==================== design 1
design_1/closeup.png
Region (57, 2) to (82, 27) um. Cells in grey, sequential cells in the stronger grey; small squares are vias.
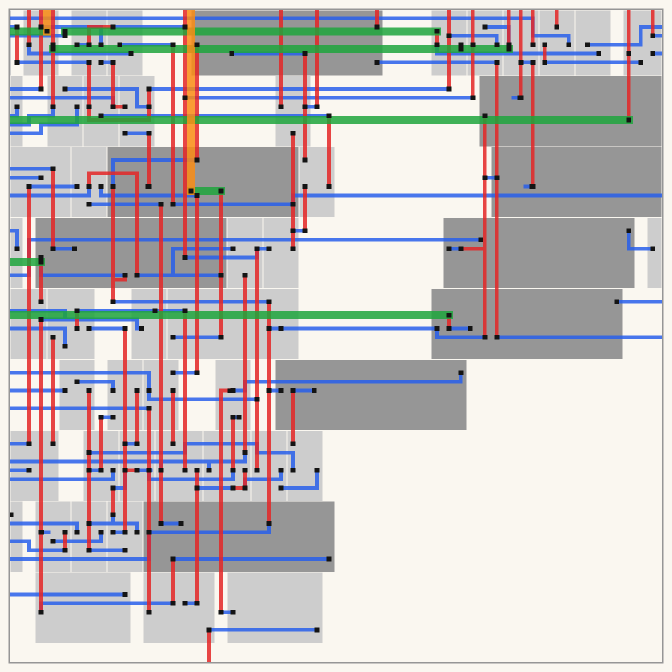

## src/rtl/rotate_bank_ctrl.sv

```systemverilog
// ---------------------------------------------------------------------------
// rotate_bank_ctrl
//
// Command-driven sequencer for a ring of NREG registers, each WIDTH bits.
// One command is accepted at a time: LOAD, CLEAR, ROT_LEFT by N or ROT_RIGHT
// by N. A rotation performs one step per clock, and every register in the
// ring updates on the same edge, so no value is lost. An in-progress
// rotation can be stopped early with abort.
//
// Ports
//   clk        in   rising-edge clock
//   rst        in   synchronous, active-high reset
//   cmd_valid  in   command present
//   cmd_ready  out  controller idle and able to accept a command
//   cmd_op     in   00=LOAD, 01=ROT_LEFT, 10=ROT_RIGHT, 11=CLEAR
//   cmd_steps  in   rotation count for ROT_* commands
//   load_data  in   LOAD value; register i = load_data[i*WIDTH +: WIDTH]
//   abort      in   stops a rotation in progress (ignored when not rotating)
//   reg_out    out  bank contents, packed the same way as load_data
//   busy       out  high while rotating
//   done       out  one-cycle completion pulse
//   aborted    out  qualifies done: 1 when the command ended by abort
//   steps_left out  remaining rotations (0 when not rotating)
// ---------------------------------------------------------------------------
module rotate_bank_ctrl #(
   parameter int NREG  = 3,
   parameter int WIDTH = 8,
   parameter int STEPW = 4
) (
   input  logic                  clk,
   input  logic                  rst,
   input  logic                  cmd_valid,
   output logic                  cmd_ready,
   input  logic [1:0]            cmd_op,
   input  logic [STEPW-1:0]      cmd_steps,
   input  logic [NREG*WIDTH-1:0] load_data,
   input  logic                  abort,
   output logic [NREG*WIDTH-1:0] reg_out,
   output logic                  busy,
   output logic                  done,
   output logic                  aborted,
   output logic [STEPW-1:0]      steps_left
);

   localparam int BW = NREG * WIDTH;

   localparam logic [1:0] ST_IDLE = 2'd0;
   localparam logic [1:0] ST_ROT  = 2'd1;
   localparam logic [1:0] ST_DONE = 2'd2;

   localparam logic [1:0] OP_LOAD = 2'b00;
   localparam logic [1:0] OP_ROTL = 2'b01;
   localparam logic [1:0] OP_ROTR = 2'b10;

   localparam logic [STEPW-1:0] STEP_ZERO = {STEPW{1'b0}};
   localparam logic [STEPW-1:0] STEP_ONE  = {{(STEPW-1){1'b0}}, 1'b1};

   logic [1:0]       state;
   logic [BW-1:0]    bank;
   logic [STEPW-1:0] steps_cnt;
   logic             dir_left;
   logic             aborted_q;

   logic [1:0]       state_nxt;
   logic [BW-1:0]    bank_nxt;
   logic [STEPW-1:0] steps_nxt;
   logic             dir_left_nxt;
   logic             aborted_nxt;

   // Register i sits at bank[i*WIDTH +: WIDTH]. A left rotation (r[i] <= r[i+1])
   // moves every field down one slot with r0 wrapping to the top; a right
   // rotation is the mirror image. Both are pure wiring of the whole ring, so
   // all registers change together.
   logic [BW-1:0] rot_left;
   logic [BW-1:0] rot_right;
   assign rot_left  = {bank[WIDTH-1:0], bank[BW-1:WIDTH]};
   assign rot_right = {bank[BW-WIDTH-1:0], bank[BW-1 -: WIDTH]};

   // Next-state and datapath decision for the command sequencer.
   always_comb begin
      state_nxt    = state;
      bank_nxt     = bank;
      steps_nxt    = steps_cnt;
      dir_left_nxt = dir_left;
      aborted_nxt  = aborted_q;
      case (state)
         ST_IDLE: begin
            if (cmd_valid) begin
               aborted_nxt = 1'b0;
               case (cmd_op)
                  OP_LOAD: begin
                     bank_nxt  = load_data;
                     state_nxt = ST_DONE;
                  end
                  OP_ROTL, OP_ROTR: begin
                     dir_left_nxt = (cmd_op == OP_ROTL);
                     if (cmd_steps == STEP_ZERO) begin
                        state_nxt = ST_DONE;
                     end else begin
                        steps_nxt = cmd_steps;
                        state_nxt = ST_ROT;
                     end
                  end
                  default: begin
                     // CLEAR
                     bank_nxt  = {BW{1'b0}};
                     state_nxt = ST_DONE;
                  end
               endcase
            end else begin
               state_nxt = ST_IDLE;
            end
         end
         ST_ROT: begin
            // abort takes priority, even over the final step
            if (abort) begin
               steps_nxt   = STEP_ZERO;
               aborted_nxt = 1'b1;
               state_nxt   = ST_DONE;
            end else begin
               bank_nxt  = dir_left ? rot_left : rot_right;
               steps_nxt = steps_cnt - STEP_ONE;
               if (steps_cnt == STEP_ONE) begin
                  state_nxt = ST_DONE;
               end else begin
                  state_nxt = ST_ROT;
               end
            end
         end
         ST_DONE: begin
            state_nxt = ST_IDLE;
         end
         default: begin
            state_nxt = ST_IDLE;
            steps_nxt = STEP_ZERO;
         end
      endcase
   end

   // State, bank and flag registers; handshake flags are decoded from the
   // next state so every output comes straight from a flop.
   always_ff @(posedge clk) begin
      if (rst) begin
         state     <= ST_IDLE;
         bank      <= {BW{1'b0}};
         steps_cnt <= STEP_ZERO;
         dir_left  <= 1'b0;
         aborted_q <= 1'b0;
         cmd_ready <= 1'b1;
         busy      <= 1'b0;
         done      <= 1'b0;
      end else begin
         state     <= state_nxt;
         bank      <= bank_nxt;
         steps_cnt <= steps_nxt;
         dir_left  <= dir_left_nxt;
         aborted_q <= aborted_nxt;
         cmd_ready <= (state_nxt == ST_IDLE);
         busy      <= (state_nxt == ST_ROT);
         done      <= (state_nxt == ST_DONE);
      end
   end

   assign reg_out    = bank;
   assign steps_left = steps_cnt;
   assign aborted    = aborted_q;

endmodule

```

## config.mk

```make
export PLATFORM = sky130hd
export DESIGN_NAME = rotate_bank_ctrl
export DESIGN_NICKNAME = d
export VERILOG_FILES = /design/src/rtl/rotate_bank_ctrl.sv
export SDC_FILE = /design/constraint.sdc
export NUM_CORES = 1
export LEC_CHECK = 0
export ABC_AREA = 1
export CAP_MARGIN = 20
export CORE_ASPECT_RATIO = 0.6
export CORE_MARGIN = 2
export CORE_UTILIZATION = 45
export DETAILED_ROUTE_END_ITERATION = 6
export HOLD_SLACK_MARGIN = 0.08
export PLACE_DENSITY = 0.84
export SLEW_MARGIN = 40
export SYNTH_ARGS = -nofsm -noshare
export SYNTH_HDL_FRONTEND = slang
export SYNTH_SLANG_ARGS = --single-unit
```

## constraint.sdc

```tcl
create_clock -name clk -period 1.5 [get_ports clk]
set_input_delay 0.15 -clock clk [delete_from_list [all_inputs] [get_ports clk]]
set_output_delay 0.15 -clock clk [all_outputs]
set_load 0.005 [all_outputs]
```

==================== design 2
<file path="src/rtl/uart_rx_pkg.sv">
// Shared definitions for the parameterised UART receiver: FSM states, legal
// oversampling ratios and the 2-of-3 vote. UART_RX_BREAK_DET_EN adds the BREAK state.
package uart_rx_pkg;

  typedef enum logic [2:0] {
    ST_IDLE,
    ST_START,
    ST_DATA,
    ST_PARITY,
    ST_STOP1,
    ST_STOP2
`ifdef UART_RX_BREAK_DET_EN
    , ST_BREAK
`endif
  } rx_state_t;

  localparam logic [5:0] PRESCALE_8  = 6'd8;
  localparam logic [5:0] PRESCALE_16 = 6'd16;
  localparam logic [5:0] PRESCALE_32 = 6'd32;

  function automatic logic is_legal_prescale(input logic [5:0] p);
    return (p == PRESCALE_8) || (p == PRESCALE_16) || (p == PRESCALE_32);
  endfunction

  function automatic logic maj3(input logic [2:0] v);
    return (v[0] & v[1]) | (v[0] & v[2]) | (v[1] & v[2]);
  endfunction

endpackage

</file>
<file path="src/rtl/uart_rx_param_if.sv">
// Link between the bit sampler (master) and the frame FSM (slave): the FSM
// enables counting and supplies the ratio, the sampler returns the voted bit.
interface uart_rx_param_if;
  logic       run;
  logic [5:0] prescale;
  logic       rx_sync;
  logic       sample_bit;
  logic       bit_done;

  modport master (input run, prescale, output rx_sync, sample_bit, bit_done);
  modport slave  (output run, prescale, input rx_sync, sample_bit, bit_done);
endinterface

</file>
<file path="src/rtl/uart_rx_sampler.sv">
// Line synchroniser, per-bit edge counter and 3-point majority voter.
// bit_done marks edge prescale-1 of the current bit; sample_bit is valid then.
module uart_rx_sampler
  import uart_rx_pkg::*;
#(
  parameter int SYNC_STAGES = 2
) (
  input  logic            clk,
  input  logic            rst,
  input  logic            rx_in,
  uart_rx_param_if.master link
);

  logic [SYNC_STAGES-1:0] sync_q;
  logic [5:0]             edge_cnt;
  logic [2:0]             votes;
  logic [5:0]             half;

  assign half = {1'b0, link.prescale[5:1]};

  always_ff @(posedge clk) begin
    if (rst) sync_q <= '1;
    else     sync_q <= {sync_q[SYNC_STAGES-2:0], rx_in};
  end

  // Counter rests at 0 whenever the FSM is not inside a frame.
  always_ff @(posedge clk) begin
    if (rst) begin
      edge_cnt <= '0;
      votes    <= '1;
    end else if (!link.run) begin
      edge_cnt <= '0;
    end else begin
      if (edge_cnt == link.prescale - 6'd1) edge_cnt <= '0;
      else                                  edge_cnt <= edge_cnt + 6'd1;
      if (edge_cnt == half - 6'd1) votes[0] <= link.rx_sync;
      if (edge_cnt == half)        votes[1] <= link.rx_sync;
      if (edge_cnt == half + 6'd1) votes[2] <= link.rx_sync;
    end
  end

  assign link.rx_sync    = sync_q[SYNC_STAGES-1];
  assign link.bit_done   = link.run && (edge_cnt == link.prescale - 6'd1);
  assign link.sample_bit = maj3(votes);

endmodule

</file>
<file path="src/rtl/uart_rx_param.sv">
// Oversampling UART receiver with parity, 1/2 stop bits and overrun detection.
// Define UART_RX_BREAK_DET_EN to add break detection (brk_det port, BREAK state).
module uart_rx_param
  import uart_rx_pkg::*;
#(
  parameter int DATA_WIDTH  = 8,
  parameter int SYNC_STAGES = 2
) (
  input  logic                  CLK,
  input  logic                  RST,
  input  logic                  RX_IN,
  input  logic [5:0]            Prescale,
  input  logic                  PAR_EN,
  input  logic                  PAR_TYP,
  input  logic                  STP2,
  input  logic                  out_ready,
  output logic                  Data_Valid,
  output logic [DATA_WIDTH-1:0] P_DATA,
  output logic                  par_err,
  output logic                  stp_err,
  output logic                  ovr_err,
`ifdef UART_RX_BREAK_DET_EN
  output logic                  brk_det,
`endif
  output rx_state_t             dbg_state
);

  localparam int IDX_W = $clog2(DATA_WIDTH);

  // Output handshake: Data_Valid=1 means P_DATA holds an undelivered frame; it is
  // consumed on any cycle with Data_Valid && out_ready. A new frame arriving while
  // one is held and not being consumed is dropped with ovr_err.
  uart_rx_param_if link ();

  rx_state_t             state, next_state;
  logic [5:0]            cfg_presc;
  logic                  cfg_par_en, cfg_par_typ, cfg_stp2;
  logic [IDX_W-1:0]      bit_idx;
  logic [DATA_WIDTH-1:0] shift_q;
  logic                  par_bad, stp_bad;
  logic                  start_go, frame_done, done_par_bad, done_stp_bad;
  logic                  frame_ok, load, ovr_now;
`ifdef UART_RX_BREAK_DET_EN
  logic                  all_zero, break_hit;
`endif

  uart_rx_sampler #(.SYNC_STAGES(SYNC_STAGES)) u_sampler (
    .clk   (CLK),
    .rst   (RST),
    .rx_in (RX_IN),
    .link  (link)
  );

`ifdef UART_RX_BREAK_DET_EN
  assign link.run = (state != ST_IDLE) && (state != ST_BREAK);
`else
  assign link.run = (state != ST_IDLE);
`endif
  assign link.prescale = cfg_presc;
  assign start_go      = (state == ST_IDLE) && !link.rx_sync;
  assign dbg_state     = state;

  always_ff @(posedge CLK) begin
    if (RST) state <= ST_IDLE;
    else     state <= next_state;
  end

  always_comb begin
    next_state   = state;
    frame_done   = 1'b0;
    done_par_bad = 1'b0;
    done_stp_bad = 1'b0;
`ifdef UART_RX_BREAK_DET_EN
    break_hit    = 1'b0;
`endif
    case (state)
      ST_IDLE:   if (!link.rx_sync) next_state = ST_START;
      ST_START:  if (link.bit_done) next_state = link.sample_bit ? ST_IDLE : ST_DATA;
      ST_DATA:   if (link.bit_done && bit_idx == IDX_W'(DATA_WIDTH - 1))
                   next_state = cfg_par_en ? ST_PARITY : ST_STOP1;
      ST_PARITY: if (link.bit_done) next_state = ST_STOP1;
      ST_STOP1: begin
        if (link.bit_done) begin
`ifdef UART_RX_BREAK_DET_EN
          if (all_zero && !link.sample_bit) begin
            next_state = ST_BREAK;
            break_hit  = 1'b1;
          end else
`endif
          if (cfg_stp2) begin
            next_state = ST_STOP2;
          end else begin
            next_state   = ST_IDLE;
            frame_done   = 1'b1;
            done_par_bad = par_bad;
            done_stp_bad = !link.sample_bit;
          end
        end
      end
      ST_STOP2: begin
        if (link.bit_done) begin
          next_state   = ST_IDLE;
          frame_done   = 1'b1;
          done_par_bad = par_bad;
          done_stp_bad = stp_bad | !link.sample_bit;
        end
      end
`ifdef UART_RX_BREAK_DET_EN
      ST_BREAK:  if (link.rx_sync) next_state = ST_IDLE;
`endif
      default:   next_state = ST_IDLE;
    endcase
  end

  assign frame_ok = frame_done && !done_par_bad && !done_stp_bad;
  assign load     = frame_ok && (!Data_Valid || out_ready);
  assign ovr_now  = frame_ok && Data_Valid && !out_ready;

  always_ff @(posedge CLK) begin
    if (RST) begin
      cfg_presc   <= PRESCALE_8;
      cfg_par_en  <= 1'b0;
      cfg_par_typ <= 1'b0;
      cfg_stp2    <= 1'b0;
      bit_idx     <= '0;
      shift_q     <= '0;
      par_bad     <= 1'b0;
      stp_bad     <= 1'b0;
      P_DATA      <= '0;
      Data_Valid  <= 1'b0;
      par_err     <= 1'b0;
      stp_err     <= 1'b0;
      ovr_err     <= 1'b0;
`ifdef UART_RX_BREAK_DET_EN
      all_zero    <= 1'b0;
      brk_det     <= 1'b0;
`endif
    end else begin
      par_err <= done_par_bad;
      stp_err <= done_stp_bad;
      ovr_err <= ovr_now;
`ifdef UART_RX_BREAK_DET_EN
      brk_det <= break_hit;
`endif
      // Frame settings are frozen at the start edge; an unsupported ratio falls back to 16.
      if (start_go) begin
        cfg_presc   <= is_legal_prescale(Prescale) ? Prescale : PRESCALE_16;
        cfg_par_en  <= PAR_EN;
        cfg_par_typ <= PAR_TYP;
        cfg_stp2    <= STP2;
        bit_idx     <= '0;
        par_bad     <= 1'b0;
        stp_bad     <= 1'b0;
`ifdef UART_RX_BREAK_DET_EN
        all_zero    <= 1'b1;
`endif
      end
      if (link.bit_done) begin
        case (state)
          ST_DATA: begin
            shift_q <= {link.sample_bit, shift_q[DATA_WIDTH-1:1]};
            bit_idx <= bit_idx + IDX_W'(1);
`ifdef UART_RX_BREAK_DET_EN
            if (link.sample_bit) all_zero <= 1'b0;
`endif
          end
          ST_PARITY: begin
            par_bad <= (^shift_q) ^ link.sample_bit ^ cfg_par_typ;
`ifdef UART_RX_BREAK_DET_EN
            if (link.sample_bit) all_zero <= 1'b0;
`endif
          end
          ST_STOP1: if (!link.sample_bit) stp_bad <= 1'b1;
          default: ;
        endcase
      end
      if (load) begin
        P_DATA     <= shift_q;
        Data_Valid <= 1'b1;
      end else if (Data_Valid && out_ready) begin
        Data_Valid <= 1'b0;
      end
    end
  end

endmodule

</file>
<file path="config.mk">
export PLATFORM = sky130hd
export DESIGN_NAME = uart_rx_param
export DESIGN_NICKNAME = d
export VERILOG_FILES = /design/src/rtl/uart_rx_pkg.sv /design/src/rtl/uart_rx_param_if.sv /design/src/rtl/uart_rx_sampler.sv /design/src/rtl/uart_rx_param.sv
export SDC_FILE = /design/constraint.sdc
export NUM_CORES = 1
export LEC_CHECK = 0
export CORE_MARGIN = 10
export CORE_UTILIZATION = 53
export CTS_BUF_LIST = sky130_fd_sc_hd__clkbuf_8
export DETAILED_ROUTE_END_ITERATION = 8
export PLACE_DENSITY = 0.78
export SLEW_MARGIN = 10
export SYNTH_ARGS = -nofsm -noshare
export SYNTH_HDL_FRONTEND = slang
export SYNTH_SLANG_ARGS = --single-unit
</file>
<file path="constraint.sdc">
create_clock -name CLK -period 2.2 [get_ports CLK]
set_input_delay 0.66 -clock CLK [delete_from_list [all_inputs] [get_ports CLK]]
set_output_delay 0.66 -clock CLK [all_outputs]
set_load 0.01 [all_outputs]
</file>
==================== design 3
File: src/rtl/stopwatch_ctrl_pkg.sv
// Shared mode encoding and select constants for the stopwatch mode controller.
// Encoding 2'd3 is unused; the controller treats it as RUN.
package stopwatch_ctrl_pkg;

    typedef enum logic [1:0] {
        ST_RUN    = 2'd0,
        ST_PAUSED = 2'd1,
        ST_ADJUST = 2'd2
    } mode_e;

    localparam logic SEL_MIN = 1'b0;
    localparam logic SEL_SEC = 1'b1;

    // Pause press while adjusting flips the mode we return to on exit.
    function automatic mode_e toggleMode(input mode_e m);
        return (m == ST_PAUSED) ? ST_RUN : ST_PAUSED;
    endfunction

endpackage

File: src/rtl/stopwatch_ctrl_sw_debounce.sv
// Synchroniser plus counter debouncer for one bouncy board input.
// A change is accepted only after it has been seen for DEBOUNCE_CYCLES consecutive cycles.
module sw_debounce #(
    parameter int SYNC_STAGES     = 2,
    parameter int DEBOUNCE_CYCLES = 1_000_000
) (
    input  logic clk,
    input  logic reset,
    input  logic raw,
    output logic stable
);

    localparam int CW = (DEBOUNCE_CYCLES > 1) ? $clog2(DEBOUNCE_CYCLES) : 1;
    localparam logic [CW-1:0] CNT_LAST = CW'(DEBOUNCE_CYCLES - 1);

    logic [SYNC_STAGES-1:0] sync_q;
    logic [CW-1:0]          cnt_q, cnt_d;
    logic                   stable_q, stable_d;
    logic                   syncOut;

    assign syncOut = sync_q[SYNC_STAGES-1];

    always_comb begin
        cnt_d    = '0;
        stable_d = stable_q;
        if (syncOut != stable_q) begin
            if (cnt_q == CNT_LAST) begin
                stable_d = syncOut;
            end else begin
                cnt_d = cnt_q + 1'b1;
            end
        end
    end

    always_ff @(posedge clk) begin
        if (reset) begin
            sync_q   <= '0;
            cnt_q    <= '0;
            stable_q <= 1'b0;
        end else begin
            sync_q   <= {sync_q[SYNC_STAGES-2:0], raw};
            cnt_q    <= cnt_d;
            stable_q <= stable_d;
        end
    end

    assign stable = stable_q;

endmodule

File: src/rtl/stopwatch_ctrl.sv
// Stopwatch mode controller: debounced buttons/switches drive the RUN/PAUSED/ADJUST machine,
// which gates the clk_div tick strobes into counter enables and drives the adjust blink.
module stopwatch_ctrl
    import stopwatch_ctrl_pkg::*;
#(
    parameter int DEBOUNCE_CYCLES = 1_000_000,
    parameter int SYNC_STAGES     = 2
) (
    input  logic       clk,
    input  logic       reset,
    input  logic       btn_rst_raw,
    input  logic       btn_pause_raw,
    input  logic       sw_adjust_raw,
    input  logic       sw_select_raw,
    input  logic       tick_1hz,
    input  logic       tick_2hz,
    input  logic       tick_blink,
    output logic       clear,
    output logic       count_en,
    output logic       adj_en,
    output logic       adj_sel,
    output logic       blink_min,
    output logic       blink_sec,
    output logic [1:0] state
);

    logic  clrStable, pauseStable, adjStable, selStable;
    logic  clrPrev_q, pausePrev_q;
    logic  clearPress, pausePress;
    mode_e state_q, state_d, resume_q, resume_d;
    logic  clear_q, clear_d, countEn_q, countEn_d, adjEn_q, adjEn_d;
    logic  phase_q, phase_d;
    logic  inRun, inAdjust;

    sw_debounce #(.SYNC_STAGES(SYNC_STAGES), .DEBOUNCE_CYCLES(DEBOUNCE_CYCLES)) u_dbRst (
        .clk(clk), .reset(reset), .raw(btn_rst_raw), .stable(clrStable));
    sw_debounce #(.SYNC_STAGES(SYNC_STAGES), .DEBOUNCE_CYCLES(DEBOUNCE_CYCLES)) u_dbPause (
        .clk(clk), .reset(reset), .raw(btn_pause_raw), .stable(pauseStable));
    sw_debounce #(.SYNC_STAGES(SYNC_STAGES), .DEBOUNCE_CYCLES(DEBOUNCE_CYCLES)) u_dbAdjust (
        .clk(clk), .reset(reset), .raw(sw_adjust_raw), .stable(adjStable));
    sw_debounce #(.SYNC_STAGES(SYNC_STAGES), .DEBOUNCE_CYCLES(DEBOUNCE_CYCLES)) u_dbSelect (
        .clk(clk), .reset(reset), .raw(sw_select_raw), .stable(selStable));

    // Presses are rising edges of the debounced buttons; releases do nothing.
    assign clearPress = clrStable & ~clrPrev_q;
    assign pausePress = pauseStable & ~pausePrev_q;
    assign inAdjust   = (state_q == ST_ADJUST);
    assign inRun      = (state_q != ST_PAUSED) && (state_q != ST_ADJUST);

    always_comb begin
        state_d  = state_q;
        resume_d = resume_q;
        case (state_q)
            ST_ADJUST: begin
                if (clearPress) begin
                    resume_d = ST_RUN;
                end else if (pausePress) begin
                    resume_d = toggleMode(resume_q);
                end
                if (!adjStable) begin
                    state_d = resume_d;
                end
            end
            ST_PAUSED: begin
                if (adjStable) begin
                    state_d  = ST_ADJUST;
                    resume_d = clearPress ? ST_RUN : ST_PAUSED;
                end else if (clearPress || pausePress) begin
                    state_d = ST_RUN;
                end
            end
            default: begin
                if (adjStable) begin
                    state_d  = ST_ADJUST;
                    resume_d = ST_RUN;
                end else if (!clearPress && pausePress) begin
                    state_d = ST_PAUSED;
                end else begin
                    state_d = ST_RUN;
                end
            end
        endcase

        clear_d   = clearPress;
        countEn_d = tick_1hz && inRun && !clearPress;
        adjEn_d   = tick_2hz && inAdjust && !clearPress;

        // Entering ADJUST always starts with digits visible.
        phase_d = phase_q;
        if ((state_d == ST_ADJUST) && !inAdjust) begin
            phase_d = 1'b0;
        end else if (inAdjust && tick_blink) begin
            phase_d = ~phase_q;
        end
    end

    always_ff @(posedge clk) begin
        if (reset) begin
            state_q     <= ST_RUN;
            resume_q    <= ST_RUN;
            clrPrev_q   <= 1'b0;
            pausePrev_q <= 1'b0;
            clear_q     <= 1'b0;
            countEn_q   <= 1'b0;
            adjEn_q     <= 1'b0;
            phase_q     <= 1'b0;
        end else begin
            state_q     <= state_d;
            resume_q    <= resume_d;
            clrPrev_q   <= clrStable;
            pausePrev_q <= pauseStable;
            clear_q     <= clear_d;
            countEn_q   <= countEn_d;
            adjEn_q     <= adjEn_d;
            phase_q     <= phase_d;
        end
    end

    assign clear     = clear_q;
    assign count_en  = countEn_q;
    assign adj_en    = adjEn_q;
    assign adj_sel   = selStable;
    assign blink_min = inAdjust && (selStable == SEL_MIN) && phase_q;
    assign blink_sec = inAdjust && (selStable == SEL_SEC) && phase_q;
    assign state     = state_q;

endmodule
File: config.mk
export PLATFORM = sky130hd
export DESIGN_NAME = stopwatch_ctrl
export DESIGN_NICKNAME = d
export VERILOG_FILES = /design/src/rtl/stopwatch_ctrl_pkg.sv /design/src/rtl/stopwatch_ctrl_sw_debounce.sv /design/src/rtl/stopwatch_ctrl.sv
export SDC_FILE = /design/constraint.sdc
export NUM_CORES = 1
export LEC_CHECK = 0
export CAP_MARGIN = 20
export CORE_MARGIN = 3
export CORE_UTILIZATION = 45
export CTS_CLUSTER_SIZE = 12
export DETAILED_ROUTE_END_ITERATION = 10
export GPL_ROUTABILITY_DRIVEN = 0
export GPL_TIMING_DRIVEN = 0
export MAX_ROUTING_LAYER = met4
export PLACE_DENSITY = 0.65
export SLEW_MARGIN = 20
export SYNTH_ARGS = -nofsm -noshare
export SYNTH_HDL_FRONTEND = slang
export SYNTH_HIERARCHICAL = 1
export SYNTH_SLANG_ARGS = --single-unit
File: constraint.sdc
create_clock -name clk -period 2.95 [get_ports clk]
set_input_delay 0.59 -clock clk [delete_from_list [all_inputs] [get_ports clk]]
set_output_delay 0.59 -clock clk [all_outputs]
set_load 0.01 [all_outputs]
design_1/m4.png
Cells faint in the background.
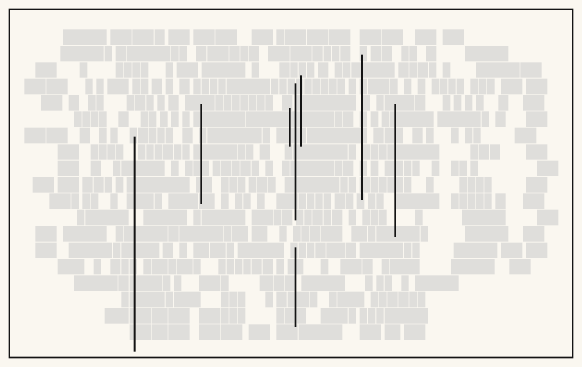
wire length on this layer: 150 um
share of all routed wire: 2.1%
nets with wire on the layer: 7
number of vias in the routed layout: 2,662
Detailed Route WL: 7.26 mm

design_1/layers.png
Only two layers are drawn.
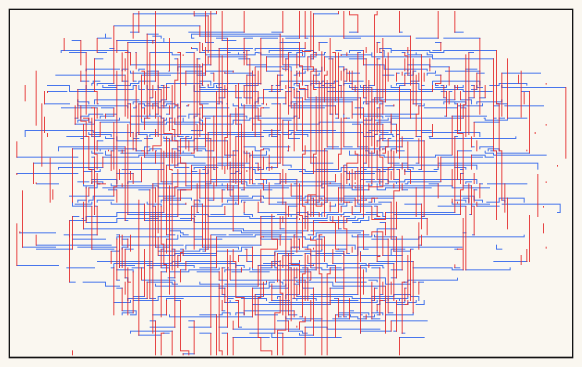
legend:
  red:
    layer: M2
    wire_length: 3,030 um
  blue:
    layer: M1
    wire_length: 3,350 um
Overall Global Routing Usage: 26.6%
Routed wire per std cell: 14.1 um

About design_1/closeup.png:
legend:
  red:
    layer: M2
  blue:
    layer: M1
  green:
    layer: M3
  orange:
    layer: M4
netlist names of flops here include: reg_out (4), steps_left (2)
cells with their middle in the window: 46
sequential cells in the window: 9
most frequent: nand2_1 (12), nor2_1 (11), dfxtp_1 (9)

==> impl_metrics.yaml, design 1 <==
# yosys + openroad results
layout:
  final_layout_size_suffix_gt1_share_pct: 8.41
  final_cells: 515
  antenna-diode-count: 0
  mostFrequentLayoutCells: "nand2_1, nor2_1, clkdlybuf4s50_1"
  nets: 489
routing:
  met3WireLength_um: 726
  drtIter0Drc: 279
  detailedRoute.firstPassIterationCount: 5
  routed_via_density: 5.17
  post-route-drc-count: 0
critical_path:
  worstPathArrival_ns: 1.64
  critical_path.max_stage_delay_ns: 0.33
  critical_path.startpoint_type: "flop"
  r2r_setup_slack_ns: 0.05
  path_cells: "buf_4, nor2_1, nand2_1, nand3_4, clkbuf_16, nand2_1, nand2_1, nor2_1"
  critical_path.reg2reg.endpoint: "reg_out[7]$_SDFFE_PP0P_"
  worstSetupPathType: "flop to flop"
  cp-startpoint: "state[0]$_SDFF_PP0_"
  worst-path-stages: 8
power_and_ir_drop:
  power.share.combinational_pct: 39.2
  power_density_nw_per_um2: 930
  power_in_sequential_cells_mw: 1.12
  power_mw: 2.96
  switching_share_pct: 34.5
timing:
  worst_slack_ns: 0.0494
  report.final.hold_viol_count: 0
  clock.fmax_mhz: 689
  totalNegativeSetupSlack_ns: 0
  timing.final.crit_period_ns: 1.45
  final.setup_skew_ns: 0.00322
  holdWs_ns: 0.464
die:
  effective_utilization_at_floorplan_pct: 46.9
  row_count: 19
  design.core.area_sq_um: 4590
  chipArea_sq_um: 5370
placed_design:
  place_ws_ns: -0.303
  dp_cells: 503
  place.gp.congestion: 0.926
  hpwlAfterDp_mm: 4.83
cts:
  post_cts.resized_instances: 7
  cts_setup_buffers: 0
  clk-insertion-delay-late_ns: 0.29
  clock-sinks: 35
  clk_pin_slew_worst_paths_ns: 0.07
synth:
  yosys.cell_types.count: 13
  yosys.area_share.xor_xnor_pct: 0.407
  enable_flop_cells: 0
  netlist.top_cell.by_instances: "nand2_1"
  adder_share_pct: 2.33
  yosys-top-cells-count: "nand2_1, nor2_1, nand3_1"
  logic_family: "simple AND/OR/NAND/NOR gates"
  mean_instance_size_in_the_synthesized_netlist_sq_um: 5.69
  ys_cells: 378
  seq_area_frac_synth_pct: 32.6
global_route:
  groute.layer.met1.usage_pct: 39.4
  grt_pass1_vias: 2260
  grt_most_used_layer: "met1"
  grt_antenna_before_repair: 0
  grt_start_max_net_pins: 27
  global_routing_usage_on_met3_pct: 7.00
outcome:
  outcome: "finished, final reports clean"
run:
  openroad.warnings: 28
==> design 1: cell type report <==
| type | instances | area, sq um | share of cell area (%) |
|---|---|---|---|
| Multi-Input combinational cell | 285 | 1240 | 39.1 |
| Tap cell | 63 | 78.8 | 2.48 |
| Sequential cell | 35 | 702 | 22.1 |
| Timing Repair Buffer | 85 | 926 | 29.1 |
| Clock inverter | 3 | 15.0 | 0.472 |
| Clock buffer | 5 | 68.8 | 2.17 |
| Inverter | 39 | 146 | 4.61 |
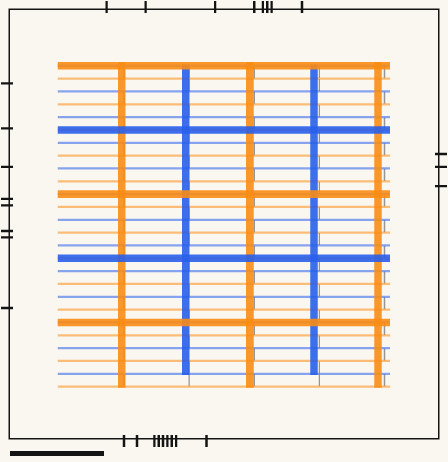
design_2/floorplan.png
The bar under the picture is 20 um long. Pins as bars on the die edge. Tap cells in grey.
legend:
  blue:
    net: VDD
  orange:
    net: VSS
met1 rails: 26
rows: 25

==> impl_metrics.yaml, design 2 <==
# yosys + openroad results
layout:
  multi_input_comb_cells: 214
  non_clk_invs: 4
  mostFrequentLayoutCells: "dfxtp_1, nand2_1, clkdlybuf4s50_1"
  utilization_pct: 67.9
  sh_seq_area_pct: 29.6
critical_path:
  worst-path-stages: 1
  timing.rr.start: "cfg_presc[1]$_SDFFE_PP0P_"
  worstSetupPathType: "flop to output port"
  critical_path.max_stage_delay_ns: 0.61
  worstPathRequired_ns: 1.54
outcome:
  outcome: "finished, final reports clean"
min_path:
  min_from: "u_sampler.sync_q[0]$_SDFF_PP1_"
  whs_path_depth: 1
  worstHoldEndpoint: "u_sampler.sync_q[1]$_SDFF_PP1_"
die:
  row_count: 25
  dieWidth_um: 90.7
  tapCellCount: 67
  chipArea_sq_um: 8230
  floorplan.die.height_um: 90.7
routing:
  maxUsedRoutingLayer: "met4"
  met3WireLength_um: 287
  m1WireLength_mm: 2.74
global_route:
  groute.layer.met1.usage_pct: 18.4
  globalRoute.totalOverflow: 0
  global_routing_usage_on_met3_pct: 4.41
timing:
  setup_viol_count_final: 0
  worst-slew-pin-transition_ns: 0.540
  totalNegativeSetupSlack_ns: 0
synth:
  mappedNetlistArea_sq_um: 2650
  synthesis.instances: 285
  yosys.area_share.xor_xnor_pct: 10.9
  synth.cellmix.compoundShare_pct: 11.2
  synth.yosys.chip_area_sq_um: 2650
  mux_contribution_to_synthesized_area_pct: 7.79
  ys_async_sr_fraction_pct: 0
  ys_cells: 285
  yosys_warnings: 0
  synth.top_cell.area_share_pct: 36.3
power_and_ir_drop:
  power_mw: 1.70
  power_density_nw_per_um2: 522
placed_design:
  place_ws_ns: 0.0140
==> design 2: repair_timing <==
item	CTS	global route
endpoints found under the setup margin	2	17
resized	2	15
endpoints found under the hold margin	0	0
pin swaps	0	2
setup buffers	0	2
hold buffers	0	0
==> design 2: power by group <==
part | total, mW | switching [mW] | leakage (nW) | internal, mW
Sequential | 0.893 | 0.0165 | 0.388 | 0.876
Combinational | 0.135 | 0.0715 | 0.861 | 0.0640
Clock | 0.669 | 0.326 | 0.0548 | 0.343
Total | 1.70 | 0.414 | 1.30 | 1.28
design_3/floorplan.png
The bar under the picture is 20 um long. Pins as bars on the die edge. Tap cells in grey.
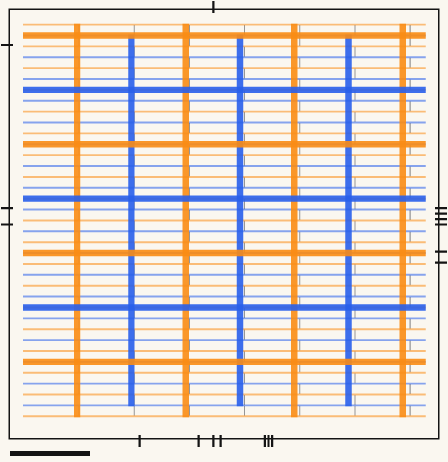
legend:
  blue:
    net: VDD
  orange:
    net: VSS
tap cells: 133
rows: 36
met4 straps: 7
met1 rails: 37
met5 straps: 7

==> impl_metrics.yaml, design 3 <==
# yosys + openroad results
outcome:
  outcome: "finished, final reports clean"
global_route:
  track_usage_pct: 15.7
  globalRouteMet2Util_pct: 25.1
layout:
  final_cells: 656
  antenna-diode-count: 0
  layout.clock.cell_area_share_pct: 3.39
  most_common_logic_cell_in_the_routed_design: "dfxtp_1"
  non_clk_invs: 14
  comb_area_sq_um: 2380
  multi_input_comb_cells: 359
  sh_comb_area_pct: 46.7
  nets: 534
  utilization_pct: 51.6
  post-route-cell-area_sq_um: 5090
  sequential_cell_area_sq_um: 2040
  layout.filler_cells: 904
cts:
  cts_inserted_buffers: 9
  ctsHtreeMaxLevel: 3
  cts_tree: "yes"
power_and_ir_drop:
  clk_network_pwr_share_pct: 35.8
  seqPwrFrac_pct: 62.4
  largestPowerGroup: "registers"
  switching_power_mw: 0.492
critical_path:
  largest_fanout_on_the_critical_path: 10
  cp-startpoint: "state[1]$_SDFF_PP0_"
  rr_worst_depth: 7
  worstPathRequired_ns: 2.36
routing:
  wl_met2_mm: 3.89
  postRouteWirelength_mm: 8.24
  via_count: 3500
  post_drt_wl_per_cell_um: 12.6
  postRouteAntennaNets: 0
synth:
  seq_area_frac_synth_pct: 44.5
  synth.cellmix.compoundShare_pct: 10.9
  yosys.cell_types.count: 46
  netlist.top_cell.by_instances: "dfxtp_1"
min_path:
  hold_path.class: "flop to flop"
  whs_path_depth: 1
timing:
  worst-slew-pin-transition_ns: 0.529
  finalClockPeriodUsage_pct: 81.8
  clock.fmax_mhz: 414
  unrepaired_setup_endpoints_after_global_routing: "no"
  final.setup_skew_ns: 0.00904
die:
  boundaryPins: 17
placed_design:
  cell_area_after_placement_sq_um: 4920
run:
  openroad.warnings: 27
[design 3: registers in the layout (all words and copies together), names as in the netlist, 2 cells and up]
signal and flops:
state 2, u_dbRst/cnt_q 20, u_dbSelect/sync_q 2, u_dbSelect/cnt_q 20, u_dbAdjust/cnt_q 20, resume_q 2, u_dbPause/cnt_q 20, u_dbPause/sync_q 2
u_dbRst/sync_q 2, u_dbAdjust/sync_q 2

==> layout pictures side by side <==
Congestion heat map.
shot_01.png
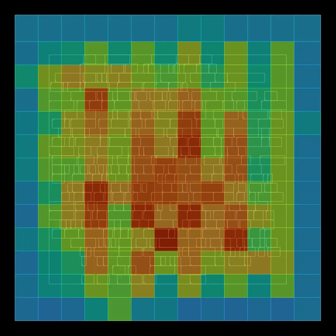
shot_02.png
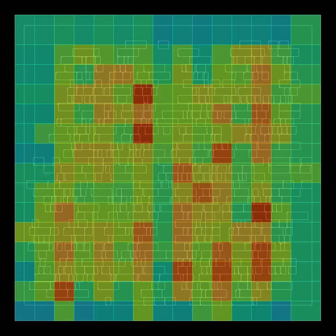
shot_03.png
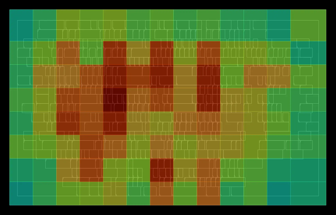
Of these, highest track usage: shot_03.png
shot_02.png -> design 3
shot_03.png -> design 1
shot_01.png -> design 2


==================== design 4
design_4/layers.png
Only two layers are drawn.
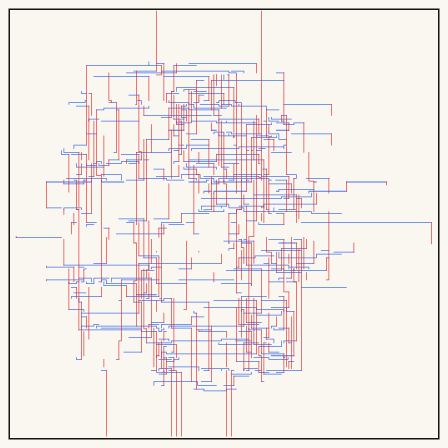

File: src/rtl/uart_tx_oversampled.sv
// uart_tx_oversampled
//
// UART transmitter clocked by the oversampling clock (baud x Prescale), sharing
// the receive path's 5-bit Prescale encoding. A word presented with a one-cycle
// Data_Valid strobe while idle is framed as start, 8 data bits LSB first,
// optional parity and one stop bit, each held for P = max(Prescale, 4) cycles.
//
// Ports:
//   CLK         oversampling clock, rising edge
//   RST         asynchronous active-high reset
//   P_DATA      word to transmit, sampled on the accept edge
//   Data_Valid  request strobe, honoured only while Busy = 0
//   PAR_EN      1 = insert parity bit after the data
//   PAR_TYP     0 = even parity, 1 = odd parity
//   Prescale    clock cycles per bit (0..3 treated as 4)
//   TX_OUT      registered serial line, idle high
//   Busy        registered, high from accept edge to end of stop bit

module uart_tx_oversampled (
    input  logic       CLK,
    input  logic       RST,
    input  logic [7:0] P_DATA,
    input  logic       Data_Valid,
    input  logic       PAR_EN,
    input  logic       PAR_TYP,
    input  logic [4:0] Prescale,
    output logic       TX_OUT,
    output logic       Busy
);

    typedef enum logic [2:0] {StIdle, StStart, StData, StParity, StStop} state_e;

    state_e     state_q, state_d;
    logic [4:0] edge_cnt_q, edge_cnt_d;
    logic [2:0] bit_cnt_q, bit_cnt_d;
    logic [7:0] data_q, data_d;
    logic [4:0] presc_q, presc_d;
    logic       par_en_q, par_en_d;
    logic       par_bit_q, par_bit_d;
    logic       tx_q, tx_d;
    logic       busy_q, busy_d;

    logic [4:0] presc_eff;
    logic       bit_end;

    assign presc_eff = (Prescale < 5'd4) ? 5'd4 : Prescale;
    // Last cycle of the current bit; the transition edge loads the next level.
    assign bit_end   = (edge_cnt_q == presc_q - 5'd1);

    always_comb begin
        state_d    = state_q;
        edge_cnt_d = bit_end ? 5'd0 : edge_cnt_q + 5'd1;
        bit_cnt_d  = bit_cnt_q;
        data_d     = data_q;
        presc_d    = presc_q;
        par_en_d   = par_en_q;
        par_bit_d  = par_bit_q;
        tx_d       = tx_q;
        busy_d     = busy_q;

        unique case (state_q)
            StIdle: begin
                edge_cnt_d = 5'd0;
                bit_cnt_d  = 3'd0;
                tx_d       = 1'b1;
                busy_d     = 1'b0;
                if (Data_Valid) begin
                    data_d    = P_DATA;
                    presc_d   = presc_eff;
                    par_en_d  = PAR_EN;
                    par_bit_d = (^P_DATA) ^ PAR_TYP;
                    state_d   = StStart;
                    tx_d      = 1'b0;
                    busy_d    = 1'b1;
                end
            end
            StStart: begin
                if (bit_end) begin
                    state_d   = StData;
                    bit_cnt_d = 3'd0;
                    tx_d      = data_q[0];
                end
            end
            StData: begin
                if (bit_end) begin
                    if (bit_cnt_q == 3'd7) begin
                        bit_cnt_d = 3'd0;
                        if (par_en_q) begin
                            state_d = StParity;
                            tx_d    = par_bit_q;
                        end else begin
                            state_d = StStop;
                            tx_d    = 1'b1;
                        end
                    end else begin
                        bit_cnt_d = bit_cnt_q + 3'd1;
                        tx_d      = data_q[bit_cnt_q + 3'd1];
                    end
                end
            end
            StParity: begin
                if (bit_end) begin
                    state_d = StStop;
                    tx_d    = 1'b1;
                end
            end
            StStop: begin
                if (bit_end) begin
                    state_d = StIdle;
                    tx_d    = 1'b1;
                    busy_d  = 1'b0;
                end
            end
            default: begin
                state_d    = StIdle;
                edge_cnt_d = 5'd0;
                tx_d       = 1'b1;
                busy_d     = 1'b0;
            end
        endcase
    end

    always_ff @(posedge CLK or posedge RST) begin
        if (RST) begin
            state_q    <= StIdle;
            edge_cnt_q <= 5'd0;
            bit_cnt_q  <= 3'd0;
            data_q     <= 8'd0;
            presc_q    <= 5'd4;
            par_en_q   <= 1'b0;
            par_bit_q  <= 1'b0;
            tx_q       <= 1'b1;
            busy_q     <= 1'b0;
        end else begin
            state_q    <= state_d;
            edge_cnt_q <= edge_cnt_d;
            bit_cnt_q  <= bit_cnt_d;
            data_q     <= data_d;
            presc_q    <= presc_d;
            par_en_q   <= par_en_d;
            par_bit_q  <= par_bit_d;
            tx_q       <= tx_d;
            busy_q     <= busy_d;
        end
    end

    assign TX_OUT = tx_q;
    assign Busy   = busy_q;

endmodule

File: config.mk
export PLATFORM = sky130hd
export DESIGN_NAME = uart_tx_oversampled
export DESIGN_NICKNAME = d
export VERILOG_FILES = /design/src/rtl/uart_tx_oversampled.sv
export SDC_FILE = /design/constraint.sdc
export NUM_CORES = 1
export LEC_CHECK = 0
export CAP_MARGIN = 20
export CORE_MARGIN = 8
export CORE_UTILIZATION = 40
export CTS_BUF_LIST = sky130_fd_sc_hd__clkbuf_16
export DETAILED_ROUTE_END_ITERATION = 7
export DONT_BUFFER_PORTS = 1
export GPL_TIMING_DRIVEN = 0
export PLACE_DENSITY = 0.55
export SKIP_LAST_GASP = 1
export SLEW_MARGIN = 20
export SYNTH_ARGS = -nofsm -noshare
export SYNTH_HDL_FRONTEND = slang
export SYNTH_SLANG_ARGS = --single-unit
File: constraint.sdc
create_clock -name CLK -period 2.6 [get_ports CLK]
set_clock_uncertainty 0.2 [all_clocks]
set_input_delay 0.52 -clock CLK [delete_from_list [all_inputs] [get_ports CLK]]
set_output_delay 0.52 -clock CLK [all_outputs]
set_load 0.02 [all_outputs]
==================== design 5
<file path="config.mk">
export PLATFORM = sky130hd
export DESIGN_NAME = occupancy_lights
export DESIGN_NICKNAME = d
export VERILOG_FILES = /design/src/rtl/occupancy_lights.sv
export SDC_FILE = /design/constraint.sdc
export NUM_CORES = 1
export LEC_CHECK = 0
export CAP_MARGIN = 10
export CORE_ASPECT_RATIO = 0.9
export CORE_MARGIN = 1
export CORE_UTILIZATION = 50
export CTS_CLUSTER_SIZE = 16
export DETAILED_ROUTE_END_ITERATION = 8
export GPL_ROUTABILITY_DRIVEN = 0
export PLACE_DENSITY = 0.81
export SLEW_MARGIN = 40
export SYNTH_ARGS = -nofsm -noshare
export SYNTH_HDL_FRONTEND = slang
export SYNTH_SLANG_ARGS = --single-unit
</file>
<file path="constraint.sdc">
create_clock -name clk -period 3.5 [get_ports clk]
set_input_delay 1.05 -clock clk [delete_from_list [all_inputs] [get_ports clk]]
set_output_delay 1.05 -clock clk [all_outputs]
set_load 0.005 [all_outputs]
</file>
<file path="src/rtl/occupancy_lights.sv">
// Multi-zone occupancy light controller. Each zone counts occupants and keeps
// its light on while occupied or forced, then holds it for HOLD_CYCLES cycles.
module occupancy_lights #(
    parameter int ZONES       = 4,
    parameter int CNT_W       = 4,
    parameter int HOLD_CYCLES = 8,
    parameter int HOLD_W      = 4
) (
    input  logic                   clk,
    input  logic                   rst,
    input  logic [ZONES-1:0]       entering,
    input  logic [ZONES-1:0]       leaving,
    input  logic [ZONES-1:0]       force_on,
    output logic [ZONES-1:0]       light,
    output logic [ZONES-1:0]       occupied,
    output logic [ZONES*CNT_W-1:0] count_flat,
    output logic [ZONES-1:0]       overflow,
    output logic [2*ZONES-1:0]     state_dbg
);

    typedef enum logic [1:0] {
        ST_OFF  = 2'd0,
        ST_ON   = 2'd1,
        ST_HOLD = 2'd2
    } state_t;

    localparam logic [CNT_W-1:0]  CNT_MAX   = {CNT_W{1'b1}};
    localparam logic [HOLD_W-1:0] HOLD_LOAD = HOLD_W'(HOLD_CYCLES - 1);

    for (genvar z = 0; z < ZONES; z++) begin : g_zone
        state_t            state_q, state_d;
        logic [CNT_W-1:0]  count_q, count_d;
        logic [HOLD_W-1:0] timer_q, timer_d;
        logic              ovf_q, ovf_d;
        logic              active;

        always_ff @(posedge clk) begin
            if (rst) begin
                state_q <= ST_OFF;
                count_q <= '0;
                timer_q <= '0;
                ovf_q   <= 1'b0;
            end else begin
                state_q <= state_d;
                count_q <= count_d;
                timer_q <= timer_d;
                ovf_q   <= ovf_d;
            end
        end

        // The FSM looks at the post-update count so an enter lights the zone on the same edge.
        always_comb begin
            count_d = count_q;
            ovf_d   = ovf_q;
            state_d = state_q;
            timer_d = timer_q;

            if (entering[z] && !leaving[z]) begin
                if (count_q == CNT_MAX) begin
                    ovf_d = 1'b1;
                end else begin
                    count_d = count_q + 1'b1;
                end
            end else if (leaving[z] && !entering[z]) begin
                if (count_q != '0) begin
                    count_d = count_q - 1'b1;
                end
            end

            active = (count_d != '0) || force_on[z];

            case (state_q)
                ST_OFF: begin
                    if (active) begin
                        state_d = ST_ON;
                    end
                end
                ST_ON: begin
                    if (!active) begin
                        state_d = ST_HOLD;
                        timer_d = HOLD_LOAD;
                    end
                end
                ST_HOLD: begin
                    if (active) begin
                        state_d = ST_ON;
                    end else if (timer_q == '0) begin
                        state_d = ST_OFF;
                    end else begin
                        timer_d = timer_q - 1'b1;
                    end
                end
                default: begin
                    state_d = ST_OFF;
                    timer_d = '0;
                end
            endcase
        end

        assign light[z]                   = (state_q != ST_OFF);
        assign occupied[z]                = (count_q != '0);
        assign count_flat[z*CNT_W +: CNT_W] = count_q;
        assign overflow[z]                = ovf_q;
        assign state_dbg[2*z +: 2]        = state_q;
    end

endmodule
</file>
==================== design 6
`src/rtl/x_top_uart_mem_master_if.sv`:
```
// Byte stream and memory request signals between the UART bridge and its environment.
// master = bridge side, slave = UART/memory side.
interface x_top_uart_mem_master_if;
    logic        i_rx_valid;
    logic [7:0]  i_rx_data;
    logic        o_tx_valid;
    logic [7:0]  o_tx_data;
    logic        i_tx_accept;
    logic        o_rnw;
    logic        o_valid;
    logic        i_accept;
    logic [31:0] o_addr;
    logic [31:0] o_data;
    logic [31:0] i_data;
    logic        o_busy;

    modport master (
        input  i_rx_valid, i_rx_data, i_tx_accept, i_accept, i_data,
        output o_tx_valid, o_tx_data, o_rnw, o_valid, o_addr, o_data, o_busy
    );

    modport slave (
        output i_rx_valid, i_rx_data, i_tx_accept, i_accept, i_data,
        input  o_tx_valid, o_tx_data, o_rnw, o_valid, o_addr, o_data, o_busy
    );
endinterface

```
`src/rtl/x_top_uart_mem_master.sv`:
```
// UART byte commands (R/W + LE addr/data) to one mem request; o_valid one cycle after last byte, tx held until accepted, rx never stalled.
// X_UART_MEM_MASTER_TIMEOUT_EN adds an inter-byte timeout of p_timeout_cycles in ADDR/DATA.
module x_top_uart_mem_master #(
    parameter int unsigned p_timeout_cycles = 1000000
) (
    input logic                     i_clk,
    input logic                     i_rst,
    x_top_uart_mem_master_if.master bus
);
    typedef enum logic [2:0] {IDLE, ADDR, DATA, MEM, RESP} state_t;

    state_t      state;
    logic [1:0]  cnt;
    logic        rnw;
    logic        valid;
    logic        tx_valid;
    logic [7:0]  tx_data;
    logic [31:0] addr;
    logic [31:0] data;
    logic [23:0] resp;

    assign bus.o_rnw      = rnw;
    assign bus.o_valid    = valid;
    assign bus.o_addr     = addr;
    assign bus.o_data     = data;
    assign bus.o_tx_valid = tx_valid;
    assign bus.o_tx_data  = tx_data;
    assign bus.o_busy     = (state != IDLE);

`ifdef X_UART_MEM_MASTER_TIMEOUT_EN
    localparam int unsigned TW = $clog2(p_timeout_cycles + 1);
    logic [TW-1:0] tcnt;
    logic          tmo;
    assign tmo = (tcnt == TW'(p_timeout_cycles));

    // Clears on every received byte and whenever outside ADDR/DATA, so entry starts at zero.
    always_ff @(posedge i_clk) begin
        if (i_rst) begin
            tcnt <= '0;
        end else if ((state == ADDR || state == DATA) && !bus.i_rx_valid && !tmo) begin
            tcnt <= tcnt + 1'b1;
        end else begin
            tcnt <= '0;
        end
    end
`endif

    always_ff @(posedge i_clk) begin
        if (i_rst) begin
            state    <= IDLE;
            cnt      <= 2'd0;
            rnw      <= 1'b0;
            valid    <= 1'b0;
            tx_valid <= 1'b0;
            tx_data  <= 8'h00;
            addr     <= 32'h0;
            data     <= 32'h0;
            resp     <= 24'h0;
        end else begin
            case (state)
                IDLE: begin
                    if (bus.i_rx_valid) begin
                        cnt <= 2'd0;
                        if (bus.i_rx_data == 8'h52) begin
                            rnw   <= 1'b1;
                            state <= ADDR;
                        end else if (bus.i_rx_data == 8'h57) begin
                            rnw   <= 1'b0;
                            state <= ADDR;
                        end else begin
                            tx_data  <= 8'h3F;
                            tx_valid <= 1'b1;
                            state    <= RESP;
                        end
                    end
                end
                ADDR: begin
                    if (bus.i_rx_valid) begin
                        addr[{cnt, 3'b000} +: 8] <= bus.i_rx_data;
                        cnt <= cnt + 2'd1;
                        if (cnt == 2'd3) begin
                            if (rnw) begin
                                valid <= 1'b1;
                                state <= MEM;
                            end else begin
                                state <= DATA;
                            end
                        end
                    end
`ifdef X_UART_MEM_MASTER_TIMEOUT_EN
                    else if (tmo) state <= IDLE;
`endif
                end
                DATA: begin
                    if (bus.i_rx_valid) begin
                        data[{cnt, 3'b000} +: 8] <= bus.i_rx_data;
                        cnt <= cnt + 2'd1;
                        if (cnt == 2'd3) begin
                            valid <= 1'b1;
                            state <= MEM;
                        end
                    end
`ifdef X_UART_MEM_MASTER_TIMEOUT_EN
                    else if (tmo) state <= IDLE;
`endif
                end
                MEM: begin
                    if (bus.i_accept) begin
                        valid    <= 1'b0;
                        tx_valid <= 1'b1;
                        state    <= RESP;
                        if (rnw) begin
                            tx_data <= bus.i_data[7:0];
                            resp    <= bus.i_data[31:8];
                            cnt     <= 2'd3;
                        end else begin
                            tx_data <= 8'h4B;
                            cnt     <= 2'd0;
                        end
                    end
                end
                RESP: begin
                    // cnt holds the number of bytes still queued behind the one on tx_data.
                    if (bus.i_tx_accept) begin
                        if (cnt == 2'd0) begin
                            tx_valid <= 1'b0;
                            state    <= IDLE;
                        end else begin
                            tx_data <= resp[7:0];
                            resp    <= {8'h00, resp[23:8]};
                            cnt     <= cnt - 2'd1;
                        end
                    end
                end
                default: state <= IDLE;
            endcase
        end
    end
endmodule

```
`src/flat_wrapper.sv`:
```
// flat-port wrapper written by rule: the top's interface ports become plain ports
module x_top_uart_mem_master_flat 
#(
    parameter int unsigned p_timeout_cycles = 1000000
)
  (i_clk, i_rst, bus_i_rx_valid, bus_i_rx_data, bus_i_tx_accept, bus_i_accept, bus_i_data, bus_o_tx_valid, bus_o_tx_data, bus_o_rnw, bus_o_valid, bus_o_addr, bus_o_data, bus_o_busy);
  x_top_uart_mem_master_if bus_i ();
  input logic i_clk;
  input logic i_rst;
  input wire logic [$bits(bus_i.i_rx_valid)-1:0] bus_i_rx_valid;
  input wire logic [$bits(bus_i.i_rx_data)-1:0] bus_i_rx_data;
  input wire logic [$bits(bus_i.i_tx_accept)-1:0] bus_i_tx_accept;
  input wire logic [$bits(bus_i.i_accept)-1:0] bus_i_accept;
  input wire logic [$bits(bus_i.i_data)-1:0] bus_i_data;
  output wire logic [$bits(bus_i.o_tx_valid)-1:0] bus_o_tx_valid;
  output wire logic [$bits(bus_i.o_tx_data)-1:0] bus_o_tx_data;
  output wire logic [$bits(bus_i.o_rnw)-1:0] bus_o_rnw;
  output wire logic [$bits(bus_i.o_valid)-1:0] bus_o_valid;
  output wire logic [$bits(bus_i.o_addr)-1:0] bus_o_addr;
  output wire logic [$bits(bus_i.o_data)-1:0] bus_o_data;
  output wire logic [$bits(bus_i.o_busy)-1:0] bus_o_busy;
  assign bus_i.i_rx_valid = bus_i_rx_valid;
  assign bus_i.i_rx_data = bus_i_rx_data;
  assign bus_i.i_tx_accept = bus_i_tx_accept;
  assign bus_i.i_accept = bus_i_accept;
  assign bus_i.i_data = bus_i_data;
  assign bus_o_tx_valid = bus_i.o_tx_valid;
  assign bus_o_tx_data = bus_i.o_tx_data;
  assign bus_o_rnw = bus_i.o_rnw;
  assign bus_o_valid = bus_i.o_valid;
  assign bus_o_addr = bus_i.o_addr;
  assign bus_o_data = bus_i.o_data;
  assign bus_o_busy = bus_i.o_busy;
  x_top_uart_mem_master #(.p_timeout_cycles(p_timeout_cycles)) u_core (.i_clk(i_clk), .i_rst(i_rst), .bus(bus_i));
endmodule
```
`config.mk`:
```
export PLATFORM = sky130hd
export DESIGN_NAME = x_top_uart_mem_master_flat
export DESIGN_NICKNAME = d
export VERILOG_FILES = /design/src/rtl/x_top_uart_mem_master_if.sv /design/src/rtl/x_top_uart_mem_master.sv /design/src/flat_wrapper.sv
export SDC_FILE = /design/constraint.sdc
export NUM_CORES = 1
export LEC_CHECK = 0
export ABC_CLOCK_PERIOD_IN_PS = 6300
export CAP_MARGIN = 30
export CORE_UTILIZATION = 45
export DETAILED_ROUTE_END_ITERATION = 7
export PLACE_DENSITY = 0.85
export SYNTH_ARGS = -nofsm -noshare
export SYNTH_HDL_FRONTEND = slang
export SYNTH_SLANG_ARGS = --single-unit
```
`constraint.sdc`:
```
create_clock -name i_clk -period 6.3 [get_ports i_clk]
set_input_delay 0.63 -clock i_clk [delete_from_list [all_inputs] [get_ports i_clk]]
set_output_delay 0.63 -clock i_clk [all_outputs]
set_load 0.02 [all_outputs]
```
==================== design 7
`config.mk`:
```
export PLATFORM = sky130hd
export DESIGN_NAME = reset_sequencer
export DESIGN_NICKNAME = d
export VERILOG_FILES = /design/src/rtl/reset_seq_pkg.sv /design/src/rtl/sync_2ff.sv /design/src/rtl/reset_sequencer.sv
export SDC_FILE = /design/constraint.sdc
export NUM_CORES = 1
export LEC_CHECK = 0
export CORE_ASPECT_RATIO = 1.25
export CORE_MARGIN = 2
export CORE_UTILIZATION = 23
export DETAILED_ROUTE_END_ITERATION = 10
export GPL_TIMING_DRIVEN = 0
export HOLD_SLACK_MARGIN = 0.06
export PLACE_DENSITY = 0.44
export RECOVER_POWER = 25
export SLEW_MARGIN = 20
export SYNTH_ARGS = -nofsm -noshare
export SYNTH_HDL_FRONTEND = slang
export SYNTH_SLANG_ARGS = --single-unit
export TNS_END_PERCENT = 30
```
`constraint.sdc`:
```
create_clock -name clk_i -period 2.85 [get_ports clk_i]
set_input_delay 0.285 -clock clk_i [delete_from_list [all_inputs] [get_ports clk_i]]
set_output_delay 0.285 -clock clk_i [all_outputs]
set_load 0.02 [all_outputs]
```
`src/rtl/reset_seq_pkg.sv`:
```
// Shared types and elaboration helpers for the reset sequencer.
// Optional feature macro: RESET_SEQ_TIMEOUT_EN (adds ready timeout and FAULT state).
package reset_seq_pkg;

  typedef enum logic [2:0] {
    WAIT_LOCK  = 3'd0,
    HOLD       = 3'd1,
    WAIT_READY = 3'd2,
    GAP        = 3'd3,
    RUN        = 3'd4,
    FAULT      = 3'd5
  } seq_state_e;

  // Wide enough to index up to 8 sequenced stages.
  localparam int STAGE_IDX_W = 3;

  // Width of the shared counter; the timeout only widens it when the feature is built in.
  function automatic int cnt_width(input int hold, input int gap, input int timeout,
                                   input bit use_timeout);
    int m;
    m = (hold > gap) ? hold : gap;
    if (use_timeout && (timeout > m)) begin
      m = timeout;
    end else begin
      m = m;
    end
    return $clog2(m + 1);
  endfunction

endpackage

```
`src/rtl/sync_2ff.sv`:
```
// Two-flop bit synchroniser, each bit independent, asynchronously cleared to 0.
module sync_2ff #(
  parameter int WIDTH = 1
) (
  input  logic             clk_i,
  input  logic             reset_n_i,
  input  logic [WIDTH-1:0] d_i,
  output logic [WIDTH-1:0] q_o
);

  logic [WIDTH-1:0] meta_d, meta_q;
  logic [WIDTH-1:0] sync_d, sync_q;

  // Next values: first stage captures the async input, second stage re-times it.
  always_comb begin
    meta_d = d_i;
    sync_d = meta_q;
  end

  // Synchroniser flops.
  always_ff @(posedge clk_i or negedge reset_n_i) begin
    if (!reset_n_i) begin
      meta_q <= '0;
      sync_q <= '0;
    end else begin
      meta_q <= meta_d;
      sync_q <= sync_d;
    end
  end

  assign q_o = sync_q;

endmodule

```
`src/rtl/reset_sequencer.sv`:
```
// Ordered release of per-domain active-low resets after PLL lock, with soft reset.
// Optional feature macro: RESET_SEQ_TIMEOUT_EN -- when defined, a stage that does not
// report ready within READY_TIMEOUT cycles is put back in reset and fault_o is raised.
module reset_sequencer
  import reset_seq_pkg::*;
#(
  parameter int N_STAGES      = 3,
  parameter int HOLD_CYCLES   = 16,
  parameter int STAGE_GAP     = 8,
  parameter int READY_TIMEOUT = 1023
) (
  input  logic                clk_i,
  input  logic                reset_n_i,
  input  logic                lock_i,
  input  logic [N_STAGES-1:0] stage_ready_i,
  input  logic                soft_rst_req_i,
  output logic [N_STAGES-1:0] stage_rst_n_o,
  output logic                all_ready_o,
  output logic                soft_rst_ack_o,
  output logic                fault_o
);

  localparam bit TIMEOUT_EN =
`ifdef RESET_SEQ_TIMEOUT_EN
    1'b1;
`else
    1'b0;
`endif

  localparam int CNT_W = cnt_width(HOLD_CYCLES, STAGE_GAP, READY_TIMEOUT, TIMEOUT_EN);
  localparam logic [CNT_W-1:0] CNT_ONE   = CNT_W'(1);
  localparam logic [CNT_W-1:0] HOLD_LAST = CNT_W'(HOLD_CYCLES - 1);
  localparam logic [CNT_W-1:0] GAP_LAST  = CNT_W'(STAGE_GAP - 1);
`ifdef RESET_SEQ_TIMEOUT_EN
  localparam logic [CNT_W-1:0] TO_LAST   = CNT_W'(READY_TIMEOUT - 1);
`endif
  localparam logic [STAGE_IDX_W-1:0] LAST_STAGE = STAGE_IDX_W'(N_STAGES - 1);
  localparam logic [STAGE_IDX_W-1:0] STAGE_ONE  = STAGE_IDX_W'(1);

  logic                   lock_s;
  logic [N_STAGES-1:0]    ready_s;
  logic [N_STAGES-1:0]    cur_sel;
  logic [N_STAGES-1:0]    next_sel;
  logic                   ready_cur;

  seq_state_e             state_d, state_q;
  logic [CNT_W-1:0]       cnt_d, cnt_q;
  logic [STAGE_IDX_W-1:0] k_d, k_q;
  logic [N_STAGES-1:0]    stage_rst_n_d, stage_rst_n_q;
  logic                   all_ready_d, all_ready_q;
  logic                   ack_d, ack_q;

  sync_2ff #(.WIDTH(1)) u_lock_sync (
    .clk_i     (clk_i),
    .reset_n_i (reset_n_i),
    .d_i       (lock_i),
    .q_o       (lock_s)
  );

  sync_2ff #(.WIDTH(N_STAGES)) u_ready_sync (
    .clk_i     (clk_i),
    .reset_n_i (reset_n_i),
    .d_i       (stage_ready_i),
    .q_o       (ready_s)
  );

  // One-hot selects avoid indexing a vector with a wider stage index.
  assign cur_sel   = N_STAGES'(1'b1) << k_q;
  assign next_sel  = N_STAGES'(1'b1) << k_d;
  assign ready_cur = |(ready_s & cur_sel);

  // State, counter and registered outputs.
  always_ff @(posedge clk_i or negedge reset_n_i) begin
    if (!reset_n_i) begin
      state_q       <= WAIT_LOCK;
      cnt_q         <= '0;
      k_q           <= '0;
      stage_rst_n_q <= '0;
      all_ready_q   <= 1'b0;
      ack_q         <= 1'b0;
    end else begin
      state_q       <= state_d;
      cnt_q         <= cnt_d;
      k_q           <= k_d;
      stage_rst_n_q <= stage_rst_n_d;
      all_ready_q   <= all_ready_d;
      ack_q         <= ack_d;
    end
  end

  // Next-state logic; lock loss overrides every other transition.
  always_comb begin
    state_d = state_q;
    cnt_d   = cnt_q;
    k_d     = k_q;
    if ((state_q != WAIT_LOCK) && !lock_s) begin
      state_d = WAIT_LOCK;
      cnt_d   = '0;
      k_d     = '0;
    end else begin
      case (state_q)
        WAIT_LOCK: begin
          if (lock_s) begin
            state_d = HOLD;
            cnt_d   = '0;
          end else begin
            cnt_d   = '0;
          end
        end
        HOLD: begin
          if (cnt_q == HOLD_LAST) begin
            state_d = WAIT_READY;
            cnt_d   = '0;
            k_d     = '0;
          end else begin
            cnt_d   = cnt_q + CNT_ONE;
          end
        end
        WAIT_READY: begin
          if (ready_cur) begin
            if (k_q == LAST_STAGE) begin
              state_d = RUN;
            end else begin
              state_d = GAP;
              cnt_d   = '0;
            end
`ifdef RESET_SEQ_TIMEOUT_EN
          end else if (cnt_q == TO_LAST) begin
            state_d = FAULT;
          end else begin
            cnt_d   = cnt_q + CNT_ONE;
          end
`else
          end else begin
            cnt_d   = cnt_q;
          end
`endif
        end
        GAP: begin
          if (cnt_q == GAP_LAST) begin
            state_d = WAIT_READY;
            cnt_d   = '0;
            k_d     = k_q + STAGE_ONE;
          end else begin
            cnt_d   = cnt_q + CNT_ONE;
          end
        end
        RUN: begin
          if (soft_rst_req_i) begin
            state_d = HOLD;
            cnt_d   = '0;
            k_d     = '0;
          end else begin
            state_d = RUN;
          end
        end
`ifdef RESET_SEQ_TIMEOUT_EN
        FAULT: begin
          if (soft_rst_req_i) begin
            state_d = HOLD;
            cnt_d   = '0;
            k_d     = '0;
          end else begin
            state_d = FAULT;
          end
        end
`endif
        default: begin
          state_d = WAIT_LOCK;
          cnt_d   = '0;
          k_d     = '0;
        end
      endcase
    end
  end

  // Output next values derived from the transition being taken.
  always_comb begin
    all_ready_d = (state_d == RUN);
    ack_d       = ((state_q == RUN) || (state_q == FAULT)) && (state_d == HOLD);
    if ((state_d == WAIT_LOCK) || (state_d == HOLD)) begin
      stage_rst_n_d = '0;
    end else if ((state_d == WAIT_READY) && (state_q != WAIT_READY)) begin
      stage_rst_n_d = stage_rst_n_q | next_sel;
    end else if ((state_d == FAULT) && (state_q != FAULT)) begin
      stage_rst_n_d = stage_rst_n_q & ~cur_sel;
    end else begin
      stage_rst_n_d = stage_rst_n_q;
    end
  end

`ifdef RESET_SEQ_TIMEOUT_EN
  logic fault_d, fault_q;

  // Sticky fault: set on entry to FAULT, cleared by any exit from it.
  always_comb begin
    fault_d = (state_d == FAULT);
  end

  // Fault flag register.
  always_ff @(posedge clk_i or negedge reset_n_i) begin
    if (!reset_n_i) begin
      fault_q <= 1'b0;
    end else begin
      fault_q <= fault_d;
    end
  end

  assign fault_o = fault_q;
`else
  assign fault_o = 1'b0;
`endif

  assign stage_rst_n_o  = stage_rst_n_q;
  assign all_ready_o    = all_ready_q;
  assign soft_rst_ack_o = ack_q;

endmodule

```

## Gallery

Where the registers sit.
Other sequential cells in the stronger grey, the rest of the logic in the fainter grey.
(a)
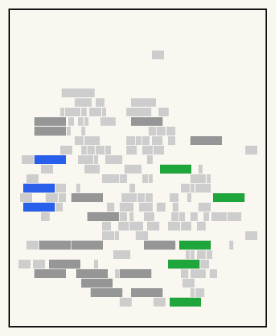
(b)
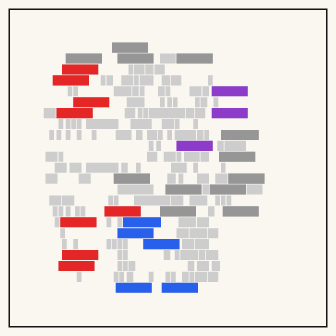
(c)
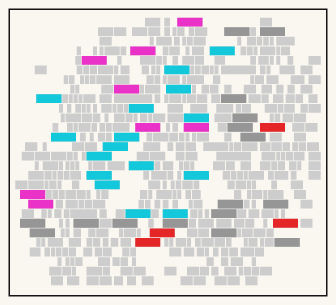
The one with the most cells is (c).
For design 5, see (c).
For design 7, see (a).
For design 4, see (b).

design_6/layers.png
Only two layers are drawn.
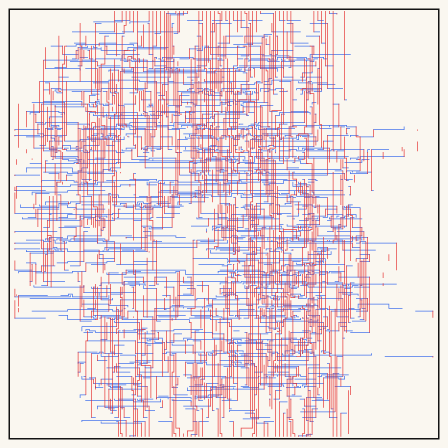
legend:
  red:
    layer: M2
    wire_length: 6,180 um
  blue:
    layer: M1
    wire_length: 5,520 um

design_6/floorplan.png
The bar under the picture is 20 um long. Pins as bars on the die edge. Tap cells in grey.
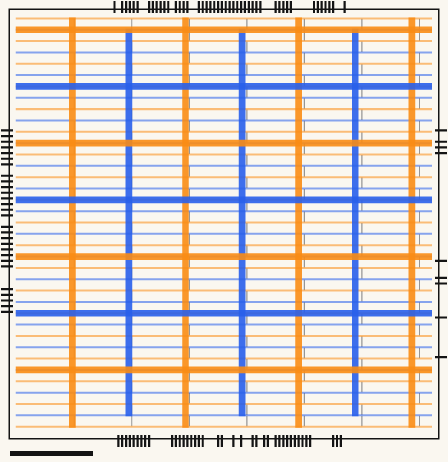
legend:
  blue:
    net: VDD
  orange:
    net: VSS
met5 straps: 7
signal pins: 121

==> impl_metrics.yaml, design 6 <==
# yosys + openroad results
outcome:
  outcome: "finished, final reports clean"
synth:
  mux_contribution_to_synthesized_area_pct: 4.50
  top_cells_by_area: "dfxtp_1, a21oi_1, nand3_1"
  synthesis.nets: 586
  yosys_warnings: 0
  yosys.cell_types.count: 60
critical_path:
  critical_path.startpoint_type: "flop"
global_route:
  track_usage_pct: 25.2
cts:
  ctsHtreeMaxLevel: 3
timing:
  final.setup_skew_ns: 0.0122
  finalClockPeriodUsage_pct: 45.9
  worst-slew-pin-transition_ns: 0.994
die:
  row_count: 36
run:
  drv_cap: 0
layout:
  sh_comb_area_pct: 37.4
  comb_area_sq_um: 2230
power_and_ir_drop:
  power.static_leakage_nw: 1.96
  switching_power_mw: 0.373
design 6: per-layer routing:
metal,GRT usage [%],routed length [um]
met1,34.0,5520
met2,39.8,6180
met3,4.14,907
met4,10.8,268
met5,0,0
design 6: worst min-delay path, cell delays in order (launching register included):
cell and delay, ns:
dfxtp_1 0.32, nand2_1 0.05, a21oi_1 0.05
design 6: state kept, by name, indices dropped and copies added, names as in the netlist:
register,cells
u_core.bus.o_tx_valid,1
u_core.cnt,2
u_core.bus.o_valid,1
u_core.bus.o_tx_data,8
u_core.state,3
u_core.bus.o_rnw,1
u_core.bus.o_addr,32
u_core.resp,24
u_core.bus.o_data,32
design_4/closeup.png
Region (47, 7) to (72, 32) um. Cells in grey, sequential cells in the stronger grey; small squares are vias.
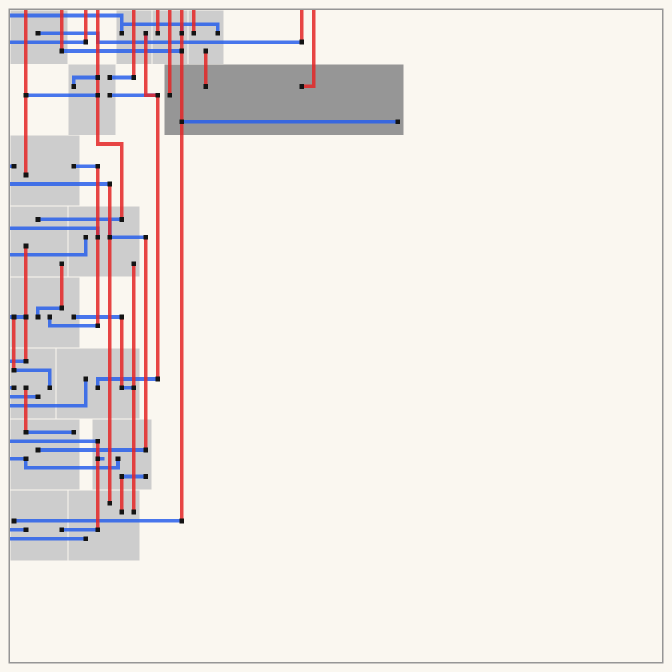
legend:
  blue:
    layer: M1
  red:
    layer: M2
cells with their middle in the window: 14
netlist names of flops here include: edge_cnt_q (1)
most frequent: xor2_1 (4), nor2_1 (3)
sequential cells in the window: 1

design_4/congestion_map.png
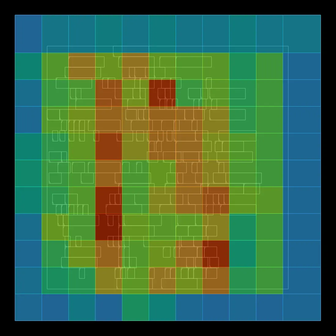
Routed wire per std cell: 14.2 um
end-of-flow core utilization: 44.2%
most utilized layer in the global route result: met2
grt met2 use: 18.3%

Notes on design_4/layers.png above:
legend:
  red:
    layer: M2
    wire_length: 1,550 um
  blue:
    layer: M1
    wire_length: 1,430 um

==> impl_metrics.yaml, design 4 <==
# yosys + openroad results
outcome:
  outcome: "finished with violations"
  failing_checks: "negative hold slack"
placed_design:
  place_ws_ns: 0.178
  hpwlAfterDp_mm: 2.50
  port_buf_inserts: 0
critical_path:
  largest_fanout_on_the_critical_path: 6
  critical-path-slowest-cell: "mux4_2"
  worst-path-stages: 6
  crit_path_end_kind: "flop"
  rr_worst_depth: 6
min_path:
  hold_path.class: "input port to asynchronous set/reset pin"
timing:
  holdWs_ns: -0.00862
  report.final.hold_viol_count: 12
  setup_viol_count_final: 0
  totalNegativeSetupSlack_ns: 0
cts:
  ctsLongestPathBuffers: 2
  clk_pin_slew_worst_paths_ns: 0.07
  cts_setup_buffers: 0
  clock-sinks: 28
layout:
  non_clk_invs: 7
  layout.nonclk_buf_share_pct: 2.41
  nonClockBufferCount: 7
  top_regs: "data_q (8), edge_cnt_q (5), presc_q (5)"
  sequential_cell_area_sq_um: 703
  max_flop_register: "data_q"
synth:
  top_cells_by_area: "dfrtp_1, nand2_1, xnor2_1"
  mux_contribution_to_synthesized_area_pct: 5.25
  synthesis.instances: 167
  yosys_warnings: 0
  basic_gates_by_area_pct: 21.4
  top_flip_flop_cell_by_instance_count_after_synthesis: "dfrtp_1"
global_route:
  wire_length_of_the_first_global_routing_pass_mm: 5.67
  globalRoute.totalOverflow: 0
routing:
  drtIter0Drc: 60
die:
  design.core.area_sq_um: 3880
  chipArea_sq_um: 6200
power_and_ir_drop:
  power.share.combinational_pct: 40.3
  power_density_nw_per_um2: 1090
  power_mw: 1.86
  power_in_sequential_cells_mw: 0.766
## design 4: stage by stage
step,cell area [sq um],utilization (%)
detailed placement,1640,42.1
global route,1720,44.2
CTS,1720,44.2
global placement,1640,42.1
floorplan,1570,-
finish,1720,44.2
## design 4: cell usage after synthesis, types with 2 or more instances
master,n
buf_6,2
a21o_1,2
a21oi_1,4
o21ai_0,9
ha_1,4
nand3b_1,3
nand2b_1,2
inv_1,7
mux4_2,2
xor2_1,7
clkbuf_1,5
nor2_1,15
mux2_2,2
nand2_1,41
nand3_1,2
dfrtp_1,26
o31ai_1,2
nor3_1,2
dfstp_2,2
xnor2_1,11
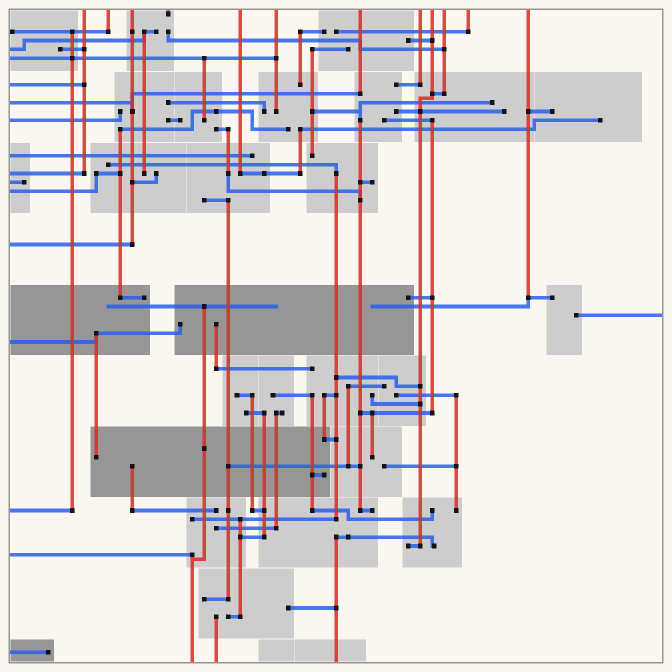
design_7/closeup.png
Region (42, 10) to (67, 35) um. Cells in grey, sequential cells in the stronger grey; small squares are vias.
legend:
  blue:
    layer: M1
  red:
    layer: M2
most frequent: nand3_1 (3), dfrtp_1 (3)
netlist names of flops here include: cnt_q (2), u_lock_sync.q_o (1)
cells with their middle in the window: 25
sequential cells in the window: 3

==> impl_metrics.yaml, design 7 <==
# yosys + openroad results
synth:
  synthesis.instances: 123
  adder_share_pct: 6.38
  mean_instance_size_in_the_synthesized_netlist_sq_um: 11.2
  synth_area_leader_cell: "dfrtp_1"
  mux_contribution_to_synthesized_area_pct: 1.46
die:
  design.core.area_sq_um: 5780
min_path:
  hold_path.class: "flop to flop"
layout:
  largest_register_ffs: 5
cts:
  clk_pin_slew_worst_paths_ns: 0.09
critical_path:
  worstPathArrival_ns: 2.49
power_and_ir_drop:
  power.internal_mw: 0.501
  power_in_sequential_cells_mw: 0.361
  clk_network_pwr_share_pct: 35.7
routing:
  postRouteWirelength_mm: 2.76
  post-route-drc-count: 0
  maxUsedRoutingLayer: "met4"
  routed_via_density: 4.74
outcome:
  outcome: "finished, final reports clean"
global_route:
  globalRouteMet2Util_pct: 14.9
==> design 7: through the flow <==
step / instances / utilization, % / worst slack (ns) / hold WS, ns
4_1_cts: 204 / 28.0 / 0.514 / 0.354
6_report: 205 / 28.1 / 0.528 / 0.353
3_3_place_gp: 200 / 27.1 / 0.553 / 0.333
5_1_grt: 205 / 28.1 / 0.341 / 0.360
3_5_place_dp: 200 / 27.1 / 0.534 / 0.335
2_1_floorplan: 123 / - / 0.761 / -0.0106
design_5/layers.png
Only two layers are drawn.
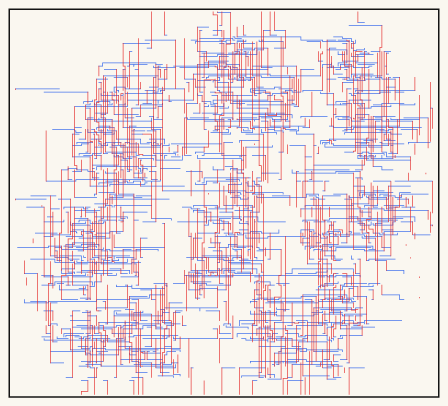
legend:
  red:
    layer: M2
    wire_length: 3,490 um
  blue:
    layer: M1
    wire_length: 3,570 um

design_5/congestion_map.png
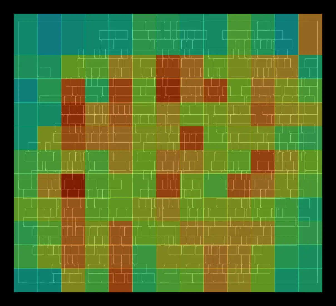
Routed wire per std cell: 12.7 um
met1 routing resource usage after global routing: 27.0%
end-of-flow core utilization: 63.2%
global routing usage on met3: 2.62%
Overall Global Routing Usage: 20.4%

==> impl_metrics.yaml, design 5 <==
# yosys + openroad results
outcome:
  outcome: "finished, final reports clean"
power_and_ir_drop:
  largestPowerGroup: "combinational cells"
  seqPwrFrac_pct: 31.6
  power_density_nw_per_um2: 475
  irDropWorstVdd_v: 0.000212
  power.static_leakage_nw: 1.59
  pg_clk_mw: 0.424
synth:
  mappedNetlistArea_sq_um: 3460
  basic_gates_by_area_pct: 30.4
  adder_share_pct: 10.5
  synth.yosys.chip_area_sq_um: 3460
  synthesis.instances: 443
  yosys.area_share.xor_xnor_pct: 1.77
  seq_area_frac_synth_pct: 25.4
layout:
  mostFrequentLayoutCells: "clkdlybuf4s50_1, dfxtp_1, nor2_1"
  antenna-diode-count: 0
  comb_area_sq_um: 2350
timing:
  totalNegativeSetupSlack_ns: 0
  setup_viol_count_final: 0
  worst-slew-pin-transition_ns: 0.502
routing:
  routed_via_density: 5.62
cts:
  clk-insertion-delay-late_ns: 0.29
  cts_inserted_buffers: 5
  ctsHtreeMaxLevel: 2
global_route:
  grt_start_max_net_pins: 27
  grt_antenna_before_repair: 0
critical_path:
  largest_fanout_on_the_critical_path: 10
  critical-path-slowest-cell: "clkdlybuf4s50_1"
  r2r_setup_slack_ns: 0.89
  critical_path_buf_inv_count: 3
  path_cells: "clkdlybuf4s50_1, nor2b_1, a221oi_1, a311oi_1, buf_4, a2111oi_4, buf_12, or3_2, o31ai_2"
  crit_path_end_kind: "flop"
  critical_path.max_stage_delay_ns: 0.52
min_path:
  whs_path_depth: 2
  hold_path.class: "flop to flop"
  worstHoldEndpoint: "g_zone[1].ovf_q$_SDFFE_PP0P_"
==> design 5: cell type report <==
type                    instances  share of cell area, %
clock buffers                   7                   2.30
well taps                      90                   2.69
flip-flops and latches         44                   21.0
clock inverters                 1                  0.717
inverters                      37                   3.32
repair buffers                 60                   13.9
multi-input cells             342                   56.1
==> design 5: per-layer routing <==
layer / vias to the layer above / wire [um]
li1: 1670 / -
met1: 1518 / 3570
met2: 76 / 3490
met3: 4 / 300
met4: 0 / 37
met5: - / 0
==> design 5: tightest hold or removal path, stage by stage (launching register included) <==
cell	delay [ns]
dfxtp_1	0.33
a21oi_1	0.04
nor2_1	0.07


==> layout pictures side by side <==
Supply network.
The bar under the picture is 20 um long. Pins as bars on the die edge. Tap cells in grey.
image #1
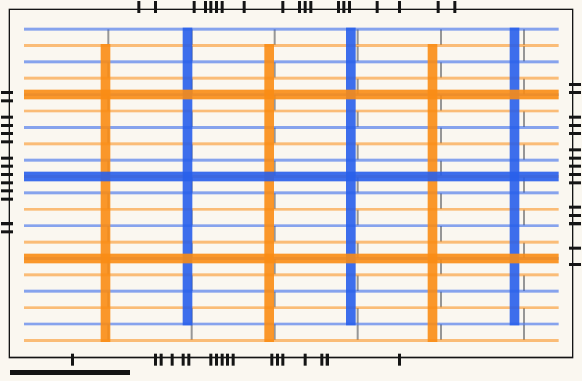
image #2
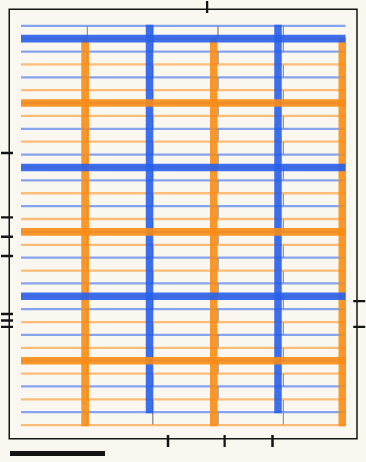
image #3
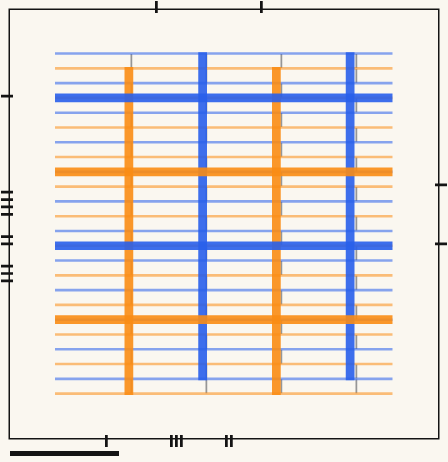
image #4
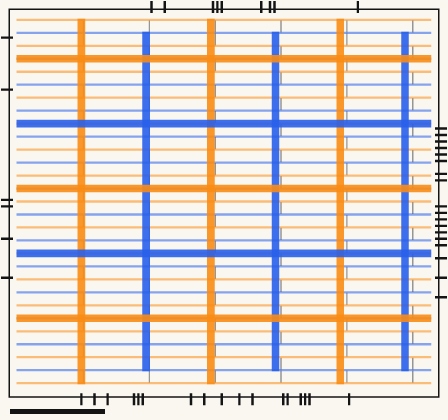
The one with the smallest die is image #1.
For design 7, see image #2.
For design 5, see image #4.
For design 1, see image #1.
For design 4, see image #3.

Key to image #2:
legend:
  orange:
    net: VSS
  blue:
    net: VDD
met4 straps: 5
met1 rails: 32


==> notes/layouts.md <==
Pictures saved along the way, in no particular order.

Wiring by layer.
Only two layers are drawn.
panel A
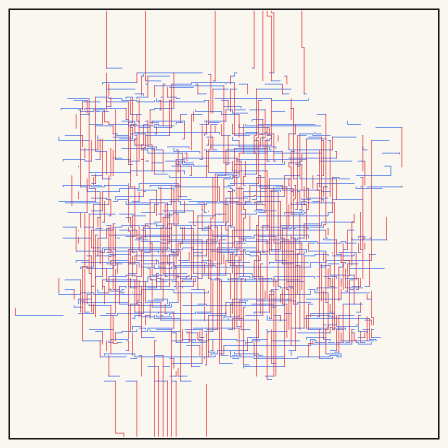
panel B
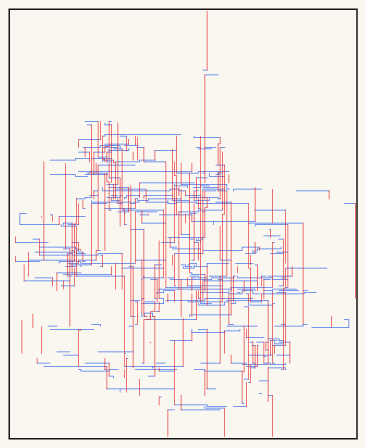
panel C
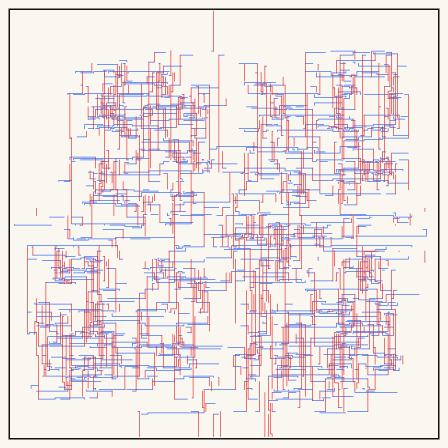
Design 3 is panel C.
Design 7 is panel B.
Design 2 is panel A.
- least wire: panel B
- most wire: panel C

Power is estimated from default activity; no workload was simulated.
